==================== reset_request_filter
Figure 1. Power grid (reset_request_filter).
Scale: 6 px per um. Pins as bars on the die edge.
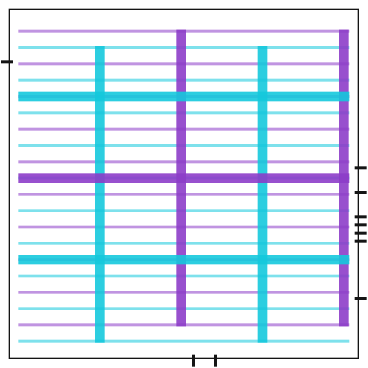

[config.mk]
export PLATFORM = sky130hd
export DESIGN_NAME = reset_request_filter
export DESIGN_NICKNAME = d
export VERILOG_FILES = /design/src/rtl/reset_request_filter.sv
export SDC_FILE = /design/constraint.sdc
export NUM_CORES = 1
export LEC_CHECK = 0
export CAP_MARGIN = 20
export CORE_UTILIZATION = 40
export DETAILED_ROUTE_END_ITERATION = 8
export HOLD_SLACK_MARGIN = 0.08
export MAX_ROUTING_LAYER = met4
export PLACE_DENSITY = 0.57
export SYNTH_ARGS = -nofsm -noshare
export SYNTH_HDL_FRONTEND = slang
export SYNTH_SLANG_ARGS = --single-unit
[constraint.sdc]
create_clock -name clk -period 1.8 [get_ports clk]
set_clock_uncertainty 0.2 [all_clocks]
set_input_delay 0.36 -clock clk [delete_from_list [all_inputs] [get_ports clk]]
set_output_delay 0.36 -clock clk [all_outputs]
set_load 0.1 [all_outputs]
[src/rtl/reset_request_filter.sv]
// Conditions the reset-generator request: synchronises and debounces the reset button,
// glitch-filters PLL lock, stretches force_rst_n low, and keeps a sticky reset cause.
module reset_request_filter #(
  parameter int SYNC_STAGES = 2,
  parameter int DEBOUNCE    = 1000,
  parameter int LOCK_FILTER = 16,
  parameter int PULSE_MIN   = 8,
  parameter int W_DB        = $clog2(DEBOUNCE + 1)
) (
  input  logic       clk,
  input  logic       rst,
  input  logic       btn_n_async,
  input  logic       pll_locked_async,
  input  logic       cause_clr,
  output logic       force_rst_n,
  output logic       btn_pressed,
  output logic       lock_ok,
  output logic [1:0] rst_cause
);

  localparam int W_DBC = (W_DB < 1) ? 1 : W_DB;
  localparam int W_LK  = $clog2(LOCK_FILTER + 1);
  localparam int W_PC  = (PULSE_MIN < 1) ? 1 : $clog2(PULSE_MIN + 1);

  localparam logic [W_LK-1:0] LK_ONE  = W_LK'(1);
  localparam logic [W_LK-1:0] LK_LAST = W_LK'(LOCK_FILTER - 1);
  localparam logic [W_LK-1:0] LK_SAT  = W_LK'(LOCK_FILTER);
  localparam logic [W_PC-1:0] PC_ONE  = W_PC'(1);
  localparam logic [W_PC-1:0] PC_INIT = W_PC'(PULSE_MIN);

  typedef enum logic {
    ST_ASSERT = 1'b0,
    ST_RUN    = 1'b1
  } state_t;

  logic [SYNC_STAGES-1:0] btn_sync;
  logic [SYNC_STAGES-1:0] lock_sync;
  logic                   btn_s;
  logic                   lock_s;

  logic [W_LK-1:0] lock_ctr;
  logic [W_PC-1:0] pulse_ctr;
  logic [W_PC-1:0] pulse_next;
  logic [1:0]      cause_set;
  state_t          state;
  state_t          next_state;

  // Button idles released (high) and lock idles unlocked while in reset.
  always_ff @(posedge clk) begin
    if (rst) begin
      btn_sync  <= '1;
      lock_sync <= '0;
    end else begin
      btn_sync  <= {btn_sync[SYNC_STAGES-2:0], btn_n_async};
      lock_sync <= {lock_sync[SYNC_STAGES-2:0], pll_locked_async};
    end
  end

  assign btn_s  = btn_sync[SYNC_STAGES-1];
  assign lock_s = lock_sync[SYNC_STAGES-1];

  generate
    if (DEBOUNCE == 0) begin : g_no_debounce
      always_ff @(posedge clk) begin
        if (rst) btn_pressed <= 1'b0;
        else     btn_pressed <= ~btn_s;
      end
    end else begin : g_debounce
      localparam logic [W_DBC-1:0] DB_ONE  = W_DBC'(1);
      localparam logic [W_DBC-1:0] DB_LAST = W_DBC'(DEBOUNCE - 1);
      logic [W_DBC-1:0] db_ctr;

      // A change needs DEBOUNCE consecutive samples disagreeing with the current state.
      always_ff @(posedge clk) begin
        if (rst) begin
          db_ctr      <= '0;
          btn_pressed <= 1'b0;
        end else if (~btn_s != btn_pressed) begin
          if (db_ctr == DB_LAST) begin
            btn_pressed <= ~btn_pressed;
            db_ctr      <= '0;
          end else begin
            db_ctr <= db_ctr + DB_ONE;
          end
        end else begin
          db_ctr <= '0;
        end
      end
    end
  endgenerate

  // Lock loss is reported immediately; lock recovery must prove itself first.
  always_ff @(posedge clk) begin
    if (rst) begin
      lock_ctr <= '0;
      lock_ok  <= 1'b0;
    end else if (!lock_s) begin
      lock_ctr <= '0;
      lock_ok  <= 1'b0;
    end else begin
      if (lock_ctr != LK_SAT) lock_ctr <= lock_ctr + LK_ONE;
      if (lock_ctr >= LK_LAST) lock_ok <= 1'b1;
    end
  end

  always_comb begin
    next_state = state;
    pulse_next = pulse_ctr;
    cause_set  = 2'b00;
    case (state)
      ST_ASSERT: begin
        if (pulse_ctr != '0) pulse_next = pulse_ctr - PC_ONE;
        if (pulse_ctr == '0 && lock_ok && !btn_pressed) next_state = ST_RUN;
      end
      ST_RUN: begin
        if (btn_pressed || !lock_ok) begin
          next_state = ST_ASSERT;
          pulse_next = PC_INIT;
          cause_set  = {~lock_ok, btn_pressed};
        end
      end
    endcase
  end

  // A new cause overrides a simultaneous clear so the freshest event is never lost.
  always_ff @(posedge clk) begin
    if (rst) begin
      state       <= ST_ASSERT;
      pulse_ctr   <= PC_INIT;
      force_rst_n <= 1'b0;
      rst_cause   <= 2'b00;
    end else begin
      state       <= next_state;
      pulse_ctr   <= pulse_next;
      force_rst_n <= (next_state == ST_RUN);
      if (cause_set != 2'b00)
        rst_cause <= cause_clr ? cause_set : (rst_cause | cause_set);
      else if (cause_clr)
        rst_cause <= 2'b00;
    end
  end

endmodule
==================== multicycle_controller
### config.mk
export PLATFORM = sky130hd
export DESIGN_NAME = multicycle_controller
export DESIGN_NICKNAME = d
export VERILOG_FILES = /design/src/rtl/multicycle_controller_pkg.sv /design/src/rtl/mc_opcode_decode.sv /design/src/rtl/multicycle_controller.sv
export SDC_FILE = /design/constraint.sdc
export NUM_CORES = 1
export LEC_CHECK = 0
export CORE_UTILIZATION = 30
export CTS_BUF_LIST = sky130_fd_sc_hd__clkbuf_8 sky130_fd_sc_hd__clkbuf_16
export DETAILED_ROUTE_END_ITERATION = 8
export SYNTH_ARGS = -nofsm -noshare
export SYNTH_HDL_FRONTEND = slang
export SYNTH_HIERARCHICAL = 1
export SYNTH_SLANG_ARGS = --single-unit
### constraint.sdc
create_clock -name clk -period 2.1 [get_ports clk]
set_clock_uncertainty 0.15 [all_clocks]
set_input_delay 0.315 -clock clk [delete_from_list [all_inputs] [get_ports clk]]
set_output_delay 0.315 -clock clk [all_outputs]
set_load 0.05 [all_outputs]
### src/rtl/multicycle_controller_pkg.sv
// ==== multicycle_controller_pkg: opcodes, FSM states, instruction classes, datapath mux codes ====
// Rev 1.0
`default_nettype none

package multicycle_controller_pkg;

  localparam logic [5:0] OP_RTYPE = 6'b000000;
  localparam logic [5:0] OP_LW    = 6'b100011;
  localparam logic [5:0] OP_SW    = 6'b101011;
  localparam logic [5:0] OP_BEQ   = 6'b000100;
  localparam logic [5:0] OP_ADDI  = 6'b001000;
  localparam logic [5:0] OP_ANDI  = 6'b001100;
  localparam logic [5:0] OP_ORI   = 6'b001101;
  localparam logic [5:0] OP_XORI  = 6'b001110;
  localparam logic [5:0] OP_SLTI  = 6'b001010;
  localparam logic [5:0] OP_J     = 6'b000010;

  localparam logic [1:0] SRCB_B       = 2'b00;
  localparam logic [1:0] SRCB_FOUR    = 2'b01;
  localparam logic [1:0] SRCB_IMM     = 2'b10;
  localparam logic [1:0] SRCB_IMM_SH2 = 2'b11;

  localparam logic [1:0] ALUOP_ADD   = 2'b00;
  localparam logic [1:0] ALUOP_SUB   = 2'b01;
  localparam logic [1:0] ALUOP_FUNCT = 2'b10;
  localparam logic [1:0] ALUOP_IMM   = 2'b11;

  localparam logic [1:0] PCSRC_ALU    = 2'b00;
  localparam logic [1:0] PCSRC_ALUOUT = 2'b01;
  localparam logic [1:0] PCSRC_JUMP   = 2'b10;

  // FETCH is encoded as zero so the debug port reads FETCH while reset forces it low.
  typedef enum logic [3:0] {
    S_FETCH  = 4'd0,
    S_DECODE = 4'd1,
    S_MEMADR = 4'd2,
    S_MEMRD  = 4'd3,
    S_MEMWB  = 4'd4,
    S_MEMWR  = 4'd5,
    S_EXEC   = 4'd6,
    S_RWB    = 4'd7,
    S_IEXEC  = 4'd8,
    S_IWB    = 4'd9,
    S_BRANCH = 4'd10,
    S_JUMP   = 4'd11,
    S_HALT   = 4'd12
  } state_e;

  typedef enum logic [2:0] {
    CLS_RTYPE   = 3'd0,
    CLS_LOAD    = 3'd1,
    CLS_STORE   = 3'd2,
    CLS_BEQ     = 3'd3,
    CLS_IMM     = 3'd4,
    CLS_JUMP    = 3'd5,
    CLS_ILLEGAL = 3'd6
  } instr_class_e;

endpackage

`default_nettype wire

### src/rtl/mc_opcode_decode.sv
// ==== mc_opcode_decode: combinational opcode to instruction-class decode ====
// Rev 1.0
`default_nettype none

module mc_opcode_decode
  import multicycle_controller_pkg::*;
(
  input  logic [5:0]   opcode,
  output instr_class_e cls
);

  always_comb begin
    cls = CLS_ILLEGAL;
    case (opcode)
      OP_RTYPE:                                  cls = CLS_RTYPE;
      OP_LW:                                     cls = CLS_LOAD;
      OP_SW:                                     cls = CLS_STORE;
      OP_BEQ:                                    cls = CLS_BEQ;
      OP_ADDI, OP_ANDI, OP_ORI, OP_XORI, OP_SLTI: cls = CLS_IMM;
      OP_J:                                      cls = CLS_JUMP;
      default:                                   cls = CLS_ILLEGAL;
    endcase
  end

endmodule

`default_nettype wire

### src/rtl/multicycle_controller.sv
// ==== multicycle_controller: Moore FSM sequencing the multicycle MIPS datapath ====
// Rev 1.0
`default_nettype none

module multicycle_controller
  import multicycle_controller_pkg::*;
#(
  parameter int STATE_W = 4,
  parameter int MEM_HS  = 1
) (
  input  logic               clk,
  input  logic               rst,
  input  logic [5:0]         opcode,
  input  logic               zero,
  input  logic               mem_ready,
  input  logic               halt_req,
  output logic               PCWrite,
  output logic               PCWriteCond,
  output logic               pc_en,
  output logic               IorD,
  output logic               MemRead,
  output logic               MemWrite,
  output logic               IRWrite,
  output logic               RegDst,
  output logic               MemToReg,
  output logic               RegWrite,
  output logic               ALUSrcA,
  output logic [1:0]         ALUSrcB,
  output logic [1:0]         ALUOp,
  output logic [1:0]         PCSource,
  output logic               instr_done,
  output logic               illegal_op,
  output logic               halted,
  output logic [STATE_W-1:0] state
);

  state_e       r_state;
  state_e       w_next;
  state_e       w_boundary;
  instr_class_e w_class;
  logic         w_ready;

  mc_opcode_decode u_decode (
    .opcode (opcode),
    .cls    (w_class)
  );

  assign w_ready    = (MEM_HS != 0) ? mem_ready : 1'b1;
  // Every instruction-ending transition funnels through here so halt is only taken at a boundary.
  assign w_boundary = halt_req ? S_HALT : S_FETCH;
  assign state      = rst ? '0 : STATE_W'(r_state);

  always_ff @(posedge clk) begin
    if (rst) r_state <= S_FETCH;
    else     r_state <= w_next;
  end

  always_comb begin
    w_next      = r_state;
    PCWrite     = 1'b0;
    PCWriteCond = 1'b0;
    IorD        = 1'b0;
    MemRead     = 1'b0;
    MemWrite    = 1'b0;
    IRWrite     = 1'b0;
    RegDst      = 1'b0;
    MemToReg    = 1'b0;
    RegWrite    = 1'b0;
    ALUSrcA     = 1'b0;
    ALUSrcB     = SRCB_B;
    ALUOp       = ALUOP_ADD;
    PCSource    = PCSRC_ALU;
    instr_done  = 1'b0;
    illegal_op  = 1'b0;
    halted      = 1'b0;
    if (!rst) begin
      case (r_state)
        S_FETCH: begin
          MemRead = 1'b1;
          ALUSrcB = SRCB_FOUR;
          if (w_ready) begin
            IRWrite = 1'b1;
            PCWrite = 1'b1;
            w_next  = S_DECODE;
          end
        end
        S_DECODE: begin
          ALUSrcB = SRCB_IMM_SH2;
          case (w_class)
            CLS_RTYPE:           w_next = S_EXEC;
            CLS_LOAD, CLS_STORE: w_next = S_MEMADR;
            CLS_BEQ:             w_next = S_BRANCH;
            CLS_IMM:             w_next = S_IEXEC;
            CLS_JUMP:            w_next = S_JUMP;
            default: begin
              illegal_op = 1'b1;
              w_next     = w_boundary;
            end
          endcase
        end
        S_MEMADR: begin
          ALUSrcA = 1'b1;
          ALUSrcB = SRCB_IMM;
          w_next  = (w_class == CLS_LOAD) ? S_MEMRD : S_MEMWR;
        end
        S_MEMRD: begin
          IorD    = 1'b1;
          MemRead = 1'b1;
          if (w_ready) w_next = S_MEMWB;
        end
        S_MEMWB: begin
          MemToReg   = 1'b1;
          RegWrite   = 1'b1;
          instr_done = 1'b1;
          w_next     = w_boundary;
        end
        S_MEMWR: begin
          IorD     = 1'b1;
          MemWrite = 1'b1;
          if (w_ready) begin
            instr_done = 1'b1;
            w_next     = w_boundary;
          end
        end
        S_EXEC: begin
          ALUSrcA = 1'b1;
          ALUOp   = ALUOP_FUNCT;
          w_next  = S_RWB;
        end
        S_RWB: begin
          RegDst     = 1'b1;
          RegWrite   = 1'b1;
          instr_done = 1'b1;
          w_next     = w_boundary;
        end
        S_IEXEC: begin
          ALUSrcA = 1'b1;
          ALUSrcB = SRCB_IMM;
          ALUOp   = ALUOP_IMM;
          w_next  = S_IWB;
        end
        S_IWB: begin
          RegWrite   = 1'b1;
          instr_done = 1'b1;
          w_next     = w_boundary;
        end
        S_BRANCH: begin
          ALUSrcA     = 1'b1;
          ALUOp       = ALUOP_SUB;
          PCWriteCond = 1'b1;
          PCSource    = PCSRC_ALUOUT;
          instr_done  = 1'b1;
          w_next      = w_boundary;
        end
        S_JUMP: begin
          PCWrite    = 1'b1;
          PCSource   = PCSRC_JUMP;
          instr_done = 1'b1;
          w_next     = w_boundary;
        end
        S_HALT: begin
          halted = 1'b1;
          if (!halt_req) w_next = S_FETCH;
        end
        default: w_next = S_FETCH;
      endcase
    end
    pc_en = PCWrite | (PCWriteCond & zero);
  end

endmodule

`default_nettype wire
==================== param_memory
<file path="src/rtl/param_memory_pkg.sv">
// Shared definitions for param_memory: error codes and init/run state encoding.
package param_memory_pkg;

  typedef enum logic [1:0] {
    ERR_NONE  = 2'd0,
    ERR_WADDR = 2'd1,
    ERR_RADDR = 2'd2,
    ERR_BUSY  = 2'd3
  } err_code_e;

  typedef enum logic {
    ST_INIT = 1'b0,
    ST_RUN  = 1'b1
  } state_e;

endpackage

</file>
<file path="src/rtl/param_memory_mem_init_ctrl.sv">
// Init sequencer: after reset walks every entry once, then hands the array to the user ports.
module mem_init_ctrl
  import param_memory_pkg::*;
#(
  parameter int ADDR_WIDTH = 4,
  parameter int DEPTH      = 16
) (
  input  logic                  clk,
  input  logic                  reset,
  output logic                  busy,
  output logic                  init_we,
  output logic [ADDR_WIDTH-1:0] init_addr
);

  localparam logic [ADDR_WIDTH-1:0] LAST_ADDR = ADDR_WIDTH'(DEPTH - 1);

  state_e                  state_q;
  logic [ADDR_WIDTH-1:0]   cnt_q;
  logic                    busy_q;

  always_ff @(posedge clk) begin
    if (reset) begin
      state_q <= ST_INIT;
      cnt_q   <= '0;
      busy_q  <= 1'b1;
    end else if (state_q == ST_INIT) begin
      // The last entry is written in the same cycle the FSM leaves INIT.
      if (cnt_q == LAST_ADDR) begin
        state_q <= ST_RUN;
        busy_q  <= 1'b0;
      end else begin
        cnt_q <= cnt_q + ADDR_WIDTH'(1);
      end
    end else begin
      state_q <= ST_RUN;
      busy_q  <= 1'b0;
    end
  end

  assign busy      = busy_q;
  assign init_we   = busy_q;
  assign init_addr = cnt_q;

endmodule

</file>
<file path="src/rtl/param_memory.sv">
// Single write / registered read memory with self-clearing init, selectable
// read-during-write and a sticky first-error code.
module param_memory
  import param_memory_pkg::*;
#(
  parameter int                    DATA_WIDTH = 8,
  parameter int                    ADDR_WIDTH = 4,
  parameter int                    DEPTH      = 16,
  parameter int                    RDW_MODE   = 0,
  parameter logic [DATA_WIDTH-1:0] INIT_VALUE = '0
) (
  input  logic                  clk,
  input  logic                  reset,
  input  logic                  activate,
  input  logic                  write,
  input  logic [ADDR_WIDTH-1:0] waddr,
  input  logic [DATA_WIDTH-1:0] wdata,
  input  logic                  read,
  input  logic [ADDR_WIDTH-1:0] raddr,
  output logic [DATA_WIDTH-1:0] rdata,
  output logic                  rvalid,
  output logic                  busy,
  output logic                  error,
  output logic [1:0]            err_code,
  input  logic                  error_clr
);

  localparam logic [ADDR_WIDTH:0] DEPTH_W = (ADDR_WIDTH + 1)'(DEPTH);

  logic [DATA_WIDTH-1:0] mem_q [DEPTH];
  logic [DATA_WIDTH-1:0] rdata_q, rdata_d;
  logic                  rvalid_q;
  logic                  error_q;
  err_code_e             err_code_q;
  err_code_e             err_new;

  logic                  init_we;
  logic [ADDR_WIDTH-1:0] init_addr;
  logic                  waddr_ok, raddr_ok;
  logic                  wr_req, rd_req, wr_fire, rd_fire;
  logic                  mem_we;
  logic [ADDR_WIDTH-1:0] mem_addr;
  logic [DATA_WIDTH-1:0] mem_wdata;

  mem_init_ctrl #(
    .ADDR_WIDTH (ADDR_WIDTH),
    .DEPTH      (DEPTH)
  ) u_init (
    .clk       (clk),
    .reset     (reset),
    .busy      (busy),
    .init_we   (init_we),
    .init_addr (init_addr)
  );

  assign waddr_ok = {1'b0, waddr} < DEPTH_W;
  assign raddr_ok = {1'b0, raddr} < DEPTH_W;
  assign wr_req   = activate & write;
  assign rd_req   = activate & read;
  assign wr_fire  = ~busy & wr_req & waddr_ok;
  assign rd_fire  = ~busy & rd_req & raddr_ok;

  // The init sequencer owns the write port for the whole of INIT.
  assign mem_we    = busy ? init_we    : wr_fire;
  assign mem_addr  = busy ? init_addr  : waddr;
  assign mem_wdata = busy ? INIT_VALUE : wdata;

  always_ff @(posedge clk) begin
    if (!reset && mem_we) begin
      mem_q[mem_addr] <= mem_wdata;
    end
  end

  always_comb begin
    rdata_d = mem_q[raddr];
    if (RDW_MODE == 1 && wr_fire && (waddr == raddr)) begin
      rdata_d = wdata;
    end
  end

  always_ff @(posedge clk) begin
    if (reset) begin
      rdata_q  <= '0;
      rvalid_q <= 1'b0;
    end else begin
      rvalid_q <= rd_fire;
      if (rd_fire) begin
        rdata_q <= rdata_d;
      end
    end
  end

  always_comb begin
    err_new = ERR_NONE;
    if (busy && (wr_req || rd_req)) begin
      err_new = ERR_BUSY;
    end else if (wr_req && !waddr_ok) begin
      err_new = ERR_WADDR;
    end else if (rd_req && !raddr_ok) begin
      err_new = ERR_RADDR;
    end
  end

  // A new error beats a simultaneous clear; otherwise the first code is kept.
  always_ff @(posedge clk) begin
    if (reset) begin
      error_q    <= 1'b0;
      err_code_q <= ERR_NONE;
    end else if ((err_new != ERR_NONE) && (!error_q || error_clr)) begin
      error_q    <= 1'b1;
      err_code_q <= err_new;
    end else if (error_clr) begin
      error_q    <= 1'b0;
      err_code_q <= ERR_NONE;
    end
  end

  assign rdata    = rdata_q;
  assign rvalid   = rvalid_q;
  assign error    = error_q;
  assign err_code = err_code_q;

endmodule

</file>
<file path="config.mk">
export PLATFORM = sky130hd
export DESIGN_NAME = param_memory
export DESIGN_NICKNAME = d
export VERILOG_FILES = /design/src/rtl/param_memory_pkg.sv /design/src/rtl/param_memory_mem_init_ctrl.sv /design/src/rtl/param_memory.sv
export SDC_FILE = /design/constraint.sdc
export NUM_CORES = 1
export LEC_CHECK = 0
export CORE_UTILIZATION = 50
export DETAILED_ROUTE_END_ITERATION = 8
export HOLD_SLACK_MARGIN = 0.15
export PLACE_DENSITY = 0.72
export SYNTH_ARGS = -nofsm -noshare
export SYNTH_HDL_FRONTEND = slang
export SYNTH_SLANG_ARGS = --single-unit
</file>
<file path="constraint.sdc">
create_clock -name clk -period 2.2 [get_ports clk]
set_clock_uncertainty 0.05 [all_clocks]
set_input_delay 0.44 -clock clk [delete_from_list [all_inputs] [get_ports clk]]
set_output_delay 0.44 -clock clk [all_outputs]
set_load 0.02 [all_outputs]
</file>
==================== uart_tx_fifo_drain
**src/rtl/uart_tx_fifo_drain.sv**
```systemverilog
// ============================================================================
// Module   : uart_tx_fifo_drain
// Brief    : Pops bytes from a registered-read FIFO and serializes each one
//            as a UART frame (start, LSB-first data, optional parity, stop).
// Revision : 1.0 - initial release
// ============================================================================
`default_nettype none

module uart_tx_fifo_drain #(
    parameter int DATA_WIDTH   = 8,
    parameter int CLKS_PER_BIT = 434,
    parameter int PARITY       = 0
) (
    input  logic                  clk,
    input  logic                  rst,
    input  logic                  tx_enable,
    input  logic                  fifo_empty,
    input  logic [DATA_WIDTH-1:0] fifo_rd_data,
    output logic                  fifo_rd_en,
    output logic                  tx,
    output logic                  busy,
    output logic                  tx_done
);

    localparam int c_BAUD_W = $clog2(CLKS_PER_BIT);
    localparam int c_IDX_W  = (DATA_WIDTH > 1) ? $clog2(DATA_WIDTH) : 1;
    localparam logic [c_BAUD_W-1:0] c_BAUD_MAX = c_BAUD_W'(CLKS_PER_BIT - 1);
    localparam logic [c_IDX_W-1:0]  c_IDX_MAX  = c_IDX_W'(DATA_WIDTH - 1);

    typedef enum logic [2:0] {
        S_IDLE   = 3'd0,
        S_REQ    = 3'd1,
        S_LATCH  = 3'd2,
        S_START  = 3'd3,
        S_DATA   = 3'd4,
        S_PARITY = 3'd5,
        S_STOP   = 3'd6
    } state_t;

    state_t                  r_state;
    logic [c_BAUD_W-1:0]     r_baud;
    logic [c_IDX_W-1:0]      r_idx;
    logic [DATA_WIDTH-1:0]   r_shift;
    logic                    r_parity;

    logic                    w_bit_end;
    logic [DATA_WIDTH-1:0]   w_shift_nxt;

    assign w_bit_end   = (r_baud == c_BAUD_MAX);
    assign w_shift_nxt = r_shift >> 1;

    always_ff @(posedge clk) begin
        if (rst) begin
            r_state    <= S_IDLE;
            r_baud     <= '0;
            r_idx      <= '0;
            r_shift    <= '0;
            r_parity   <= 1'b0;
            fifo_rd_en <= 1'b0;
            tx         <= 1'b1;
            busy       <= 1'b0;
            tx_done    <= 1'b0;
        end else begin
            tx_done <= 1'b0;

            // Baud counter free-runs across all on-line states; LATCH seeds it.
            if (r_state inside {S_START, S_DATA, S_PARITY, S_STOP}) begin
                r_baud <= w_bit_end ? '0 : r_baud + 1'b1;
            end

            case (r_state)
                S_IDLE: begin
                    tx <= 1'b1;
                    if (tx_enable && !fifo_empty) begin
                        fifo_rd_en <= 1'b1;
                        busy       <= 1'b1;
                        r_state    <= S_REQ;
                    end
                end
                S_REQ: begin
                    fifo_rd_en <= 1'b0;
                    r_state    <= S_LATCH;
                end
                S_LATCH: begin
                    r_shift  <= fifo_rd_data;
                    r_parity <= (PARITY == 2) ? ~^fifo_rd_data : ^fifo_rd_data;
                    tx       <= 1'b0;
                    r_baud   <= '0;
                    r_state  <= S_START;
                end
                S_START: begin
                    if (w_bit_end) begin
                        tx      <= r_shift[0];
                        r_idx   <= '0;
                        r_state <= S_DATA;
                    end
                end
                S_DATA: begin
                    if (w_bit_end) begin
                        if (r_idx == c_IDX_MAX) begin
                            if (PARITY != 0) begin
                                tx      <= r_parity;
                                r_state <= S_PARITY;
                            end else begin
                                tx      <= 1'b1;
                                r_state <= S_STOP;
                            end
                        end else begin
                            tx      <= w_shift_nxt[0];
                            r_shift <= w_shift_nxt;
                            r_idx   <= r_idx + 1'b1;
                        end
                    end
                end
                S_PARITY: begin
                    if (w_bit_end) begin
                        tx      <= 1'b1;
                        r_state <= S_STOP;
                    end
                end
                S_STOP: begin
                    if (w_bit_end) begin
                        tx_done <= 1'b1;
                        busy    <= 1'b0;
                        r_state <= S_IDLE;
                    end
                end
                default: begin
                    r_state <= S_IDLE;
                end
            endcase
        end
    end

endmodule

`default_nettype wire

```
**config.mk**
```make
export PLATFORM = sky130hd
export DESIGN_NAME = uart_tx_fifo_drain
export DESIGN_NICKNAME = d
export VERILOG_FILES = /design/src/rtl/uart_tx_fifo_drain.sv
export SDC_FILE = /design/constraint.sdc
export NUM_CORES = 1
export LEC_CHECK = 0
export ABC_AREA = 1
export CAP_MARGIN = 20
export CORE_MARGIN = 2
export CORE_UTILIZATION = 40
export DETAILED_ROUTE_END_ITERATION = 8
export GPL_TIMING_DRIVEN = 1
export PLACE_DENSITY = 0.69
export SLEW_MARGIN = 20
export SYNTH_ARGS = -nofsm -noshare
export SYNTH_HDL_FRONTEND = slang
export SYNTH_SLANG_ARGS = --single-unit
```
**constraint.sdc**
```tcl
create_clock -name clk -period 1.9 [get_ports clk]
set_clock_uncertainty 0.05 [all_clocks]
set_input_delay 0.38 -clock clk [delete_from_list [all_inputs] [get_ports clk]]
set_output_delay 0.38 -clock clk [all_outputs]
set_load 0.01 [all_outputs]
```

==> notes/layouts.md <==
Pictures saved along the way, in no particular order.

Routed clock nets over the placement.
panel A
Scale: 8 px per um.
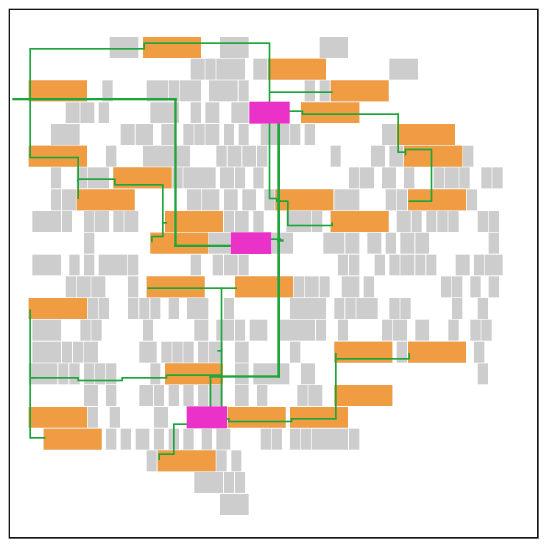
panel B
Scale: 6 px per um.
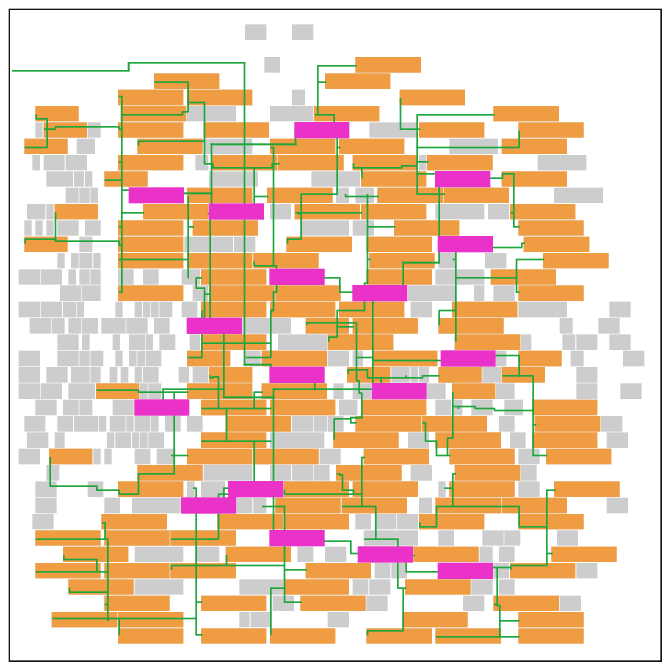
panel C
Scale: 12 px per um.
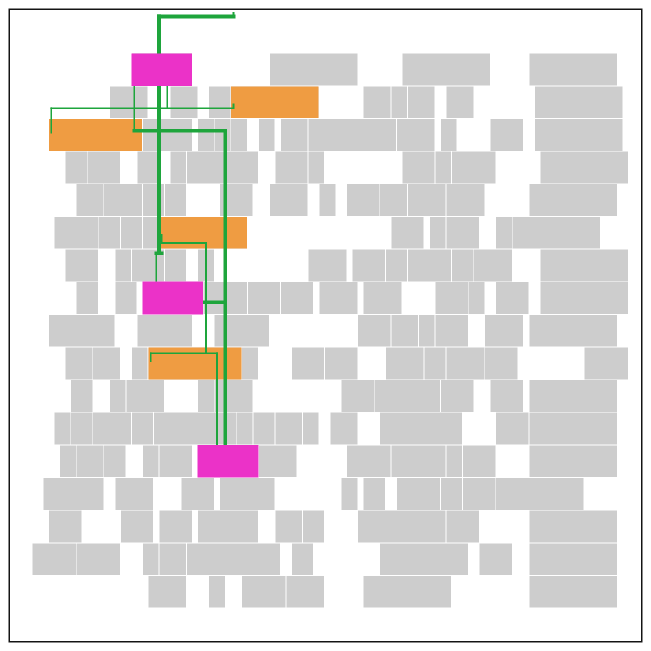
panel D
Scale: 10 px per um.
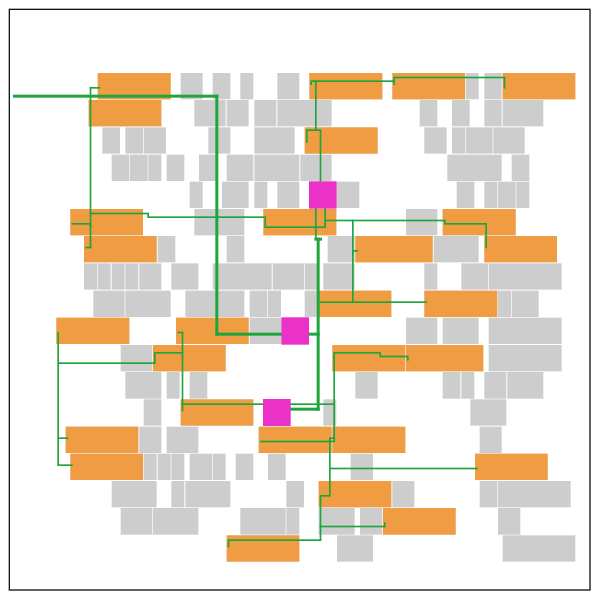
- largest die: panel B
- smallest die: panel C
Panel D comes from reset_request_filter.
Panel B comes from param_memory.
Panel A comes from uart_tx_fifo_drain.
Panel C comes from multicycle_controller.

Key to panel B:
Magenta is clock-net drivers, count 17. Orange is flip-flops, count 144. Green is clock wires, length 1520 um.
There are 18 routed clock nets.

Figure 2. Power grid (param_memory).
Scale: 3 px per um. Pins as bars on the die edge.
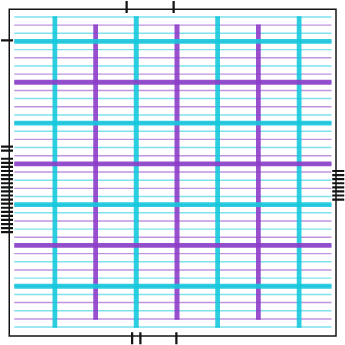
Purple is VDD. Cyan is VSS.
35 signal pins sit on the boundary. 39 met1 rails follow the rows. 7 straps on met4. The core has 38 rows.
y dimension of the die: 108 um
IR Drop Worst-Case VDD: 562 uV
die outline width: 108 um
placeable core region: 10900 um2

==> notes.md, param_memory <==
Purpose: to document the outcome of synthesis and place and route.

Placement
The number of buffers added on ports is 34.

Route
In the post-route report, total wirelength is listed as about 11000 um.

Clock tree
Counting along the longest clock path gives a buffer depth of 2.

Finish
According to the finish report, the design has a final net count of 405. The number of sequential cells is roughly 140. The most common logic cells in the final layout are 128 x sky130_fd_sc_hd__edfxtp_1, 34 x sky130_fd_sc_hd__mux2i_1, 33 x sky130_fd_sc_hd__clkdlybuf4s50_1, 26 x sky130_fd_sc_hd__buf_4, 23 x sky130_fd_sc_hd__nor2_1.

Final timing
The final setup TNS is 0 ns. Final hold analysis gives a worst-case slack of between 0.4 and 0.5 ns.

Logic synthesis
The largest area contributor in the netlist is sky130_fd_sc_hd__edfxtp_1. The sequential-to-total area share from yosys stat is about three quarters.

Worst setup path
OpenSTA lists the critical path startpoint as u_init.busy$_SDFFE_PP1N_. According to the timing report, the data required time at the worst endpoint equals 1.71 ns. Per STA, the highest per-stage delay on the worst path measures 0.65 ns.

Status
The run finished with clean final reports.

GRT
The peak-usage layer in the global routing report is met2.

Floorplan
The row count is 38.

Power
Looking at the power breakdown, the clock network takes between 40% and 50% of the total. The total power after layout is between 0.005 and 0.006 W. The clock group total power is 0.00267 W.
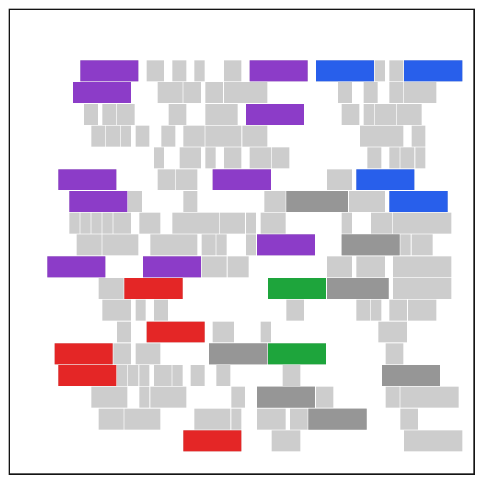
Figure 3: reset_request_filter, sequential cells colored by netlist name.
Scale: 8 px per um. Other sequential cells in the stronger gray, the rest of the logic in the fainter gray.
Red is lock_ctr, placed flops 5. Green is btn_sync, placed flops 2. Blue is pulse_ctr, placed flops 4, where north-east. Purple is g_debounce.db_ctr, placed flops 10.
sequential-cell power consumption: 0.000710 W
share of the core filled with cells in the final layout: 51.4%
Sequential cell area: 563 um2
share of the final layout cell area in sequential cells: 38.4%

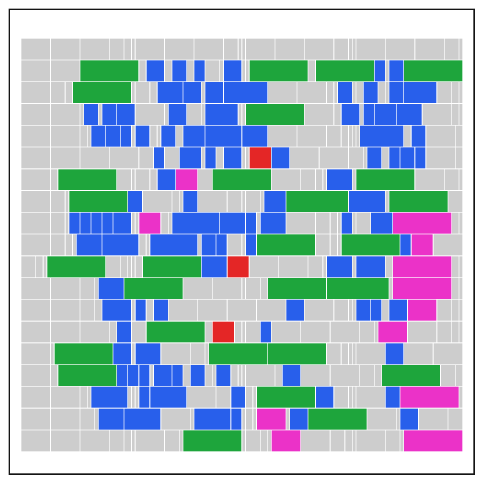
Figure 4: reset_request_filter, placement by cell class.
Scale: 8 px per um. Fill, decap, tap and diode cells in gray.
Magenta is remaining buffers and delay cells, cells 12. Green is sequential cells, cells 28. Blue is remaining logic cells, cells 102. Red is clock-net drivers, cells 3.
total number of placement rows: 19
final instance area: 1470 um2
placeable core region: 2850 um2

## Picture notes: Figure 1
Purple is VDD. Cyan is VSS.
3 straps on met5. 4 straps on met4. 20 met1 rails follow the rows. 10 signal pins sit on the boundary. The core has 19 rows.

==> notes.md, reset_request_filter <==
Purpose: to document the outcome of synthesis and place and route.

Logic synthesis
The cell-mix breakdown from Yosys lists the XOR/XNOR area share as just under 5%. Per the post-synthesis stats, the area per cell is between 9 and 10 um2. The async set or reset register ratio after synthesis is 0%.

GRT
The peak-usage layer in the global routing report is met2. The wire length of the first global-routing pass is between 4000 and 5000 um.

Worst setup path
For this design, the slowest cell found on the critical path is sky130_fd_sc_hd__dfxtp_1. The capture point of the worst path is g_debounce.db_ctr[7]$_SDFF_PP0_. The critical path launch point type is a flip-flop.

Clock tree
The clock passes through at most 2 buffers.

Final timing
The final layout reports a setup TNS of 0 ns. Setup repair after global routing left no endpoint under its margin. The worst-case headroom to the max-slew limit is between 70% and 80%.

Power
The reported net switching power is around 0.00031 W.

Route
In this run the remaining antenna-violating nets after routing total 0. For this run, design rule violations remaining after detail routing come to 2.

Status
The final reports fail on DRC. The flow ran to the end, but the final reports show violations.
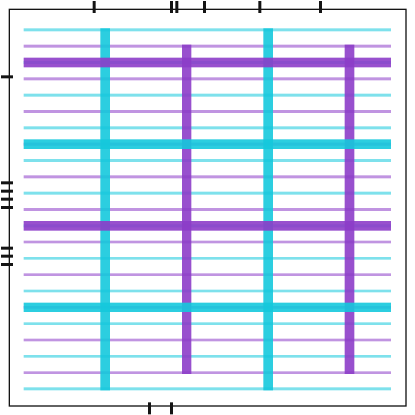
Figure 5: uart_tx_fifo_drain, power grid.
Scale: 6 px per um. Pins as bars on the die edge.
Purple is VDD. Cyan is VSS.
The core has 22 rows. 16 signal pins sit on the boundary. 4 straps on met5. 4 straps on met4. 23 met1 rails follow the rows.
die outline width: 65.9 um
placeable core region: 3660 um2
y dimension of the die: 65.9 um

==> notes.md, uart_tx_fifo_drain <==
Purpose: to document the outcome of synthesis and place and route.

GRT
The number of antenna violations at the first check in global routing came to 0. On met1, the global router reports a usage of 21.0%. The aggregate global-route resource usage is about 17%.

Logic synthesis
The number of warnings issued by yosys is 0. The cell-mix breakdown from Yosys lists the XOR/XNOR area share as less than 1%. The commonest cells after synthesis are 69 x sky130_fd_sc_hd__nand2_1, 35 x sky130_fd_sc_hd__nor2_1, 30 x sky130_fd_sc_hd__inv_1, 30 x sky130_fd_sc_hd__nand3_1, 27 x sky130_fd_sc_hd__dfxtp_1. The total standard cell area after synthesis is around 1500 um2.

The area reported by Yosys stat is between 1500 and 2000 um2. The number of enable-type register cells in the synthesized netlist is 0.

Final timing
Endpoints failing hold in the final report were tallied at 0. The worst-case headroom to the max-slew limit is 76.0%. Setup repair after global routing left no endpoint under its margin. Endpoints with negative setup slack in the final report add up to 0.

The worst setup slack after layout is approximately 0.17 ns. The post-route worst hold slack is ~0.42 ns.

Floorplan
According to the tapcell log, the count of inserted taps is approximately 48.

Clock tree
Looking at the clock tree report, the H-tree level count equals 1. In this run the deepest clock path goes through 2 buffers. The CTS tree is yes.

Route
The detail-routed via count per cell is about 4.8. The total length of routed wires is around 3300 um.

Status
The flow ran to the end, and the final reports show no timing, DRC or antenna violations.

Placement
For this run the detailed placement stage logged an HPWL of 2510 um.

Min path
The path with the worst hold slack has its endpoint at fifo_rd_en$_SDFFE_PP0P_.

Finish
Cells with a size suffix above 1 make up 7.72% of the layout. The register with the most flip-flops in the layout has 9 of them. The most common logic cell in the final layout is sky130_fd_sc_hd__nand2_1.

Power
Switching power as a fraction of the total was reported as about 37%. The sequential share of power is 44.5%.

Worst setup path
The critical path launch point type is a flip-flop.
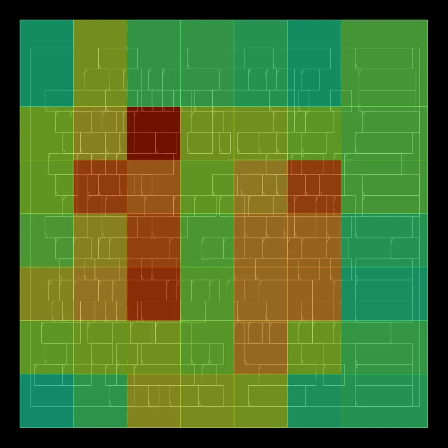
Figure 6: multicycle_controller, routing congestion map.
routing usage on met3: 2.90%
share of the core filled with cells in the final layout: 70.4%
Overall Global Routing Usage: 23.4%
global routing met2 resource utilization: 37.6%

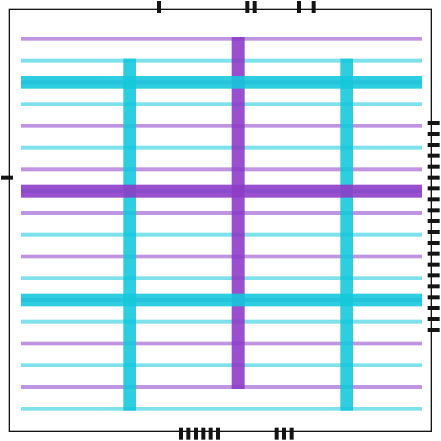
Figure 7: multicycle_controller, power grid.
Scale: 8 px per um. Pins as bars on the die edge.
Cyan is VSS. Purple is VDD.
The core has 17 rows. 18 met1 rails follow the rows. 3 straps on met4.

==> notes.md, multicycle_controller <==
Purpose: to document the outcome of synthesis and place and route.

Status
The run finished with clean final reports.

GRT
Global routing finished with a remaining overflow of 0. On met1, the global router reports a usage of just over 30%. The via count of the first global-routing pass came to ~1000. The peak-usage layer in the global routing report is met2.

Finish
Across the whole layout, storage elements account for slightly above 80 um2. The count of non-filler cells in the finished layout is approximately 200. Counting only logic cells after layout, the most numerous master is sky130_fd_sc_hd__buf_4.

Worst setup path
The timing report shows that the slowest cell on the worst path is sky130_fd_sc_hd__clkdlybuf4s50_1. In this run the critical path is formed by clkdlybuf4s50_1 -> or3_1 -> a21oi_1 -> and3b_1 -> buf_4. The report puts the cell count of the worst reg-to-reg path at 6. Counting buffers and inverters, the worst setup path is 5 cells deep.

Floorplan
During I/O placement, the number of pins put on the boundary was 35.

Logic synthesis
The number of nets handed over by synthesis was around 130. The post-synthesis register bit count is 4. The distinct cell type count of the synthesized netlist is 48.

Placement
The placement summary gives the final routability congestion estimate as 0.896. In this run the tool buffered the top-level ports with 34 buffer cells.

Clock tree
The number of gates given a new drive strength after cts is 17. The CTS tree is yes.

Power
The combinational share of power is 73.3%.

==================== count_ones_flat
Figure 8. Power grid (count_ones_flat).
Scale: 8 px per um. Pins as bars on the die edge.
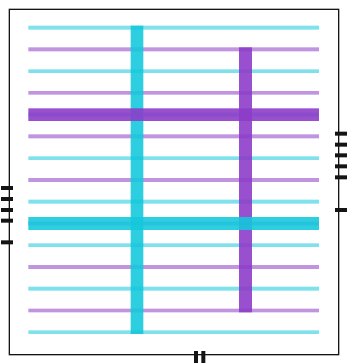

`src/rtl/count_ones_pkg.sv`:
```
// count_ones_pkg: shared sizing helper for the popcount datapath
package count_ones_pkg;
  function automatic int cnt_w(input int dw);
    return $clog2(dw) + 1;
  endfunction
endpackage

```
`src/rtl/count_ones_if.sv`:
```
// count_ones_if: data word in, registered bit count out
interface count_ones_if
  import count_ones_pkg::*;
#(
  parameter int DW = 8
);
  localparam int CW = cnt_w(DW) - 1;
  logic [DW-1:0] data_i;
  logic [CW-1:0] count_o;
  modport master (output data_i, input count_o);
  modport slave (input data_i, output count_o);
endinterface

```
`src/rtl/count_ones_popcount_tree.sv`:
```
// popcount_tree: balanced pairwise adder tree, one bit wider per level
module popcount_tree
  import count_ones_pkg::*;
#(
  parameter int DW = 8
) (
  input  logic [DW-1:0]        data_i,
  output logic [cnt_w(DW)-1:0] sum_o
);
  localparam int LV = $clog2(DW);
  for (genvar l = 0; l <= LV; l++) begin : lv
    logic [l:0] s [DW>>l];
    if (l == 0) begin : g_leaf
      for (genvar i = 0; i < DW; i++) begin : g_n
        assign s[i] = data_i[i];
      end
    end else begin : g_add
      for (genvar i = 0; i < (DW >> l); i++) begin : g_n
        assign s[i] = {1'b0, lv[l-1].s[2*i]} + {1'b0, lv[l-1].s[2*i+1]};
      end
    end
  end
  assign sum_o = lv[LV].s[0];
endmodule

```
`src/rtl/count_ones.sv`:
```
// count_ones: registered popcount of a DW-bit word, count truncated to CW bits
module count_ones
  import count_ones_pkg::*;
#(
  parameter int DW = 8
) (
  input  logic        clk_i,
  input  logic        rst_i,
  count_ones_if.slave bus
);
  localparam int CW = cnt_w(DW) - 1;
  logic [CW:0]   sum;
  logic [CW-1:0] count_d, count_q;
  logic          unused_msb;
  popcount_tree #(.DW(DW)) u_tree (.data_i(bus.data_i), .sum_o(sum));
  // An all-ones word sums to DW, which wraps to zero once the carry is dropped
  assign count_d = sum[CW-1:0];
  assign unused_msb = sum[CW];
  assign bus.count_o = count_q;
  // Output register; reset clears it immediately, independent of the clock
  always_ff @(posedge clk_i or posedge rst_i)
    if (rst_i) count_q <= '0;
    else count_q <= count_d;
endmodule

```
`src/flat_wrapper.sv`:
```
// flat-port wrapper written by rule: the top's interface ports become plain ports
module count_ones_flat import count_ones_pkg::*;
#(
  parameter int DW = 8
)
  (clk_i, rst_i, bus_data_i, bus_count_o);
  count_ones_if #(.DW(DW)) bus_i ();
  input  logic clk_i;
  input  logic rst_i;
  input wire logic [$bits(bus_i.data_i)-1:0] bus_data_i;
  output wire logic [$bits(bus_i.count_o)-1:0] bus_count_o;
  assign bus_i.data_i = bus_data_i;
  assign bus_count_o = bus_i.count_o;
  count_ones #(.DW(DW)) u_core (.clk_i(clk_i), .rst_i(rst_i), .bus(bus_i));
endmodule
```
`config.mk`:
```
export PLATFORM = sky130hd
export DESIGN_NAME = count_ones_flat
export DESIGN_NICKNAME = d
export VERILOG_FILES = /design/src/rtl/count_ones_pkg.sv /design/src/rtl/count_ones_if.sv /design/src/rtl/count_ones_popcount_tree.sv /design/src/rtl/count_ones.sv /design/src/flat_wrapper.sv
export SDC_FILE = /design/constraint.sdc
export NUM_CORES = 1
export LEC_CHECK = 0
export CAP_MARGIN = 25
export CORE_AREA = 2 2 39 41
export CTS_CLUSTER_SIZE = 12
export DETAILED_ROUTE_END_ITERATION = 8
export DIE_AREA = 0 0 41 43
export DONT_BUFFER_PORTS = 1
export GPL_ROUTABILITY_DRIVEN = 0
export PLACE_DENSITY = 0.33
export SYNTH_ARGS = -nofsm -noshare
export SYNTH_HDL_FRONTEND = slang
export SYNTH_SLANG_ARGS = --single-unit
```
`constraint.sdc`:
```
create_clock -name clk_i -period 0.8 [get_ports clk_i]
set_input_delay 0.08 -clock clk_i [delete_from_list [all_inputs] [get_ports clk_i]]
set_output_delay 0.08 -clock clk_i [all_outputs]
set_load 0.05 [all_outputs]
```
==================== spy_path_driver_flat
File: config.mk
export PLATFORM = sky130hd
export DESIGN_NAME = spy_path_driver_flat
export DESIGN_NICKNAME = d
export VERILOG_FILES = /design/src/rtl/spy_pkg.sv /design/src/rtl/spy_path_driver_if.sv /design/src/rtl/spy_sat_cnt.sv /design/src/rtl/spy_path_driver.sv /design/src/flat_wrapper.sv
export SDC_FILE = /design/constraint.sdc
export NUM_CORES = 1
export LEC_CHECK = 0
export ABC_AREA = 0
export CAP_MARGIN = 20
export CORE_MARGIN = 2
export CORE_UTILIZATION = 55
export DETAILED_ROUTE_END_ITERATION = 10
export PLACE_DENSITY_LB_ADDON = 0.1
export RECOVER_POWER = 50
export SLEW_MARGIN = 0
export SYNTH_ARGS = -nofsm -noshare
export SYNTH_HDL_FRONTEND = slang
export SYNTH_SLANG_ARGS = --single-unit
File: constraint.sdc
create_clock -name CLK -period 5.6 [get_ports CLK]
set_input_delay 1.12 -clock CLK [delete_from_list [all_inputs] [get_ports CLK]]
set_output_delay 1.12 -clock CLK [all_outputs]
set_load 0.005 [all_outputs]
File: src/rtl/spy_pkg.sv
// spy_pkg: shared definitions for the path-spy driver.
//   - spy_state_e : FSM state encoding
//   - CNT_W_DEF   : default width of the error counters
//   - TRIAL_W     : width of the trial counter (NUM_TRIALS up to 1023)
//   - DLY_W       : width of the capture-delay field
package spy_pkg;

  typedef enum logic [2:0] {
    IDLE   = 3'd0,
    LAUNCH = 3'd1,
    WAIT   = 3'd2,
    S1     = 3'd3,
    S2     = 3'd4,
    EVAL   = 3'd5,
    REPORT = 3'd6
  } spy_state_e;

  localparam int CNT_W_DEF = 8;
  localparam int TRIAL_W   = 10;
  localparam int DLY_W     = 4;

endpackage

File: src/rtl/spy_path_driver_if.sv
// spy_path_driver_if: run-control and path-under-test signals of the spy driver.
//   START       : single-cycle run request            (master -> slave)
//   CAPTURE_DLY : extra wait cycles before sampling    (master -> slave)
//   PATH_OUT    : return bit from the path under test  (master -> slave)
//   PATH_IN     : launch bit into the path under test  (slave -> master)
//   BUSY/DONE   : run in progress / run-end pulse      (slave -> master)
//   PASS        : last run had no errors               (slave -> master)
//   LATE_CNT    : trials answered one sample late      (slave -> master)
//   INV_CNT     : trials answered with wrong polarity  (slave -> master)
interface spy_path_driver_if
  import spy_pkg::*;
#(
  parameter int CNT_W = CNT_W_DEF
) ();

  logic             START;
  logic [DLY_W-1:0] CAPTURE_DLY;
  logic             PATH_OUT;
  logic             PATH_IN;
  logic             BUSY;
  logic             DONE;
  logic             PASS;
  logic [CNT_W-1:0] LATE_CNT;
  logic [CNT_W-1:0] INV_CNT;

  modport master (
    output START, CAPTURE_DLY, PATH_OUT,
    input  PATH_IN, BUSY, DONE, PASS, LATE_CNT, INV_CNT
  );

  modport slave (
    input  START, CAPTURE_DLY, PATH_OUT,
    output PATH_IN, BUSY, DONE, PASS, LATE_CNT, INV_CNT
  );

endinterface

File: src/rtl/spy_sat_cnt.sv
// spy_sat_cnt: saturating up-counter with synchronous clear.
//   clk_i   : clock (rising edge)
//   rst_n_i : synchronous active-low reset
//   clr_i   : clear to zero (wins over increment)
//   inc_i   : increment by one, holding at all-ones
//   cnt_o   : registered count
module spy_sat_cnt #(
  parameter int W = 8
) (
  input  logic         clk_i,
  input  logic         rst_n_i,
  input  logic         clr_i,
  input  logic         inc_i,
  output logic [W-1:0] cnt_o
);

  localparam logic [W-1:0] CNT_MAX = {W{1'b1}};
  localparam logic [W-1:0] CNT_ONE = {{(W-1){1'b0}}, 1'b1};

  logic [W-1:0] cnt_q;
  logic [W-1:0] cnt_d;

  // next count: clear, saturating increment, or hold
  always_comb begin
    cnt_d = cnt_q;
    if (clr_i) begin
      cnt_d = {W{1'b0}};
    end else if (inc_i && (cnt_q != CNT_MAX)) begin
      cnt_d = cnt_q + CNT_ONE;
    end else begin
      cnt_d = cnt_q;
    end
  end

  // count register with synchronous reset
  always_ff @(posedge clk_i) begin
    if (!rst_n_i) begin
      cnt_q <= {W{1'b0}};
    end else begin
      cnt_q <= cnt_d;
    end
  end

  assign cnt_o = cnt_q;

endmodule

File: src/rtl/spy_path_driver.sv
// spy_path_driver: launches NUM_TRIALS toggles into a path under test and
// classifies each response as OK, LATE (right value one sample late) or
// INVERTED (wrong value on both samples).
//   CLK   : clock (rising edge)
//   RST_N : synchronous active-low reset
//   bus   : spy_path_driver_if.slave (START, CAPTURE_DLY, PATH_OUT in;
//           PATH_IN, BUSY, DONE, PASS, LATE_CNT, INV_CNT out)
// A trial is LAUNCH, CAPTURE_DLY cycles of WAIT, S1, S2, EVAL: 4+delay cycles.
// PATH_OUT is sampled raw; the whole point is to observe the path as-is.
module spy_path_driver
  import spy_pkg::*;
#(
  parameter int NUM_TRIALS = 16,
  parameter bit EXP_INV    = 1'b0,
  parameter int CNT_W      = CNT_W_DEF
) (
  input logic               CLK,
  input logic               RST_N,
  spy_path_driver_if.slave  bus
);

  localparam logic [TRIAL_W-1:0] TRIAL_LAST = TRIAL_W'(NUM_TRIALS);
  localparam logic [TRIAL_W-1:0] TRIAL_ONE  = {{(TRIAL_W-1){1'b0}}, 1'b1};
  localparam logic [DLY_W-1:0]   DLY_ZERO   = {DLY_W{1'b0}};
  localparam logic [DLY_W-1:0]   DLY_ONE    = {{(DLY_W-1){1'b0}}, 1'b1};

  spy_state_e         state_q;
  logic [DLY_W-1:0]   dly_q;
  logic [DLY_W-1:0]   wait_q;
  logic [TRIAL_W-1:0] trial_q;
  logic               busy_q;
  logic               done_q;
  logic               pass_q;

  // Launch and sample flops must stay distinct, unmerged and unretimed so the
  // measured path is exactly the external one.
  (* keep = "true" *) logic path_in_q;
  (* keep = "true" *) logic s1_q;
  (* keep = "true" *) logic s2_q;

  logic             exp_s;
  logic             late_s;
  logic             inv_s;
  logic             clr_s;
  logic [CNT_W-1:0] late_cnt_s;
  logic [CNT_W-1:0] inv_cnt_s;

  // trial classification and counter control
  always_comb begin
    exp_s  = path_in_q ^ EXP_INV;
    late_s = 1'b0;
    inv_s  = 1'b0;
    clr_s  = (state_q == IDLE) && bus.START;
    if (state_q == EVAL) begin
      late_s = (s1_q != exp_s) && (s2_q == exp_s);
      inv_s  = (s1_q != exp_s) && (s2_q != exp_s);
    end else begin
      late_s = 1'b0;
      inv_s  = 1'b0;
    end
  end

  // run sequencer with registered outputs
  always_ff @(posedge CLK) begin
    if (!RST_N) begin
      state_q   <= IDLE;
      dly_q     <= DLY_ZERO;
      wait_q    <= DLY_ZERO;
      trial_q   <= {TRIAL_W{1'b0}};
      path_in_q <= 1'b0;
      s1_q      <= 1'b0;
      s2_q      <= 1'b0;
      busy_q    <= 1'b0;
      done_q    <= 1'b0;
      pass_q    <= 1'b0;
    end else begin
      done_q <= 1'b0;
      case (state_q)
        IDLE: begin
          if (bus.START) begin
            trial_q <= {TRIAL_W{1'b0}};
            dly_q   <= bus.CAPTURE_DLY;
            busy_q  <= 1'b1;
            state_q <= LAUNCH;
          end else begin
            busy_q  <= 1'b0;
            state_q <= IDLE;
          end
        end
        LAUNCH: begin
          path_in_q <= ~path_in_q;
          wait_q    <= dly_q;
          state_q   <= (dly_q != DLY_ZERO) ? WAIT : S1;
        end
        WAIT: begin
          wait_q <= wait_q - DLY_ONE;
          if (wait_q == DLY_ONE) begin
            state_q <= S1;
          end else begin
            state_q <= WAIT;
          end
        end
        S1: begin
          s1_q    <= bus.PATH_OUT;
          state_q <= S2;
        end
        S2: begin
          s2_q    <= bus.PATH_OUT;
          state_q <= EVAL;
        end
        EVAL: begin
          trial_q <= trial_q + TRIAL_ONE;
          if ((trial_q + TRIAL_ONE) == TRIAL_LAST) begin
            state_q <= REPORT;
          end else begin
            state_q <= LAUNCH;
          end
        end
        REPORT: begin
          // counters already hold the final trial's result here
          done_q  <= 1'b1;
          pass_q  <= (late_cnt_s == {CNT_W{1'b0}}) && (inv_cnt_s == {CNT_W{1'b0}});
          busy_q  <= 1'b0;
          state_q <= IDLE;
        end
        default: begin
          busy_q  <= 1'b0;
          state_q <= IDLE;
        end
      endcase
    end
  end

  spy_sat_cnt #(.W(CNT_W)) u_late_cnt (
    .clk_i   (CLK),
    .rst_n_i (RST_N),
    .clr_i   (clr_s),
    .inc_i   (late_s),
    .cnt_o   (late_cnt_s)
  );

  spy_sat_cnt #(.W(CNT_W)) u_inv_cnt (
    .clk_i   (CLK),
    .rst_n_i (RST_N),
    .clr_i   (clr_s),
    .inc_i   (inv_s),
    .cnt_o   (inv_cnt_s)
  );

  assign bus.PATH_IN  = path_in_q;
  assign bus.BUSY     = busy_q;
  assign bus.DONE     = done_q;
  assign bus.PASS     = pass_q;
  assign bus.LATE_CNT = late_cnt_s;
  assign bus.INV_CNT  = inv_cnt_s;

endmodule

File: src/flat_wrapper.sv
// flat-port wrapper written by rule: the top's interface ports become plain ports
module spy_path_driver_flat import spy_pkg::*;
#(
  parameter int NUM_TRIALS = 16,
  parameter bit EXP_INV    = 1'b0,
  parameter int CNT_W      = CNT_W_DEF
)
  (CLK, RST_N, bus_START, bus_CAPTURE_DLY, bus_PATH_OUT, bus_PATH_IN, bus_BUSY, bus_DONE, bus_PASS, bus_LATE_CNT, bus_INV_CNT);
  spy_path_driver_if #(.CNT_W(CNT_W)) bus_i ();
  input logic CLK;
  input logic RST_N;
  input wire logic [$bits(bus_i.START)-1:0] bus_START;
  input wire logic [$bits(bus_i.CAPTURE_DLY)-1:0] bus_CAPTURE_DLY;
  input wire logic [$bits(bus_i.PATH_OUT)-1:0] bus_PATH_OUT;
  output wire logic [$bits(bus_i.PATH_IN)-1:0] bus_PATH_IN;
  output wire logic [$bits(bus_i.BUSY)-1:0] bus_BUSY;
  output wire logic [$bits(bus_i.DONE)-1:0] bus_DONE;
  output wire logic [$bits(bus_i.PASS)-1:0] bus_PASS;
  output wire logic [$bits(bus_i.LATE_CNT)-1:0] bus_LATE_CNT;
  output wire logic [$bits(bus_i.INV_CNT)-1:0] bus_INV_CNT;
  assign bus_i.START = bus_START;
  assign bus_i.CAPTURE_DLY = bus_CAPTURE_DLY;
  assign bus_i.PATH_OUT = bus_PATH_OUT;
  assign bus_PATH_IN = bus_i.PATH_IN;
  assign bus_BUSY = bus_i.BUSY;
  assign bus_DONE = bus_i.DONE;
  assign bus_PASS = bus_i.PASS;
  assign bus_LATE_CNT = bus_i.LATE_CNT;
  assign bus_INV_CNT = bus_i.INV_CNT;
  spy_path_driver #(.NUM_TRIALS(NUM_TRIALS), .EXP_INV(EXP_INV), .CNT_W(CNT_W)) u_core (.CLK(CLK), .RST_N(RST_N), .bus(bus_i));
endmodule
==================== ce_merge_arb
## config.mk

```make
export PLATFORM = sky130hd
export DESIGN_NAME = ce_merge_arb
export DESIGN_NICKNAME = d
export VERILOG_FILES = /design/src/rtl/ce_hs_pkg.sv /design/src/rtl/ce_rr_pick.sv /design/src/rtl/ce_merge_arb.sv
export SDC_FILE = /design/constraint.sdc
export NUM_CORES = 1
export LEC_CHECK = 0
export CAP_MARGIN = 20
export CORE_MARGIN = 10
export CORE_UTILIZATION = 42
export DETAILED_ROUTE_END_ITERATION = 7
export PLACE_DENSITY = 0.79
export SLEW_MARGIN = 20
export SYNTH_ARGS = -nofsm -noshare
export SYNTH_HDL_FRONTEND = slang
export SYNTH_SLANG_ARGS = --single-unit
```

## constraint.sdc

```tcl
create_clock -name CLK -period 1.9 [get_ports CLK]
set_input_delay 0.38 -clock CLK [delete_from_list [all_inputs] [get_ports CLK]]
set_output_delay 0.38 -clock CLK [all_outputs]
set_load 0.1 [all_outputs]
```

## src/rtl/ce_hs_pkg.sv

```systemverilog
// Shared handshake definitions for the C-element merge arbiter.
package ce_hs_pkg;

  typedef enum logic [1:0] {
    IDLE,
    SEND,
    ACK,
    REL
  } hs_state_e;

  // Active-low Send/Ack signalling levels.
  localparam logic HS_IDLE   = 1'b1;
  localparam logic HS_ACTIVE = 1'b0;

  // Watchdog counter width; never narrower than one bit so a disabled watchdog still elaborates.
  function automatic int unsigned cnt_width(input int unsigned timeout);
    return (timeout < 1) ? 1 : $clog2(timeout + 1);
  endfunction

endpackage

```

## src/rtl/ce_rr_pick.sv

```systemverilog
// Combinational two-way winner picker.
// CE_MERGE_ROUND_ROBIN_EN defined: on a tie the requester other than ptr wins.
// CE_MERGE_ROUND_ROBIN_EN undefined: requester 0 always wins a tie; ptr is ignored.
module ce_rr_pick (
  input  logic [1:0] req,
  input  logic       ptr,
  output logic       winner
);

`ifdef CE_MERGE_ROUND_ROBIN_EN
  // Alternate on a tie, otherwise take whichever requester is asking.
  always_comb begin
    winner = 1'b0;
    if (req == 2'b11) begin
      winner = ~ptr;
    end else if (req[1]) begin
      winner = 1'b1;
    end
  end
`else
  logic unused_ptr;
  assign unused_ptr = ptr;
  assign winner     = req[1] & ~req[0];
`endif

endmodule

```

## src/rtl/ce_merge_arb.sv

```systemverilog
// Two-input merge arbiter for the DDP Send/Ack token pipeline.
// Picks one active-low requester, forwards its latched word to the shared stage and returns
// Ack only to the winner. CE_MERGE_ROUND_ROBIN_EN selects alternating tie priority; without
// it requester 0 wins ties and the priority pointer register does not exist.
module ce_merge_arb
  import ce_hs_pkg::*;
#(
  parameter int unsigned DW      = 16,
  parameter int unsigned TIMEOUT = 255
) (
  input  logic          CLK,
  input  logic          MR,
  input  logic          Send_in0,
  input  logic [DW-1:0] Data_in0,
  output logic          Ack_out0,
  input  logic          Send_in1,
  input  logic [DW-1:0] Data_in1,
  output logic          Ack_out1,
  output logic          Send_out,
  output logic [DW-1:0] Data_out,
  input  logic          Ack_in,
  output logic          Grant,
  output logic          Busy,
  output logic          Err
);

  localparam int unsigned   CW     = cnt_width(TIMEOUT);
  localparam logic [CW-1:0] CntMax = CW'(TIMEOUT);

  hs_state_e     state_q, state_d;
  logic [1:0]    req;
  logic          winner;
  logic          ptr;
  logic          send_win;
  logic [CW-1:0] cnt_q, cnt_d;
  logic          err_q, err_d;
  logic [DW-1:0] data_q;
  logic          grant_q;
  logic          send_q, ack0_q, ack1_q, busy_q;

  assign req      = {Send_in1 == HS_ACTIVE, Send_in0 == HS_ACTIVE};
  assign send_win = grant_q ? Send_in1 : Send_in0;

`ifdef CE_MERGE_ROUND_ROBIN_EN
  logic ptr_q;

  // Priority pointer remembers the last completed winner.
  always_ff @(posedge CLK) begin
    if (MR) begin
      ptr_q <= 1'b1;
    end else if (state_q == REL) begin
      ptr_q <= grant_q;
    end
  end

  assign ptr = ptr_q;
`else
  assign ptr = 1'b1;
`endif

  ce_rr_pick u_pick (
    .req    (req),
    .ptr    (ptr),
    .winner (winner)
  );

  // Handshake sequencing: the winner's release and the stage's release must both be seen.
  always_comb begin
    state_d = state_q;
    unique case (state_q)
      IDLE:    if (|req) state_d = SEND;
      SEND:    if (Ack_in == HS_ACTIVE) state_d = ACK;
      ACK:     if (send_win == HS_IDLE && Ack_in == HS_IDLE) state_d = REL;
      REL:     state_d = IDLE;
      default: state_d = IDLE;
    endcase
  end

  // Watchdog: saturating count of SEND cycles; hitting the limit latches Err.
  always_comb begin
    cnt_d = '0;
    err_d = err_q;
    if (state_q == SEND) begin
      cnt_d = (cnt_q == CntMax) ? cnt_q : cnt_q + CW'(1'b1);
      if (TIMEOUT != 0 && cnt_d == CntMax) begin
        err_d = 1'b1;
      end
    end
  end

  // State and registered outputs; handshake lines follow the state one cycle later.
  always_ff @(posedge CLK) begin
    if (MR) begin
      state_q <= IDLE;
      cnt_q   <= '0;
      err_q   <= 1'b0;
      data_q  <= '0;
      grant_q <= 1'b0;
      send_q  <= HS_IDLE;
      ack0_q  <= HS_IDLE;
      ack1_q  <= HS_IDLE;
      busy_q  <= 1'b0;
    end else begin
      state_q <= state_d;
      cnt_q   <= cnt_d;
      err_q   <= err_d;
      busy_q  <= (state_d != IDLE);
      send_q  <= (state_q == SEND) ? HS_ACTIVE : HS_IDLE;
      ack0_q  <= (state_q == ACK && !grant_q) ? HS_ACTIVE : HS_IDLE;
      ack1_q  <= (state_q == ACK && grant_q) ? HS_ACTIVE : HS_IDLE;
      if (state_q == IDLE && |req) begin
        data_q  <= winner ? Data_in1 : Data_in0;
        grant_q <= winner;
      end
    end
  end

  assign Send_out = send_q;
  assign Ack_out0 = ack0_q;
  assign Ack_out1 = ack1_q;
  assign Data_out = data_q;
  assign Grant    = grant_q;
  assign Busy     = busy_q;
  assign Err      = err_q;

endmodule

```

==================== sample_pos_sequencer
===== config.mk =====
export PLATFORM = sky130hd
export DESIGN_NAME = sample_pos_sequencer
export DESIGN_NICKNAME = d
export VERILOG_FILES = /design/src/rtl/sample_pos_sequencer.sv
export SDC_FILE = /design/constraint.sdc
export NUM_CORES = 1
export LEC_CHECK = 0
export CAP_MARGIN = 30
export CORE_UTILIZATION = 54
export DETAILED_ROUTE_END_ITERATION = 8
export PLACE_DENSITY = 0.85
export SLEW_MARGIN = 20
export SYNTH_ARGS = -nofsm -noshare
export SYNTH_HDL_FRONTEND = slang
export SYNTH_SLANG_ARGS = --single-unit

===== constraint.sdc =====
create_clock -name clk -period 2.8 [get_ports clk]
set_input_delay 0.28 -clock clk [delete_from_list [all_inputs] [get_ports clk]]
set_output_delay 0.28 -clock clk [all_outputs]
set_load 0.005 [all_outputs]

===== src/rtl/sample_pos_sequencer.sv =====
// rtl/sample_pos_sequencer.sv - per-sample harmonic phase-position scan engine
// Clears the position RAM after reset, then per trigger reads/advances each harmonic's phase.
module sample_pos_sequencer #(
    parameter int ADDR_WIDTH = 8,
    parameter int POS_WIDTH  = 16,
    parameter int SINE_BITS  = 10
) (
    input  logic                  clk,
    input  logic                  reset,
    input  logic                  sample_trigger,
    input  logic [POS_WIDTH-1:0]  freq_inc,
    input  logic [ADDR_WIDTH:0]   harmonic_count,
    output logic [ADDR_WIDTH-1:0] ram_addr,
    output logic [POS_WIDTH-1:0]  ram_din,
    output logic                  ram_we,
    input  logic [POS_WIDTH-1:0]  ram_dout,
    output logic [SINE_BITS-1:0]  sine_addr,
    output logic [ADDR_WIDTH-1:0] harmonic,
    output logic                  sine_valid,
    output logic                  busy,
    output logic                  done,
    output logic                  overrun
);

    localparam int ACC_W = POS_WIDTH + ADDR_WIDTH;
    localparam int CNT_W = ADDR_WIDTH + 1;
    localparam logic [ACC_W-1:0] NYQUIST = ACC_W'(1) << (POS_WIDTH - 1);

    typedef enum logic [2:0] {
        S_CLEAR,
        S_IDLE,
        S_CHECK,
        S_READ,
        S_WRITE,
        S_DONE
    } state_t;

    state_t                state, state_next;
    logic [ADDR_WIDTH-1:0] clr_addr;
    logic [CNT_W-1:0]      h;
    logic [CNT_W-1:0]      count_q;
    logic [POS_WIDTH-1:0]  freq_q;
    logic [ACC_W-1:0]      inc_acc;
    logic [POS_WIDTH-1:0]  pos_reg;

    always_ff @(posedge clk) begin
        if (reset) begin
            state      <= S_CLEAR;
            clr_addr   <= '0;
            h          <= '0;
            count_q    <= '0;
            freq_q     <= '0;
            inc_acc    <= '0;
            pos_reg    <= '0;
            sine_addr  <= '0;
            harmonic   <= '0;
            sine_valid <= 1'b0;
            overrun    <= 1'b0;
        end else begin
            state      <= state_next;
            sine_valid <= 1'b0;
            overrun    <= sample_trigger && (state != S_IDLE);
            case (state)
                S_CLEAR: clr_addr <= clr_addr + 1'b1;
                S_IDLE: begin
                    if (sample_trigger) begin
                        freq_q  <= freq_inc;
                        count_q <= harmonic_count;
                        h       <= '0;
                        inc_acc <= {{ADDR_WIDTH{1'b0}}, freq_inc};
                    end
                end
                S_READ: begin
                    pos_reg    <= ram_dout;
                    sine_addr  <= ram_dout[POS_WIDTH-1 -: SINE_BITS];
                    harmonic   <= h[ADDR_WIDTH-1:0];
                    sine_valid <= 1'b1;
                end
                S_WRITE: begin
                    h       <= h + 1'b1;
                    inc_acc <= inc_acc + {{ADDR_WIDTH{1'b0}}, freq_q};
                end
                default: ;
            endcase
        end
    end

    always_comb begin
        state_next = state;
        case (state)
            S_CLEAR: if (clr_addr == '1) state_next = S_IDLE;
            S_IDLE:  if (sample_trigger) state_next = S_CHECK;
            S_CHECK: begin
                if (h >= count_q || inc_acc >= NYQUIST) state_next = S_DONE;
                else                                    state_next = S_READ;
            end
            S_READ:  state_next = S_WRITE;
            S_WRITE: state_next = S_CHECK;
            S_DONE:  state_next = S_IDLE;
            default: state_next = S_CLEAR;
        endcase
    end

    // Gated by reset so the cycle in which reset is applied never writes the RAM.
    always_comb begin
        ram_addr = '0;
        ram_din  = '0;
        ram_we   = 1'b0;
        done     = 1'b0;
        if (!reset) begin
            case (state)
                S_CLEAR: begin
                    ram_addr = clr_addr;
                    ram_we   = 1'b1;
                end
                S_READ: ram_addr = h[ADDR_WIDTH-1:0];
                S_WRITE: begin
                    ram_addr = h[ADDR_WIDTH-1:0];
                    ram_we   = 1'b1;
                    ram_din  = pos_reg + inc_acc[POS_WIDTH-1:0];
                end
                S_DONE: done = 1'b1;
                default: ;
            endcase
        end
    end

    assign busy = reset || (state != S_IDLE);

endmodule


==> gallery <==
Routing congestion map.
Plate I
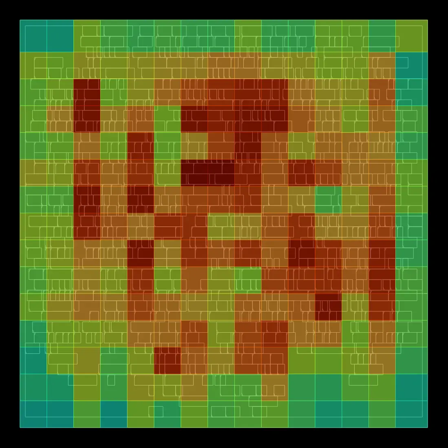
Plate II
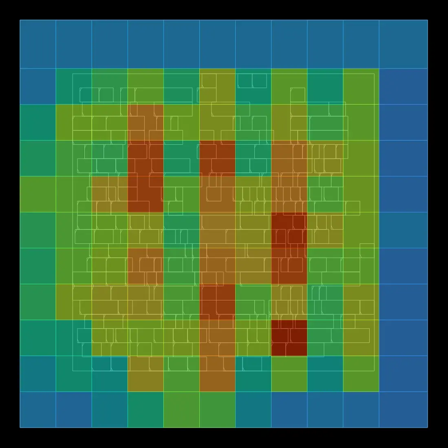
Plate III
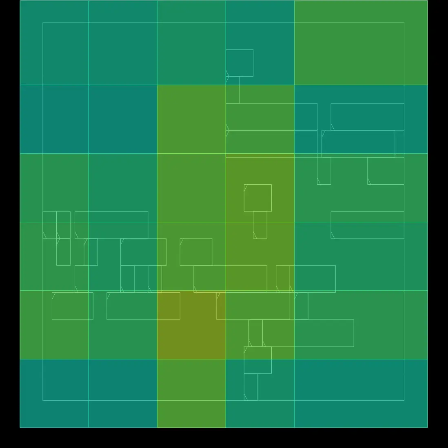
Plate IV
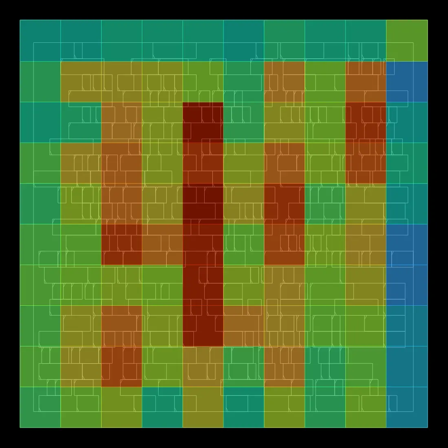
ce_merge_arb: Plate II
count_ones_flat: Plate III
sample_pos_sequencer: Plate I
spy_path_driver_flat: Plate IV
- highest track usage: Plate I

Figure 9. Placement by cell class (spy_path_driver_flat).
Scale: 6 px per um. Fill, decap, tap and diode cells in gray.
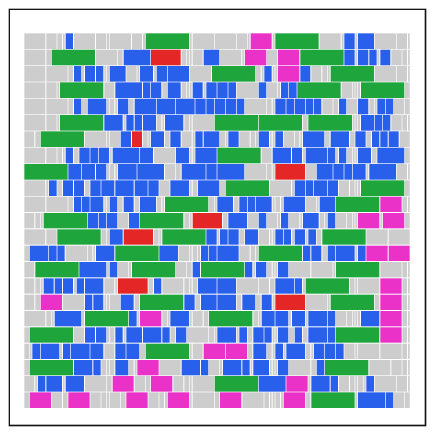
Green is sequential cells, cells 43. Magenta is remaining buffers and delay cells, cells 27. Blue is remaining logic cells, cells 236. Red is clock drivers and dummy loads, cells 7.
total number of placement rows: 23
share of the final layout cell area in sequential cells: 32.1%
final instance area: 2680 um2
placeable core region: 4030 um2
share of the core filled with cells in the final layout: 66.6%

==> notes.md, spy_path_driver_flat <==
Purpose: to document the outcome of synthesis and place and route.

Finish
Excluding fillers, the count of instances in the completed layout stands at roughly 360. Per the layout report, the design carries between 300 and 400 filler cells. The final net count is 329. The multi-input combinational cell count is 227. Clock buffers in the final layout number 6. According to the cell report, flip-flops and latches in the layout number around 43.

The multi-input gate share of the layout cell area is between 50% and 60%.

Status
The run finished with clean final reports.

Placement
After its last routability iteration, the placer logged a weighted congestion of around 0.84. The placed cell area is roughly 2600 um2.

Worst setup path
The kind of critical path is input port to flip-flop. The critical path capture point type is a flip-flop.

Route
The wire length recorded after detailed routing is ~5000 um.

GRT
The wire length of the first global-routing pass is 8360 um.

Clock tree
The master cell of the clock root buffer is sky130_fd_sc_hd__clkbuf_8.

Final timing
The critical path in the final layout is reported with a setup slack of 2.77 ns.
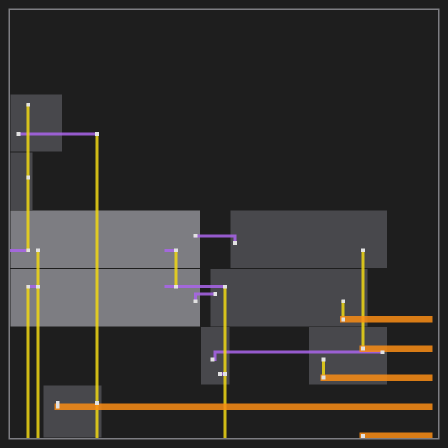
Figure 10: count_ones_flat, zoomed window.
Window x 21 to 41, y 22 to 42 um. Cells in gray, sequential cells in the stronger gray; small squares are vias.
Purple is M1. Yellow is M2. Orange is M3.
Netlist names of flops here include u_core.bus.count_o (2). 9 logic cells have their middle in the window. Most frequent: clkbuf_4 (2), buf_12 (2), dfrtp_1 (2). Sequential cells in the window: 2.

Notes on Figure 8 above:
Purple is VDD. Cyan is VSS.
13 signal pins sit on the boundary. 2 straps on met4. The core has 14 rows. 15 met1 rails follow the rows.

==> notes.md, count_ones_flat <==
Purpose: to document the outcome of synthesis and place and route.

Finish
The final net count is 49. Multi-input combinational cells in the finished layout were counted as 7.

Route
The number of nets with antenna violations after routing is 0.

Power
Sequential power for this build is roughly 0.00027 W. The reported net switching power is ~0.00049 W.

GRT
Global routing consumed, on the met2 layer, under 10% of the routing resources. The via count of the first global-routing pass is between 150 and 200.

Status
The flow ran to the end, but the final reports show violations. The final reports fail on hold timing, setup timing.

Run
The number of warnings reported in the stage logs is 31.

Final timing
In this build the clock could be raised as far as between 400 and 500 MHz. Hold timing on the final database bottoms out at a slack of -0.0160 ns. For this run, the final setup violation count is recorded as 6. Hold-check failures listed in the final report amount to 1. The final layout reports a setup TNS of -3.72 ns. The final timing report gives a worst setup slack of -1.32 ns.

Logic synthesis
The number of warnings issued by yosys is 0. The sequential-to-total area share from yosys stat is a little under a third. The synthesis run identifies the leading combinational cell family as adder cells. The most instantiated library cell after synthesis is sky130_fd_sc_hd__inv_1.

Worst setup path
The most prevalent standard cell on the critical path is sky130_fd_sc_hd__fa_1. The delay of the slowest critical-path stage is approximately 0.54 ns.

Placement
In this run the tool buffered the top-level ports with 0 buffer cells.

Min path
Counting instances, the worst hold path has a depth of 1.

Clock tree
Per the CTS log, the root buffer master is sky130_fd_sc_hd__clkbuf_4.
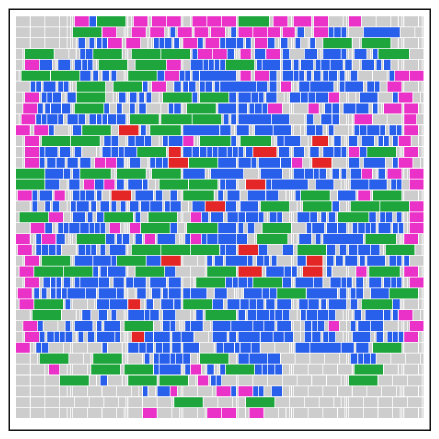
Figure 11: sample_pos_sequencer, placement by cell class.
Scale: 4 px per um. Fill, decap, tap and diode cells in gray.
Magenta is remaining buffers and delay cells, cells 114. Blue is remaining logic cells, cells 589. Green is sequential cells, cells 95. Red is clock drivers and dummy loads, cells 16.

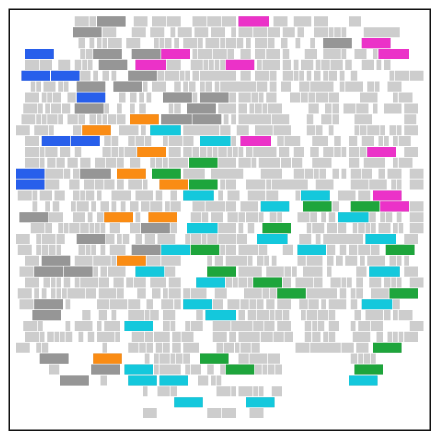
Figure 12: sample_pos_sequencer, sequential cells colored by netlist name.
Scale: 4 px per um. Other sequential cells in the stronger gray, the rest of the logic in the fainter gray.
Cyan is inc_acc, placed flops 24. Orange is h, placed flops 9. Blue is clr_addr, placed flops 8, where north-west. Magenta is sine_addr, placed flops 10. Green is freq_q, placed flops 16.
Another 28 sequential cells are not colored.

==> notes.md, sample_pos_sequencer <==
Purpose: to document the outcome of synthesis and place and route.

Floorplan
The chip occupies 11000 um2.

Power
VDD sags by at most ~270 uV. The combinational share of power is roughly 4.8%. The flow reports power dissipated in sequential cells as between 0.001 and 0.0015 W.

Per the OpenROAD power report, switching power amounts to 0.000634 W.

Clock tree
The report lists the number of cells resized after CTS as ~42. The master cell of the clock root buffer is sky130_fd_sc_hd__clkbuf_8. The number of buffers created by CTS is 9.

Min path
Along the worst hold path, the cell count comes to 5. In this run the worst hold path is classified as input port to flip-flop.

Finish
The flip-flop count of the largest register, all copies and words added is 24. The count of inverters other than clock inverters in the layout is 20. The number of sequential cells is about 95.

Worst setup path
The family of cells with the greatest summed delay on the critical path is AND-OR/OR-AND gates. The critical-path cell with the highest stage delay is sky130_fd_sc_hd__or3_1.

Logic synthesis
The leading register cell type out of synthesis is sky130_fd_sc_hd__dfxtp_1. Per the post-synthesis stats, the area per cell is approximately 7.8 um2.

Placement
The pre-CTS worst setup slack is about 0.031 ns.

GRT
The largest net degree at the start of global routing is about 70.

Route
The highest layer used for signal routing is met4.

Status
The flow ran to the end, and the final reports show no timing, DRC or antenna violations.
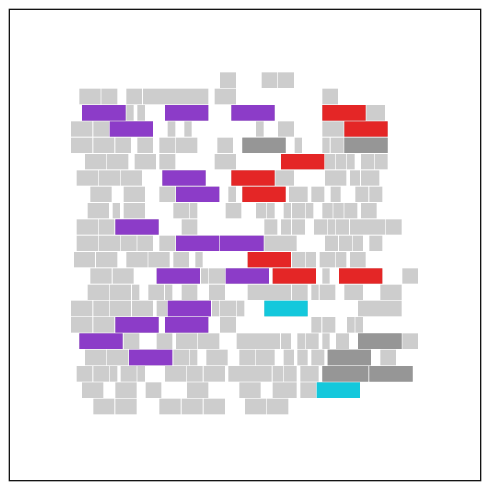
Figure 13: ce_merge_arb, sequential cells colored by netlist name.
Scale: 6 px per um. Other sequential cells in the stronger gray, the rest of the logic in the fainter gray.
Red is cnt_q, placed flops 8. Purple is Data_out, placed flops 16. Cyan is state_q, placed flops 2.

==> notes.md, ce_merge_arb <==
Purpose: to document the outcome of synthesis and place and route.

GRT
The via count of the first global-routing pass was around 1400. Global routing used just over 20% of the available met2 tracks. Per the GRT congestion report, total overflow comes to 0.

Floorplan
The floorplan step set the die height to 78.3 um. The row count is 21. The flow inserted around 46 tap cells. The placeable core region is between 3000 and 4000 um2.

Finish
The count of clock buffers in the final design is 6. The area fraction of clock buffers and clock inverters is ~3.6%. The antenna diode count is 0. The area overhead of the layout relative to synthesis is 50.0%. Summing all flip-flop and latch instances after layout gives approximately 640 um2.

Logic synthesis
The commonest cells after synthesis are 32 x sky130_fd_sc_hd__dfxtp_1, 23 x sky130_fd_sc_hd__nor2_1, 18 x sky130_fd_sc_hd__a211oi_1, 17 x sky130_fd_sc_hd__mux2i_1, 7 x sky130_fd_sc_hd__a31oi_1. In this run, the synthesized area fraction spent on and/or/nand/nor cells is recorded as 18.9%. The post-synthesis xor/xnor area fraction is less than 1%. The post-synthesis register bit count is 32. The number of warnings issued by yosys is 0.

Final timing
Setup repair after global routing left no endpoint under its margin.

Status
The flow ran to the end, and the final reports show no timing, DRC or antenna violations.

Min path
The capture endpoint of the worst hold path is Ack_out1$_SDFF_PP1_.

Power
Per the OpenROAD power report, leakage power amounts to ~0.84 nW. The internal power is about 0.0012 W. For the sequential group, total power comes out at 0.000768 W.

Clock tree
Once the clock tree was built, the resizer swapped 0 gates to a different size. The post-CTS repair timing setup buffer count is 0.

Placement
Timing analysis after detailed placement gives a worst setup slack of 0.0462 ns. The number of buffers added on ports is between 50 and 60.

Route
The total via count in the routed design is ~1300.

Worst setup path
The script reports the combined buffer and inverter count of the critical path as 0.

==================== drec_btn_cond
Figure 14. Power grid (drec_btn_cond).
Scale: 6 px per um. Pins as bars on the die edge.
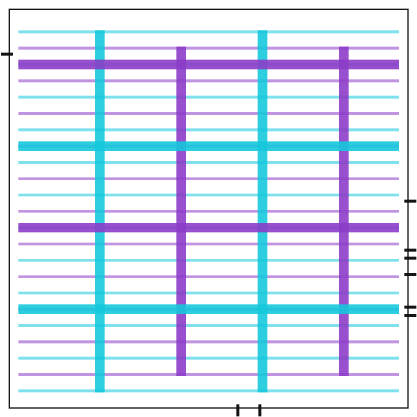

$ cat config.mk
export PLATFORM = sky130hd
export DESIGN_NAME = drec_btn_cond
export DESIGN_NICKNAME = d
export VERILOG_FILES = /design/src/rtl/drec_btn_cond.sv
export SDC_FILE = /design/constraint.sdc
export NUM_CORES = 1
export LEC_CHECK = 0
export ABC_AREA = 1
export CORE_MARGIN = 1
export CORE_UTILIZATION = 50
export CTS_BUF_LIST = sky130_fd_sc_hd__clkbuf_16
export CTS_CLUSTER_DIAMETER = 150
export CTS_CLUSTER_SIZE = 24
export DETAILED_ROUTE_END_ITERATION = 7
export PLACE_DENSITY = 0.68
export SLEW_MARGIN = 20
export SYNTH_ARGS = -nofsm -noshare
export SYNTH_HDL_FRONTEND = slang
export SYNTH_SLANG_ARGS = --single-unit
export TNS_END_PERCENT = 30
$ cat constraint.sdc
create_clock -name clk -period 1.9 [get_ports clk]
set_clock_uncertainty 0.15 [all_clocks]
set_input_delay 0.38 -clock clk [delete_from_list [all_inputs] [get_ports clk]]
set_output_delay 0.38 -clock clk [all_outputs]
set_load 0.05 [all_outputs]
$ cat src/rtl/drec_btn_cond.sv
// rtl/drec_btn_cond.sv - Play/Record button synchroniser, debouncer and press-pulse generator

// One button channel: 2-flop synchroniser, debounce counter and press/release FSM.
module drec_btn_chan #(
  parameter int DEBOUNCE_CYCLES = 11000,
  parameter int CNT_W           = 14,
  parameter int ACTIVE_LOW      = 1
) (
  input  logic clk,
  input  logic rst_n,
  input  logic raw,
  input  logic flush,
  output logic req,
  output logic level
);

  typedef enum logic [1:0] {
    REL        = 2'd0,
    PRESS_WAIT = 2'd1,
    PRESSED    = 2'd2,
    REL_WAIT   = 2'd3
  } state_t;

  // Pin value seen while the button is not pressed.
  localparam logic RELEASED_PIN = (ACTIVE_LOW != 0);
  localparam logic [CNT_W-1:0] CNT_LAST = CNT_W'(DEBOUNCE_CYCLES - 1);

  logic s1;
  logic s2;
  logic pressed;
  state_t state;
  state_t state_nxt;
  logic [CNT_W-1:0] cnt;
  logic [CNT_W-1:0] cnt_nxt;

  assign pressed = s2 ^ RELEASED_PIN;

  // Two-flop synchroniser for the asynchronous pin; resets to the released level.
  always_ff @(posedge clk) begin
    if (!rst_n) begin
      s1 <= RELEASED_PIN;
      s2 <= RELEASED_PIN;
    end else begin
      s1 <= raw;
      s2 <= s1;
    end
  end

  // State, counter and registered debounced level.
  always_ff @(posedge clk) begin
    if (!rst_n) begin
      state <= REL;
      cnt   <= '0;
      level <= 1'b0;
    end else begin
      state <= state_nxt;
      cnt   <= cnt_nxt;
      level <= (state_nxt == PRESSED) || (state_nxt == REL_WAIT);
    end
  end

  // Next-state logic; a flush only aborts a press still being debounced.
  always_comb begin
    state_nxt = state;
    cnt_nxt   = cnt;
    req       = 1'b0;
    case (state)
      REL: begin
        if (pressed) begin
          state_nxt = PRESS_WAIT;
          cnt_nxt   = '0;
        end
      end
      PRESS_WAIT: begin
        if (flush || !pressed) begin
          state_nxt = REL;
          cnt_nxt   = '0;
        end else if (cnt == CNT_LAST) begin
          state_nxt = PRESSED;
          cnt_nxt   = '0;
          req       = 1'b1;
        end else begin
          cnt_nxt = cnt + 1'b1;
        end
      end
      PRESSED: begin
        if (!pressed) begin
          state_nxt = REL_WAIT;
          cnt_nxt   = '0;
        end
      end
      REL_WAIT: begin
        if (pressed) begin
          state_nxt = PRESSED;
          cnt_nxt   = '0;
        end else if (cnt == CNT_LAST) begin
          state_nxt = REL;
          cnt_nxt   = '0;
        end else begin
          cnt_nxt = cnt + 1'b1;
        end
      end
      default: begin
        state_nxt = REL;
        cnt_nxt   = '0;
      end
    endcase
  end

endmodule

// Two conditioned channels with Play-priority pulse arbitration.
module drec_btn_cond #(
  parameter int DEBOUNCE_CYCLES = 11000,
  parameter int CNT_W           = 14,
  parameter int ACTIVE_LOW      = 1
) (
  input  logic clk,
  input  logic rst_n,
  input  logic play_raw,
  input  logic rec_raw,
  input  logic btn_rst,
  output logic play_btn,
  output logic rec_btn,
  output logic play_level,
  output logic rec_level
);

  logic play_req;
  logic rec_req;

  drec_btn_chan #(
    .DEBOUNCE_CYCLES(DEBOUNCE_CYCLES),
    .CNT_W          (CNT_W),
    .ACTIVE_LOW     (ACTIVE_LOW)
  ) u_play (
    .clk  (clk),
    .rst_n(rst_n),
    .raw  (play_raw),
    .flush(btn_rst),
    .req  (play_req),
    .level(play_level)
  );

  drec_btn_chan #(
    .DEBOUNCE_CYCLES(DEBOUNCE_CYCLES),
    .CNT_W          (CNT_W),
    .ACTIVE_LOW     (ACTIVE_LOW)
  ) u_rec (
    .clk  (clk),
    .rst_n(rst_n),
    .raw  (rec_raw),
    .flush(btn_rst),
    .req  (rec_req),
    .level(rec_level)
  );

  // Registered pulses; a simultaneous Record request loses to Play and is dropped.
  always_ff @(posedge clk) begin
    if (!rst_n) begin
      play_btn <= 1'b0;
      rec_btn  <= 1'b0;
    end else begin
      play_btn <= play_req & ~btn_rst;
      rec_btn  <= rec_req & ~play_req & ~btn_rst;
    end
  end

endmodule

==================== score_judge
**config.mk**
```make
export PLATFORM = sky130hd
export DESIGN_NAME = score_judge
export DESIGN_NICKNAME = d
export VERILOG_FILES = /design/src/rtl/score_judge.sv
export SDC_FILE = /design/constraint.sdc
export NUM_CORES = 1
export LEC_CHECK = 0
export CAP_MARGIN = 20
export CORE_UTILIZATION = 45
export CTS_CLUSTER_SIZE = 28
export DETAILED_ROUTE_END_ITERATION = 10
export PLACE_DENSITY_LB_ADDON = 0.1
export RECOVER_POWER = 100
export SLEW_MARGIN = 25
export SYNTH_ARGS = -nofsm -noshare
export SYNTH_HDL_FRONTEND = slang
export SYNTH_SLANG_ARGS = --single-unit
```
**constraint.sdc**
```tcl
create_clock -name frame_clk -period 11 [get_ports frame_clk]
set_clock_uncertainty 0.1 [all_clocks]
set_input_delay 1.1 -clock frame_clk [delete_from_list [all_inputs] [get_ports frame_clk]]
set_output_delay 1.1 -clock frame_clk [all_outputs]
set_load 0.02 [all_outputs]
```
**src/rtl/score_judge.sv**
```systemverilog
// Score judge: samples the per-dropper hit levels once per frame, turns rising edges into
// points/combo/hit/miss tallies and runs the IDLE/PLAY/DONE game-phase FSM.
module score_judge #(
  parameter int N_DROPS     = 32,
  parameter int SCORE_W     = 16,
  parameter int COMBO_W     = 8,
  parameter int BASE_PTS    = 10,
  parameter int BONUS_PTS   = 5,
  parameter int COMBO_TH    = 10,
  parameter int GRACE       = 4,
  parameter int SONG_FRAMES = 4000
) (
  input  logic               frame_clk,
  input  logic               Reset_n,
  input  logic [7:0]         keycode,
  input  logic [7:0]         keycode_second,
  input  logic [N_DROPS-1:0] score,
  output logic [SCORE_W-1:0] total_score,
  output logic [COMBO_W-1:0] combo,
  output logic [COMBO_W-1:0] max_combo,
  output logic [SCORE_W-1:0] hit_count,
  output logic [SCORE_W-1:0] miss_count,
  output logic [1:0]         game_state,
  output logic               hit_pulse
);

  localparam int CNT_W   = $clog2(N_DROPS + 1);
  localparam int SONG_W  = $clog2(SONG_FRAMES);
  localparam int GRACE_W = $clog2(GRACE + 1);
  localparam logic [7:0]  KEY_START = 8'h2c;
  localparam logic [7:0]  KEY_BACK  = 8'h01;
  localparam logic [32:0] SCORE_MAX = (33'd1 << SCORE_W) - 33'd1;
  localparam logic [32:0] COMBO_MAX = (33'd1 << COMBO_W) - 33'd1;
  localparam logic [SCORE_W-1:0] ONE_S = 1;

  typedef enum logic [1:0] {IDLE = 2'd0, PLAY = 2'd1, DONE = 2'd2} state_t;

  state_t               state_q, state_d;
  logic [N_DROPS-1:0]   score_prev;
  logic [7:0]           kc_prev, kc2_prev;
  logic [SONG_W-1:0]    song_cnt, song_d;
  logic [GRACE_W-1:0]   grace_cnt, grace_d;
  logic [SCORE_W-1:0]   total_d, hits_d, miss_d;
  logic [COMBO_W-1:0]   combo_d, max_d;
  logic                 pulse_d;

  logic [N_DROPS-1:0]   rise;
  logic [CNT_W-1:0]     n_rise;
  logic [31:0]          per_hit, pts;
  logic [32:0]          score_sum, hit_sum, combo_sum;
  logic [SCORE_W-1:0]   score_sat, hit_sat, miss_sat;
  logic [COMBO_W-1:0]   combo_sat;
  logic                 press, at_end;

  assign game_state = state_q;

  // Reserved keys (start/back) never count as a press on either slot.
  assign press = ((keycode != 8'h00) && (keycode != kc_prev) &&
                  (keycode != KEY_START) && (keycode != KEY_BACK)) ||
                 ((keycode_second != 8'h00) && (keycode_second != kc2_prev) &&
                  (keycode_second != KEY_START) && (keycode_second != KEY_BACK));
  assign at_end = (song_cnt == SONG_W'(SONG_FRAMES - 1));

  always_comb begin
    rise   = score & ~score_prev;
    n_rise = '0;
    for (int i = 0; i < N_DROPS; i++) n_rise = n_rise + CNT_W'(rise[i]);
  end

  // Bonus is decided by the combo before this frame's hits are added.
  always_comb begin
    per_hit   = (32'(combo) >= 32'(COMBO_TH)) ? 32'(BASE_PTS + BONUS_PTS) : 32'(BASE_PTS);
    pts       = 32'(n_rise) * per_hit;
    score_sum = 33'(total_score) + 33'(pts);
    hit_sum   = 33'(hit_count) + 33'(n_rise);
    combo_sum = 33'(combo) + 33'(n_rise);
    score_sat = (score_sum > SCORE_MAX) ? '1 : score_sum[SCORE_W-1:0];
    hit_sat   = (hit_sum > SCORE_MAX) ? '1 : hit_sum[SCORE_W-1:0];
    combo_sat = (combo_sum > COMBO_MAX) ? '1 : combo_sum[COMBO_W-1:0];
    miss_sat  = (miss_count == '1) ? miss_count : miss_count + ONE_S;
  end

  always_ff @(posedge frame_clk or negedge Reset_n) begin
    if (!Reset_n) state_q <= IDLE;
    else          state_q <= state_d;
  end

  always_comb begin
    state_d = state_q;
    case (state_q)
      IDLE:    if (keycode == KEY_START) state_d = PLAY;
      PLAY:    if (at_end) state_d = DONE;
      DONE:    if (keycode == KEY_BACK) state_d = IDLE;
      default: state_d = IDLE;
    endcase
  end

  always_comb begin
    total_d = total_score;
    combo_d = combo;
    max_d   = max_combo;
    hits_d  = hit_count;
    miss_d  = miss_count;
    song_d  = song_cnt;
    grace_d = grace_cnt;
    pulse_d = 1'b0;
    case (state_q)
      IDLE: begin
        if (keycode == KEY_START) begin
          total_d = '0;
          combo_d = '0;
          max_d   = '0;
          hits_d  = '0;
          miss_d  = '0;
          song_d  = '0;
          grace_d = '0;
        end
      end
      PLAY: begin
        song_d  = song_cnt + SONG_W'(1);
        total_d = score_sat;
        hits_d  = hit_sat;
        combo_d = combo_sat;
        max_d   = (combo_sat > max_combo) ? combo_sat : max_combo;
        pulse_d = (n_rise != '0);
        // A press opens a grace window; expiry without a hit breaks the combo.
        if (n_rise != '0) begin
          grace_d = '0;
        end else if (press && (grace_cnt == '0)) begin
          grace_d = GRACE_W'(GRACE);
        end else if (grace_cnt != '0) begin
          grace_d = grace_cnt - GRACE_W'(1);
          if (grace_cnt == GRACE_W'(1)) begin
            combo_d = '0;
            miss_d  = miss_sat;
          end
        end
      end
      default: ;
    endcase
  end

  always_ff @(posedge frame_clk or negedge Reset_n) begin
    if (!Reset_n) begin
      score_prev  <= '0;
      kc_prev     <= '0;
      kc2_prev    <= '0;
      song_cnt    <= '0;
      grace_cnt   <= '0;
      total_score <= '0;
      combo       <= '0;
      max_combo   <= '0;
      hit_count   <= '0;
      miss_count  <= '0;
      hit_pulse   <= 1'b0;
    end else begin
      score_prev  <= score;
      kc_prev     <= keycode;
      kc2_prev    <= keycode_second;
      song_cnt    <= song_d;
      grace_cnt   <= grace_d;
      total_score <= total_d;
      combo       <= combo_d;
      max_combo   <= max_d;
      hit_count   <= hits_d;
      miss_count  <= miss_d;
      hit_pulse   <= pulse_d;
    end
  end

endmodule

```
==================== pipe_hazard_ctrl
`config.mk`:
```
export PLATFORM = sky130hd
export DESIGN_NAME = pipe_hazard_ctrl
export DESIGN_NICKNAME = d
export VERILOG_FILES = /design/src/rtl/pipe_hazard_ctrl.sv
export SDC_FILE = /design/constraint.sdc
export NUM_CORES = 1
export LEC_CHECK = 0
export CORE_UTILIZATION = 30
export DETAILED_ROUTE_END_ITERATION = 12
export SETUP_SLACK_MARGIN = 0.4
export SLEW_MARGIN = 5
export SYNTH_ARGS = -nofsm -noshare
export SYNTH_HDL_FRONTEND = slang
export SYNTH_SLANG_ARGS = --single-unit
```
`constraint.sdc`:
```
create_clock -name clk -period 6.2 [get_ports clk]
set_input_delay 1.24 -clock clk [delete_from_list [all_inputs] [get_ports clk]]
set_output_delay 1.24 -clock clk [all_outputs]
set_load 0.05 [all_outputs]
```
`src/rtl/pipe_hazard_ctrl.sv`:
```
// Hazard/stall scheduler for the 5-stage pipeline: load-use bubbles, branch squashes,
// data-memory stalls with a sticky timeout halt, plus saturating stall/flush counters.
module pipe_hazard_ctrl #(
   parameter int MAX_MEM_WAIT = 15,
   parameter int CNT_W        = 32
) (
   input  logic             clk,
   input  logic             reset,
   input  logic [4:0]       Rn_id,
   input  logic [4:0]       Ab_id,
   input  logic             use_rn_id,
   input  logic             use_ab_id,
   input  logic [4:0]       Rd_ex,
   input  logic             MemtoReg_ex,
   input  logic             RegWrite_ex,
   input  logic             BrTaken,
   input  logic             mem_busy,
   output logic             pc_en,
   output logic             ifid_en,
   output logic             ifid_flush,
   output logic             idex_en,
   output logic             idex_flush,
   output logic             exmem_en,
   output logic             mem_timeout,
   output logic [CNT_W-1:0] stall_cnt,
   output logic [CNT_W-1:0] flush_cnt
);

   localparam int WAIT_W = $clog2(MAX_MEM_WAIT + 1);
   localparam logic [WAIT_W-1:0] WAIT_MAX = WAIT_W'(MAX_MEM_WAIT);
   localparam logic [4:0] ZERO_REG = 5'd31;

   typedef enum logic [1:0] {
      RUN      = 2'd0,
      MEM_WAIT = 2'd1,
      HALT     = 2'd2
   } state_t;

   state_t            state_reg, state_next;
   logic [WAIT_W-1:0] wait_cnt_reg, wait_cnt_next;
   logic              mem_timeout_reg, mem_timeout_next;
   logic [1:0][CNT_W-1:0] cnt_reg;
   logic [1:0]        cnt_inc;
   logic              load_use;
   logic              frozen;

   // X31 reads as zero, so a load targeting it can never create a dependency.
   assign load_use = MemtoReg_ex && RegWrite_ex && (Rd_ex != ZERO_REG) &&
                     ((use_rn_id && (Rn_id == Rd_ex)) || (use_ab_id && (Ab_id == Rd_ex)));

   always_ff @(posedge clk or posedge reset) begin
      if (reset) begin
         state_reg       <= RUN;
         wait_cnt_reg    <= '0;
         mem_timeout_reg <= 1'b0;
      end else begin
         state_reg       <= state_next;
         wait_cnt_reg    <= wait_cnt_next;
         mem_timeout_reg <= mem_timeout_next;
      end
   end

   always_comb begin
      state_next       = state_reg;
      wait_cnt_next    = wait_cnt_reg;
      mem_timeout_next = mem_timeout_reg;
      case (state_reg)
         RUN: begin
            if (mem_busy) begin
               state_next    = MEM_WAIT;
               wait_cnt_next = WAIT_W'(1);
            end
         end
         MEM_WAIT: begin
            if (mem_busy) begin
               if (wait_cnt_reg == WAIT_MAX) begin
                  state_next       = HALT;
                  mem_timeout_next = 1'b1;
               end else begin
                  wait_cnt_next = wait_cnt_reg + WAIT_W'(1);
               end
            end else begin
               state_next    = RUN;
               wait_cnt_next = '0;
            end
         end
         HALT: state_next = HALT;
         default: begin
            state_next    = RUN;
            wait_cnt_next = '0;
         end
      endcase
   end

   // RUN and a completing MEM_WAIT share the same hazard priority; only mem_busy
   // or HALT freezes the whole pipeline.
   always_comb begin
      pc_en      = 1'b1;
      ifid_en    = 1'b1;
      ifid_flush = 1'b0;
      idex_en    = 1'b1;
      idex_flush = 1'b0;
      exmem_en   = 1'b1;
      case (state_reg)
         RUN, MEM_WAIT: frozen = mem_busy;
         default:       frozen = 1'b1;
      endcase
      if (frozen) begin
         pc_en    = 1'b0;
         ifid_en  = 1'b0;
         idex_en  = 1'b0;
         exmem_en = 1'b0;
      end else if (BrTaken) begin
         ifid_flush = 1'b1;
         idex_flush = 1'b1;
      end else if (load_use) begin
         pc_en      = 1'b0;
         ifid_en    = 1'b0;
         idex_flush = 1'b1;
      end
   end

   assign cnt_inc = {ifid_flush | idex_flush, ~pc_en};

   always_ff @(posedge clk or posedge reset) begin
      if (reset) begin
         cnt_reg <= '0;
      end else begin
         for (int i = 0; i < 2; i++) begin
            if (cnt_inc[i] && (cnt_reg[i] != {CNT_W{1'b1}})) begin
               cnt_reg[i] <= cnt_reg[i] + CNT_W'(1);
            end
         end
      end
   end

   assign stall_cnt   = cnt_reg[0];
   assign flush_cnt   = cnt_reg[1];
   assign mem_timeout = mem_timeout_reg;

endmodule
```
==================== ptc_code_readback
[config.mk]
export PLATFORM = sky130hd
export DESIGN_NAME = ptc_code_readback
export DESIGN_NICKNAME = d
export VERILOG_FILES = /design/src/rtl/ptc_pkg.sv /design/src/rtl/ptc_thermo_encoder.sv /design/src/rtl/ptc_code_readback.sv
export SDC_FILE = /design/constraint.sdc
export NUM_CORES = 1
export LEC_CHECK = 0
export CORE_MARGIN = 3
export CORE_UTILIZATION = 45
export CTS_CLUSTER_DIAMETER = 50
export DETAILED_ROUTE_END_ITERATION = 7
export PLACE_DENSITY = 0.73
export SYNTH_ARGS = -nofsm -noshare
export SYNTH_HDL_FRONTEND = slang
export SYNTH_SLANG_ARGS = --single-unit
[constraint.sdc]
create_clock -name clk4 -period 4.95 [get_ports clk4]
set_input_delay 0.7425 -clock clk4 [delete_from_list [all_inputs] [get_ports clk4]]
set_output_delay 0.7425 -clock clk4 [all_outputs]
set_load 0.1 [all_outputs]
[src/rtl/ptc_pkg.sv]
// Shared widths, the packed readback code layout and the lock-tracker
// state encoding for the PTC code readback path.
package ptc_pkg;

   localparam int COARSE_W   = 4;
   localparam int FINE_W     = 3;
   localparam int COARSE_T_W = 16;
   localparam int FINE_T_W   = 8;
   localparam int Q_W        = COARSE_W + 2 * FINE_W;

   // Field order matches the SAR's Q: coarse in the MSBs, f2 in the LSBs.
   typedef struct packed {
      logic [COARSE_W-1:0] coarse;
      logic [FINE_W-1:0]   f1;
      logic [FINE_W-1:0]   f2;
   } code_t;

   typedef enum logic {
      ST_TRACK = 1'b0,
      ST_LOCK  = 1'b1
   } lock_st_e;

endpackage

[src/rtl/ptc_thermo_encoder.sv]
// Combinational thermometer-to-binary encoder with integrity checks.
// A clean word is 0..01..1 with the MSB clear (code range 0..W-1).
module thermo_encoder #(
   parameter int W  = 8,
   parameter int CW = $clog2(W)
) (
   input  logic [W-1:0]  T,
   input  logic [W-1:0]  Tb,
   output logic [CW-1:0] code,
   output logic          bubble,
   output logic          cmp_err
);

   logic [CW:0] cnt;

   // Saturated popcount plus bubble / complement detection.
   always_comb begin
      cnt = '0;
      for (int i = 0; i < W; i++) begin
         cnt = cnt + {{CW{1'b0}}, T[i]};
      end
      code = (cnt > (CW+1)'(W-1)) ? CW'(W-1) : cnt[CW-1:0];
      // T & (T+1) is zero only for a contiguous run of ones from bit 0;
      // the top bit set means the code exceeds the field range.
      bubble  = (|(T & (T + W'(1)))) | T[W-1];
      cmp_err = (T != ~Tb);
   end

endmodule

[src/rtl/ptc_code_readback.sv]
// PTC code readback: samples the delay-line thermometer words, re-encodes
// them into the 10-bit SAR code, flags bubbles/complement errors and
// tracks lock stability.
// Optional macro DITHER_TOL_EN: a +/-1 step of the full code counts as
// equal for stability tracking.
module ptc_code_readback
   import ptc_pkg::*;
#(
   parameter int LOCK_CNT = 8,
   parameter int CNT_W    = 4
) (
   input  logic                  clk4,
   input  logic                  rst_n,
   input  logic                  en,
   input  logic [COARSE_T_W-1:0] T,
   input  logic [COARSE_T_W-1:0] Tb,
   input  logic [FINE_T_W-1:0]   T_f1,
   input  logic [FINE_T_W-1:0]   Tb_f1,
   input  logic [FINE_T_W-1:0]   T_f2,
   input  logic [FINE_T_W-1:0]   Tb_f2,
   output logic [Q_W-1:0]        Q_rb,
   output logic                  valid,
   output logic                  bubble,
   output logic                  cmp_err,
   output logic                  lock,
   output logic [CNT_W-1:0]      stable_cnt
);

   // Stage-1 sample registers
   logic [COARSE_T_W-1:0] t_q, tb_q;
   logic [FINE_T_W-1:0]   tf1_q, tbf1_q, tf2_q, tbf2_q;
   logic                  s1_vld_q;

   // Stage-2 output / tracker registers
   code_t           q_rb_q;
   logic            vld_q, bubble_q, cmp_q;
   logic [CNT_W-1:0] cnt_q, cnt_d;
   lock_st_e        st_q, st_d;

   code_t code_s;
   logic  bub_c, bub_1, bub_2, cmp_c, cmp_1, cmp_2;
   logic  bubble_s, cmp_s, same_s, clr_s, load2_s;

   thermo_encoder #(.W(COARSE_T_W)) u_enc_c (
      .T(t_q), .Tb(tb_q), .code(code_s.coarse), .bubble(bub_c), .cmp_err(cmp_c)
   );
   thermo_encoder #(.W(FINE_T_W)) u_enc_f1 (
      .T(tf1_q), .Tb(tbf1_q), .code(code_s.f1), .bubble(bub_1), .cmp_err(cmp_1)
   );
   thermo_encoder #(.W(FINE_T_W)) u_enc_f2 (
      .T(tf2_q), .Tb(tbf2_q), .code(code_s.f2), .bubble(bub_2), .cmp_err(cmp_2)
   );

   assign bubble_s = bub_c | bub_1 | bub_2;
   assign cmp_s    = cmp_c | cmp_1 | cmp_2;
   // Stage 2 only loads real samples; an empty stage 1 would read as a
   // complement error.
   assign load2_s  = en & s1_vld_q;

`ifdef DITHER_TOL_EN
   logic [Q_W:0] new_x, old_x;
   assign new_x  = {1'b0, code_s};
   assign old_x  = {1'b0, q_rb_q};
   // Widened by one bit so 0 and 1023 are not treated as neighbours.
   assign same_s = (new_x == old_x) || (new_x == old_x + 1'b1) ||
                   (old_x == new_x + 1'b1);
`else
   assign same_s = (code_s == q_rb_q);
`endif

   assign clr_s = ~same_s | bubble_s | cmp_s;

   // Stage-1 capture of the raw control words.
   always_ff @(posedge clk4 or negedge rst_n) begin
      if (!rst_n) begin
         t_q      <= '0;
         tb_q     <= '0;
         tf1_q    <= '0;
         tbf1_q   <= '0;
         tf2_q    <= '0;
         tbf2_q   <= '0;
         s1_vld_q <= 1'b0;
      end else if (en) begin
         t_q      <= T;
         tb_q     <= Tb;
         tf1_q    <= T_f1;
         tbf1_q   <= Tb_f1;
         tf2_q    <= T_f2;
         tbf2_q   <= Tb_f2;
         s1_vld_q <= 1'b1;
      end
   end

   // Stage-2 output registers; valid pulses on every real load.
   always_ff @(posedge clk4 or negedge rst_n) begin
      if (!rst_n) begin
         q_rb_q   <= '0;
         bubble_q <= 1'b0;
         cmp_q    <= 1'b0;
         vld_q    <= 1'b0;
      end else begin
         vld_q <= load2_s;
         if (load2_s) begin
            q_rb_q   <= code_s;
            bubble_q <= bubble_s;
            cmp_q    <= cmp_s;
         end
      end
   end

   // Lock tracker state register.
   always_ff @(posedge clk4 or negedge rst_n) begin
      if (!rst_n) begin
         cnt_q <= '0;
         st_q  <= ST_TRACK;
      end else begin
         cnt_q <= cnt_d;
         st_q  <= st_d;
      end
   end

   // Lock tracker next state: count equal clean samples, clear on anything else.
   always_comb begin
      cnt_d = cnt_q;
      st_d  = st_q;
      if (load2_s) begin
         if (clr_s) begin
            cnt_d = '0;
            st_d  = ST_TRACK;
         end else begin
            if (cnt_q != CNT_W'(LOCK_CNT)) cnt_d = cnt_q + 1'b1;
            if (cnt_d == CNT_W'(LOCK_CNT)) st_d  = ST_LOCK;
         end
      end
   end

   assign Q_rb       = q_rb_q;
   assign valid      = vld_q;
   assign bubble     = bubble_q;
   assign cmp_err    = cmp_q;
   assign lock       = (st_q == ST_LOCK);
   assign stable_cnt = cnt_q;

endmodule

Figure 15. Sequential cells colored by netlist name (pipe_hazard_ctrl).
Scale: 4 px per um. Other sequential cells in the stronger gray, the rest of the logic in the fainter gray.
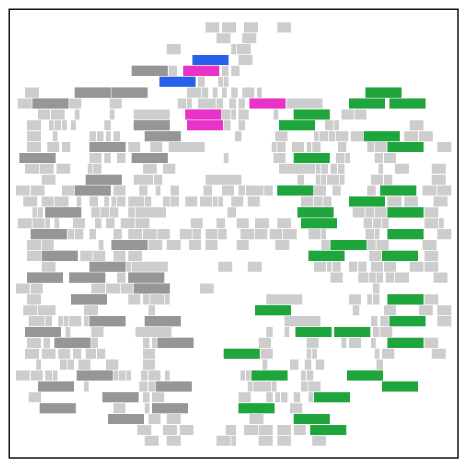
Blue is state_reg, placed flops 2. Green is flush_cnt, placed flops 32. Magenta is wait_cnt_reg, placed flops 4, where north.

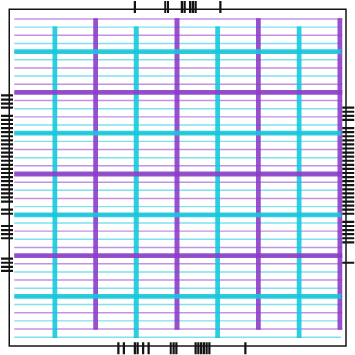
Figure 16: pipe_hazard_ctrl, power grid.
Scale: 3 px per um. Pins as bars on the die edge.
Purple is VDD. Cyan is VSS.
The core has 39 rows. 7 straps on met5. 8 straps on met4. 94 signal pins sit on the boundary.
y dimension of the die: 112 um
die outline width: 112 um

==> notes.md, pipe_hazard_ctrl <==
Purpose: to document the outcome of synthesis and place and route.

Status
The run finished, with violations left. The checks that failed: DRC.

Worst setup path
On the worst path, the slowest cell contributes a delay of between 0.7 and 0.8 ns. The critical-path cell with the highest stage delay is sky130_fd_sc_hd__clkdlybuf4s50_1.

Final timing
In the final report, the number of pins over their slew limit comes to 0. The worst clock skew is 0.00857 ns.

GRT
The aggregate global-route resource usage is about 16%. The total global routing overflow is 0. For this run, global-route usage on met2 was measured as 22.4%.

Logic synthesis
The post-synthesis register bit count is about 71. The number of enable-type register cells in the synthesized netlist is 0.

Route
The count of unresolved DRC violations after routing is 20.

Finish
The filler cells instantiated in the layout total 1127.

Placement
In the placement report, post-DP HPWL is listed as between 6000 and 7000 um.

Clock tree
Buffers inserted to repair hold after CTS numbered 0.
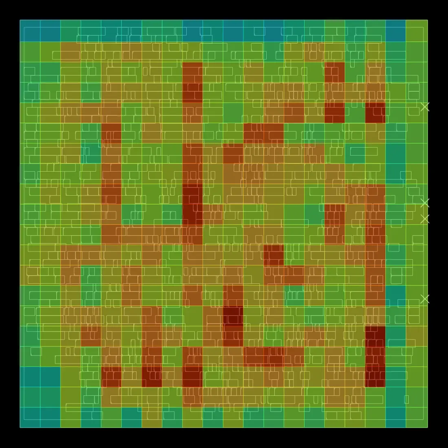
Figure 17: score_judge, routing congestion map.
wire per inst: 16.0 um
global routing met2 resource utilization: 34.2%

==> notes.md, score_judge <==
Purpose: to document the outcome of synthesis and place and route.

Status
The run finished, with violations left. The final reports fail on DRC, capacitance limit, slew limit.

Placement
After detailed placement, the design holds a cell count of 1176.

Worst setup path
Counting buffers and inverters, the worst setup path is 30 cells deep.

Route
The script parses the final routing iteration and logs DRC violations as 8. The detail route stage leaves a number of antenna-violating nets equal to 0.

Clock tree
The post-CTS repair timing setup buffer count is 0.

Finish
The area fraction of clock buffers and clock inverters is 5.90%. The total of plain and repair buffers excluding clock buffers is 122. Measured on the finished design, the core utilization comes to a little under three fifths.

Run
The tool flagged a number of max-cap violations equal to 3.

Logic synthesis
In this run, synthesis produced a sequential element count of between 100 and 150. The synthesis report lists the most area-consuming cells as sky130_fd_sc_hd__dfrtp_1 39%, sky130_fd_sc_hd__fa_1 9.3%, sky130_fd_sc_hd__ha_1 7.9%. Summing the areas of all fa, ha and maj instances in the mapped netlist gives roughly 17% of the synthesized area.

Final timing
Counting pins that exceed their max-slew limit in the final report gives roughly 170.

GRT
The via count of the first global-routing pass is about 6600.
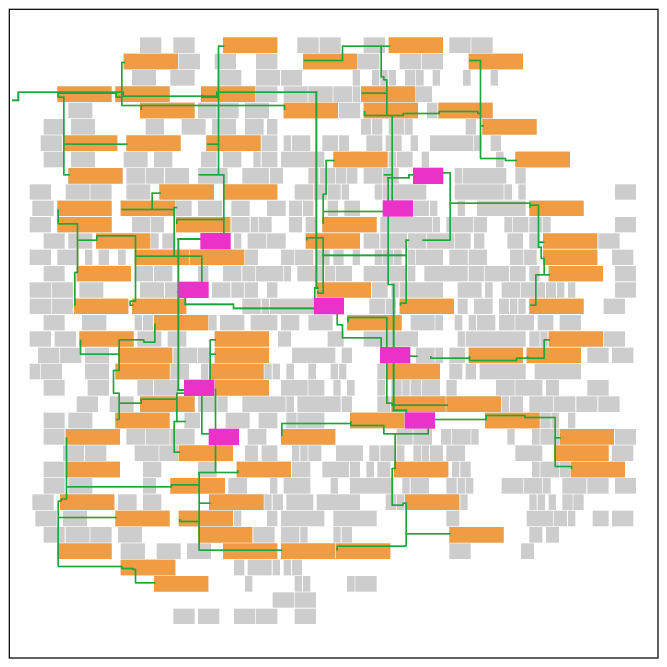
Figure 18: ptc_code_readback, routed clock nets over the placement.
Scale: 6 px per um.
Magenta is clock-net drivers, count 9. Green is clock wires, length 1020 um. Orange is flip-flops, count 83.
There are 10 routed clock nets. Position of the flops: widely spread.

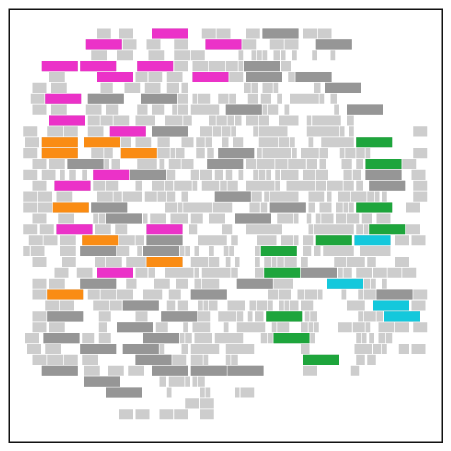
Figure 19: ptc_code_readback, sequential cells colored by netlist name.
Scale: 4 px per um. Other sequential cells in the stronger gray, the rest of the logic in the fainter gray.
Magenta is tb_q, placed flops 16, where north-west. Cyan is stable_cnt, placed flops 4. Orange is tbf2_q, placed flops 8. Green is Q_rb, placed flops 10.
Another 45 sequential cells are not colored.
share of the core filled with cells in the final layout: 60.8%
share of the final layout cell area in sequential cells: 34.5%
Sequential cell area: 2080 um2

==> notes.md, ptc_code_readback <==
Purpose: to document the outcome of synthesis and place and route.

Worst setup path
The endpoint identified for the worst register-to-register timing path is stable_cnt[1]$_DFFE_PN0P_. The critical path's slowest stage uses the library cell sky130_fd_sc_hd__fa_1. The worst endpoint required time is 5.21 ns. The worst setup path is of the flip-flop to flip-flop kind.

Route
The met3 routed wirelength is between 500 and 600 um. The number of nets with antenna violations after routing is 0. The routed layout reports a DRC error count of 0. The wire length the detailed router placed on met1 is about 5000 um.

Min path
Counting instances, the worst hold path has a depth of 1.

Logic synthesis
The distinct cell type count of the synthesized netlist is 45. The share of synthesized area in the top cell type comes to 44.5%.

Final timing
The final period demand of the worst path is ~5.2 ns. After layout, the worst setup slack is -0.282 ns. The final setup violation count is 5.

Finish
The final-layout non-clock buffer area share is around 17%. The count of inverters other than clock inverters in the layout is about 40. The layout contains a multi-input combinational cell count of roughly 300. The layout report lists the multi-input gate area as 2450 um2.

Status
The checks that failed: setup timing. The flow ran to the end, but the final reports show violations.

Floorplan
From bottom edge to top edge, the die measures between 100 and 150 um. The chip occupies around 12000 um2. Pin placement for this block handled 85 I/O pins.

Clock tree
Post-CTS repair ended up resizing 8 cells.

Placement
Summed over all nets, the half-perimeter wirelength after detailed placement is slightly above 8000 um.
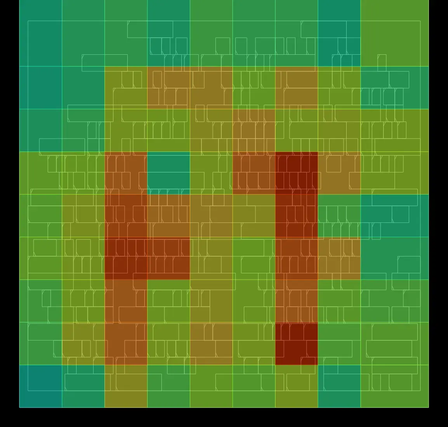
Figure 20: drec_btn_cond, routing congestion map.
global routing met2 resource utilization: 34.1%
share of the core filled with cells in the final layout: 62.8%

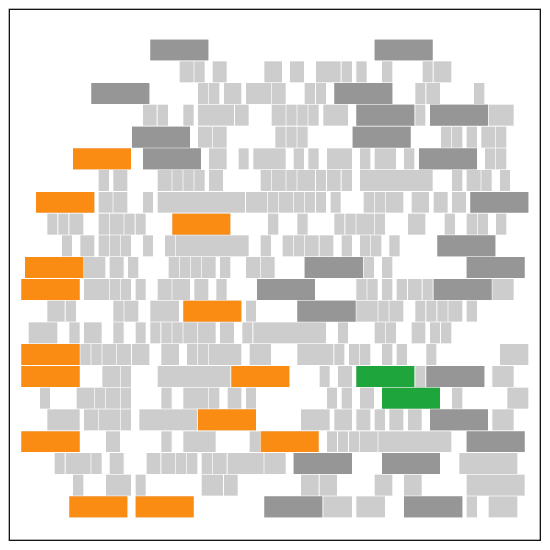
Figure 21: drec_btn_cond, sequential cells colored by netlist name.
Scale: 8 px per um. Other sequential cells in the stronger gray, the rest of the logic in the fainter gray.
Green is u_rec.state, placed flops 2. Orange is u_rec.cnt, placed flops 14.
Another 24 sequential cells are not colored.

Notes on Figure 14 above:
Purple is VDD. Cyan is VSS.
23 met1 rails follow the rows. 9 signal pins sit on the boundary. The core has 22 rows. 4 straps on met5.
placeable core region: 3800 um2
y dimension of the die: 66.2 um
die outline width: 66.2 um

==> notes.md, drec_btn_cond <==
Purpose: to document the outcome of synthesis and place and route.

Clock tree
In this run, post-CTS hold repair placed 0 buffers. The register clock-pin slew on the reported worst setup and hold paths is about 0.06 ns.

Worst setup path
The data arrival time reported for the critical path is around 1.8 ns. Counting buffers and inverters, the worst setup path is 7 cells deep. Broken down by cell family, the worst path's largest delay share belongs to simple AND/OR/NAND/NOR gates. The capturing point of the worst reg2reg path is u_play.cnt[10]$_SDFFE_PN0P_.

Placement
In this run, placement finished with an instance count of 353.

Finish
For this run, the script counts the antenna cells in the layout as 0. In the finished layout, the clock tree contains a buffer count of 5. The total of fill cells in the finished design is 366. The dominant logic cell type in the layout is sky130_fd_sc_hd__nand2_1.

Final timing
After layout, the worst setup slack is between 0.15 and 0.2 ns. The measured slew at the worst slew-check pin is a little under 0.5 ns. Of the available clock period, the critical path in the final layout requires 90.6%.

Logic synthesis
The leading register cell type out of synthesis is sky130_fd_sc_hd__dfxtp_1.

Status
The flow ran to the end, and the final reports show no timing, DRC or antenna violations.

Min path
The capture endpoint of the worst hold path is u_rec.s2$_SDFF_PN1_.

GRT
The first global-routing pass estimated between 7000 and 8000 um of wire. Per the GRT congestion report, total overflow comes to 0. In the global route stage, met1 resource usage came out at between 20% and 30%.

## Gallery

Placement by cell class.
(a)
Scale: 3 px per um. Fill, decap, tap and diode cells in gray.
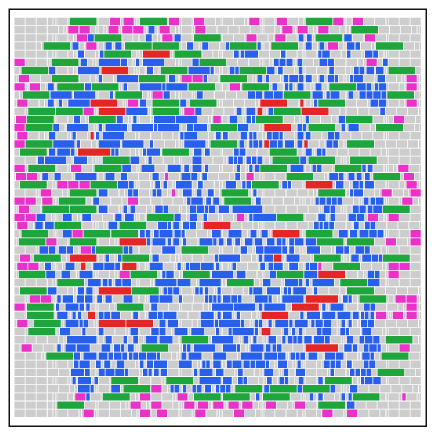
(b)
Scale: 8 px per um. Fill, decap, tap and diode cells in gray.
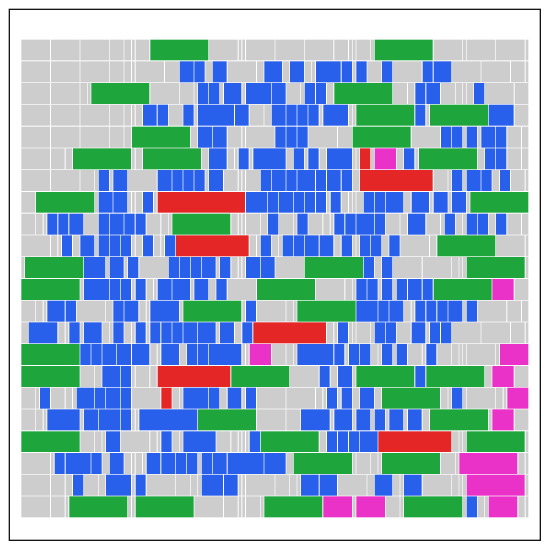
(c)
Scale: 4 px per um. Fill, decap, tap and diode cells in gray.
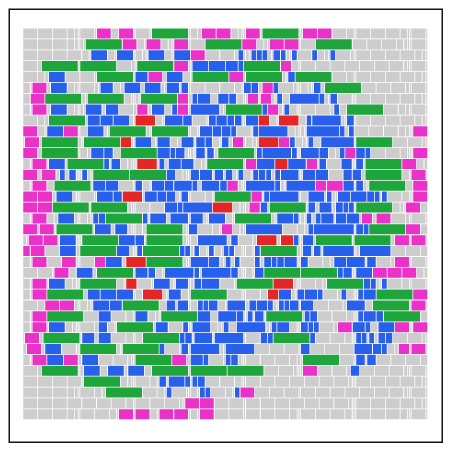
(d)
Scale: 4 px per um. Fill, decap, tap and diode cells in gray.
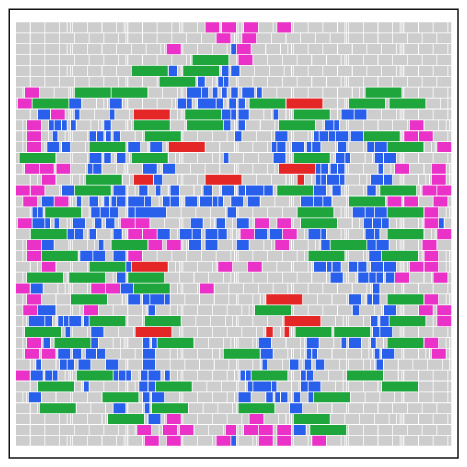
(a) -> score_judge
(c) -> ptc_code_readback
(d) -> pipe_hazard_ctrl
(b) -> drec_btn_cond
- most sequential cells: (a)

Key to (c):
Blue is remaining logic cells, cells 339. Green is sequential cells, cells 83. Red is clock drivers and dummy loads, cells 16. Magenta is remaining buffers and delay cells, cells 105.



==> notes/layouts.md <==
Pictures saved along the way, in no particular order.

Placement by cell class.
shot_01.png
Scale: 8 px per um. Fill, decap, tap and diode cells in gray.
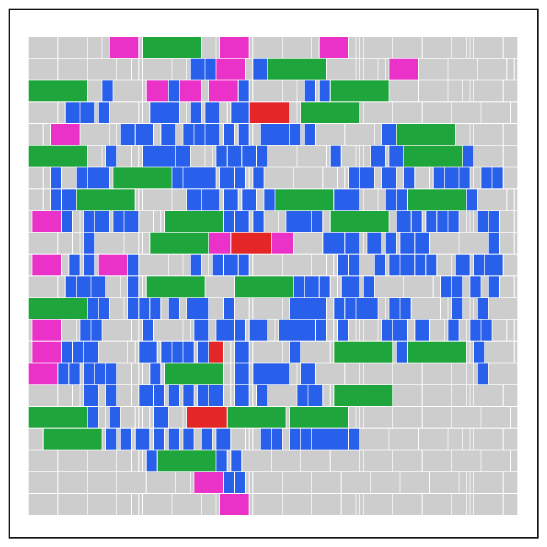
shot_02.png
Scale: 6 px per um. Fill, decap, tap and diode cells in gray.
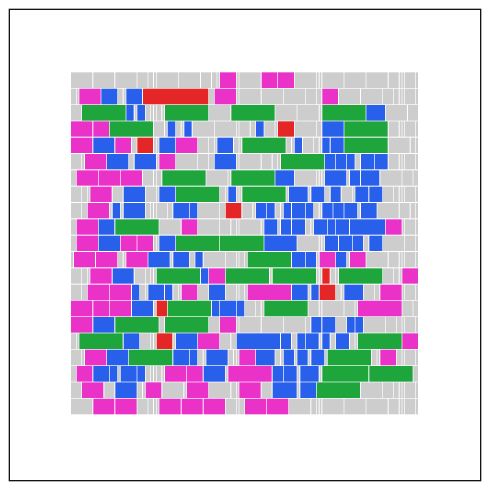
shot_03.png
Scale: 12 px per um. Fill, decap, tap and diode cells in gray.
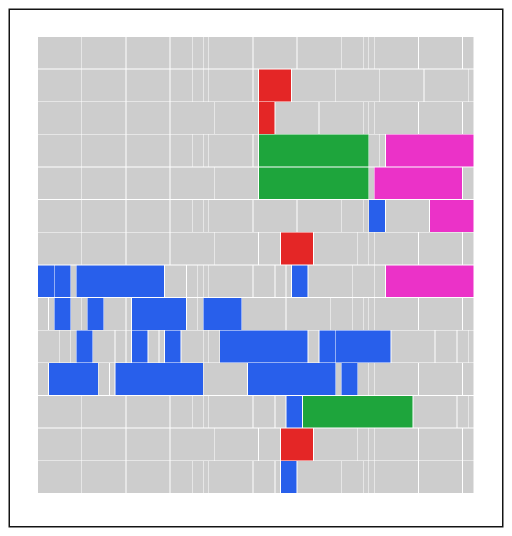
shot_04.png
Scale: 10 px per um. Fill, decap, tap and diode cells in gray.
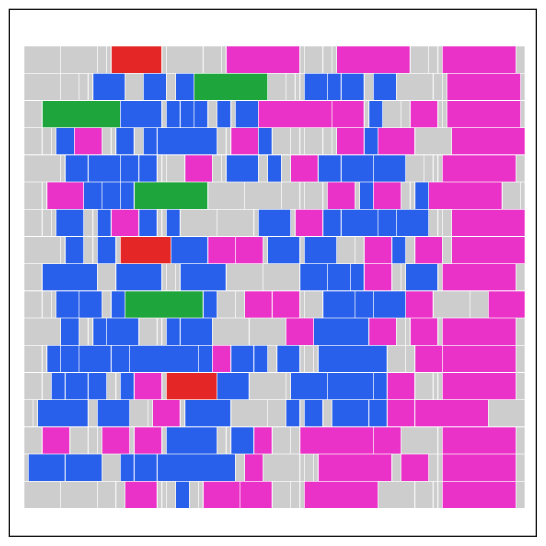
shot_05.png
Scale: 4 px per um. Fill, decap, tap and diode cells in gray.
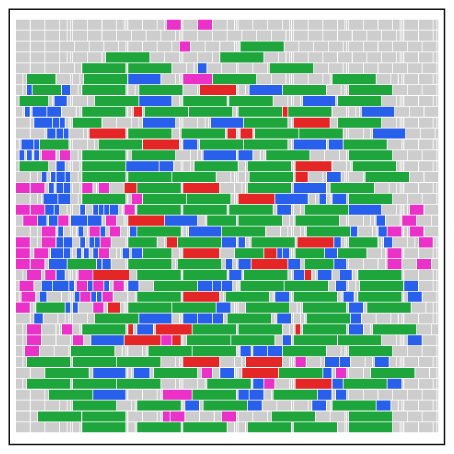
Of these, largest die: shot_05.png
Of these, most cells: shot_05.png
multicycle_controller: shot_04.png
param_memory: shot_05.png
uart_tx_fifo_drain: shot_01.png
count_ones_flat: shot_03.png
ce_merge_arb: shot_02.png


==> gallery <==
Routed clock nets over the placement.
picture 1
Scale: 4 px per um.
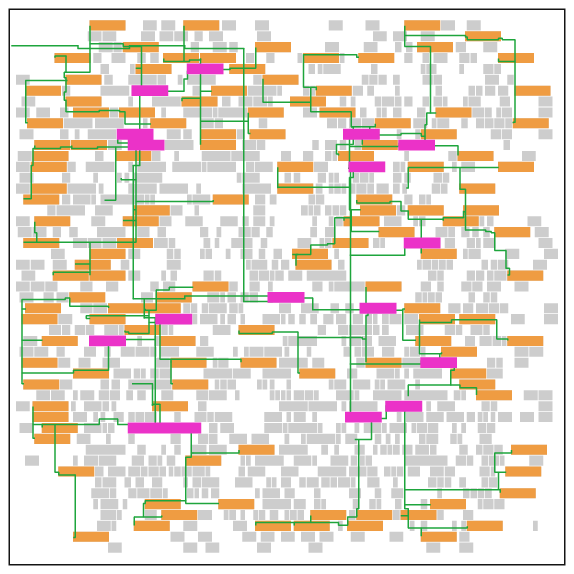
picture 2
Scale: 8 px per um.
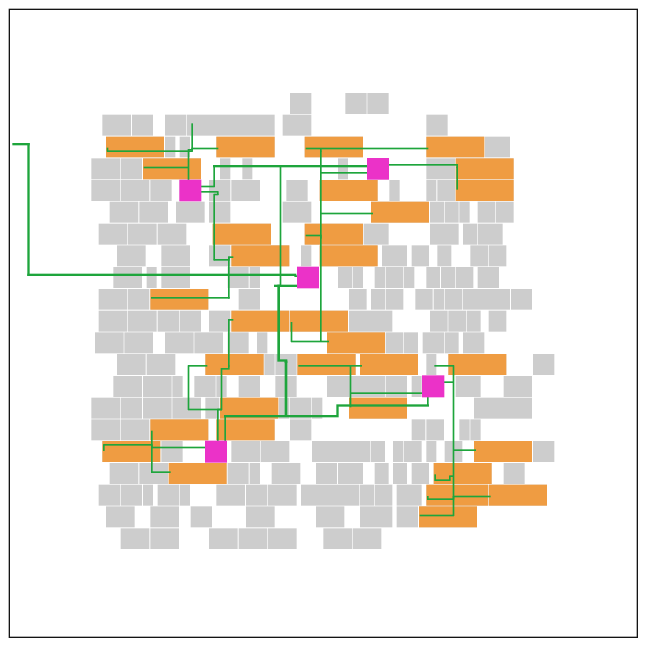
picture 3
Scale: 8 px per um.
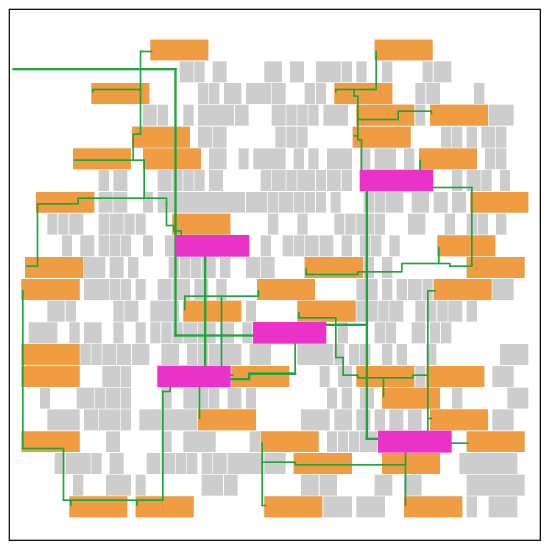
picture 4
Scale: 12 px per um.
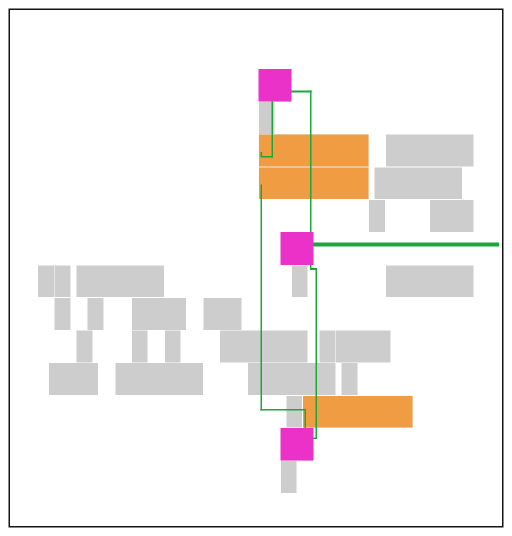
picture 5
Scale: 6 px per um.
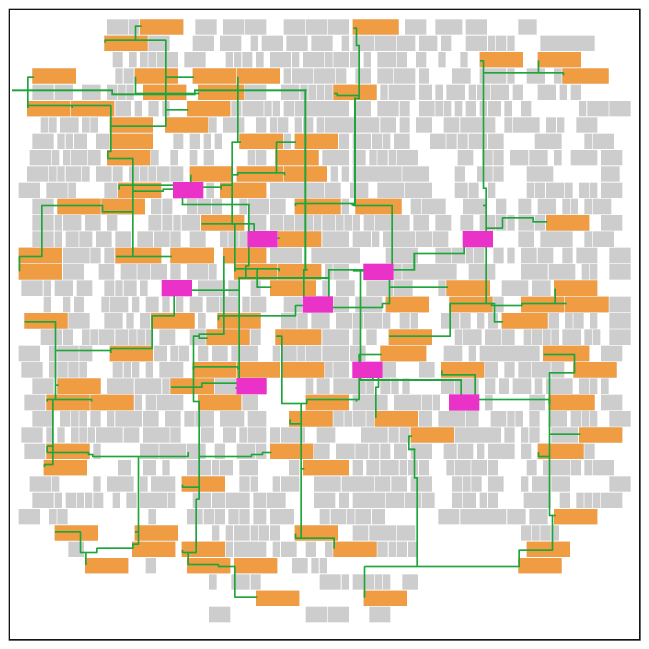
picture 6
Scale: 8 px per um.
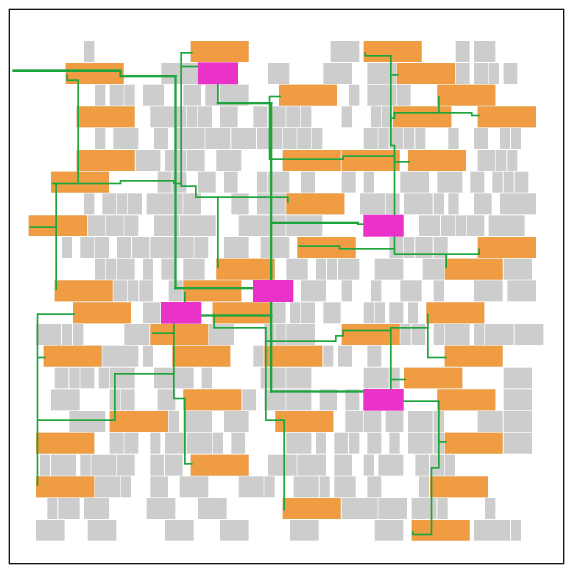
| from | picture |
|---|---|
| score_judge | picture 1 |
| count_ones_flat | picture 4 |
| drec_btn_cond | picture 3 |
| spy_path_driver_flat | picture 6 |
| sample_pos_sequencer | picture 5 |
| ce_merge_arb | picture 2 |

Key to picture 4:
Orange is flip-flops, count 3. Green is clock wires, length 86.4 um. Magenta is clock-net drivers, count 3.
There are 4 routed clock nets.

Power figures rest on the tool's default switching activity, not on a simulated workload.
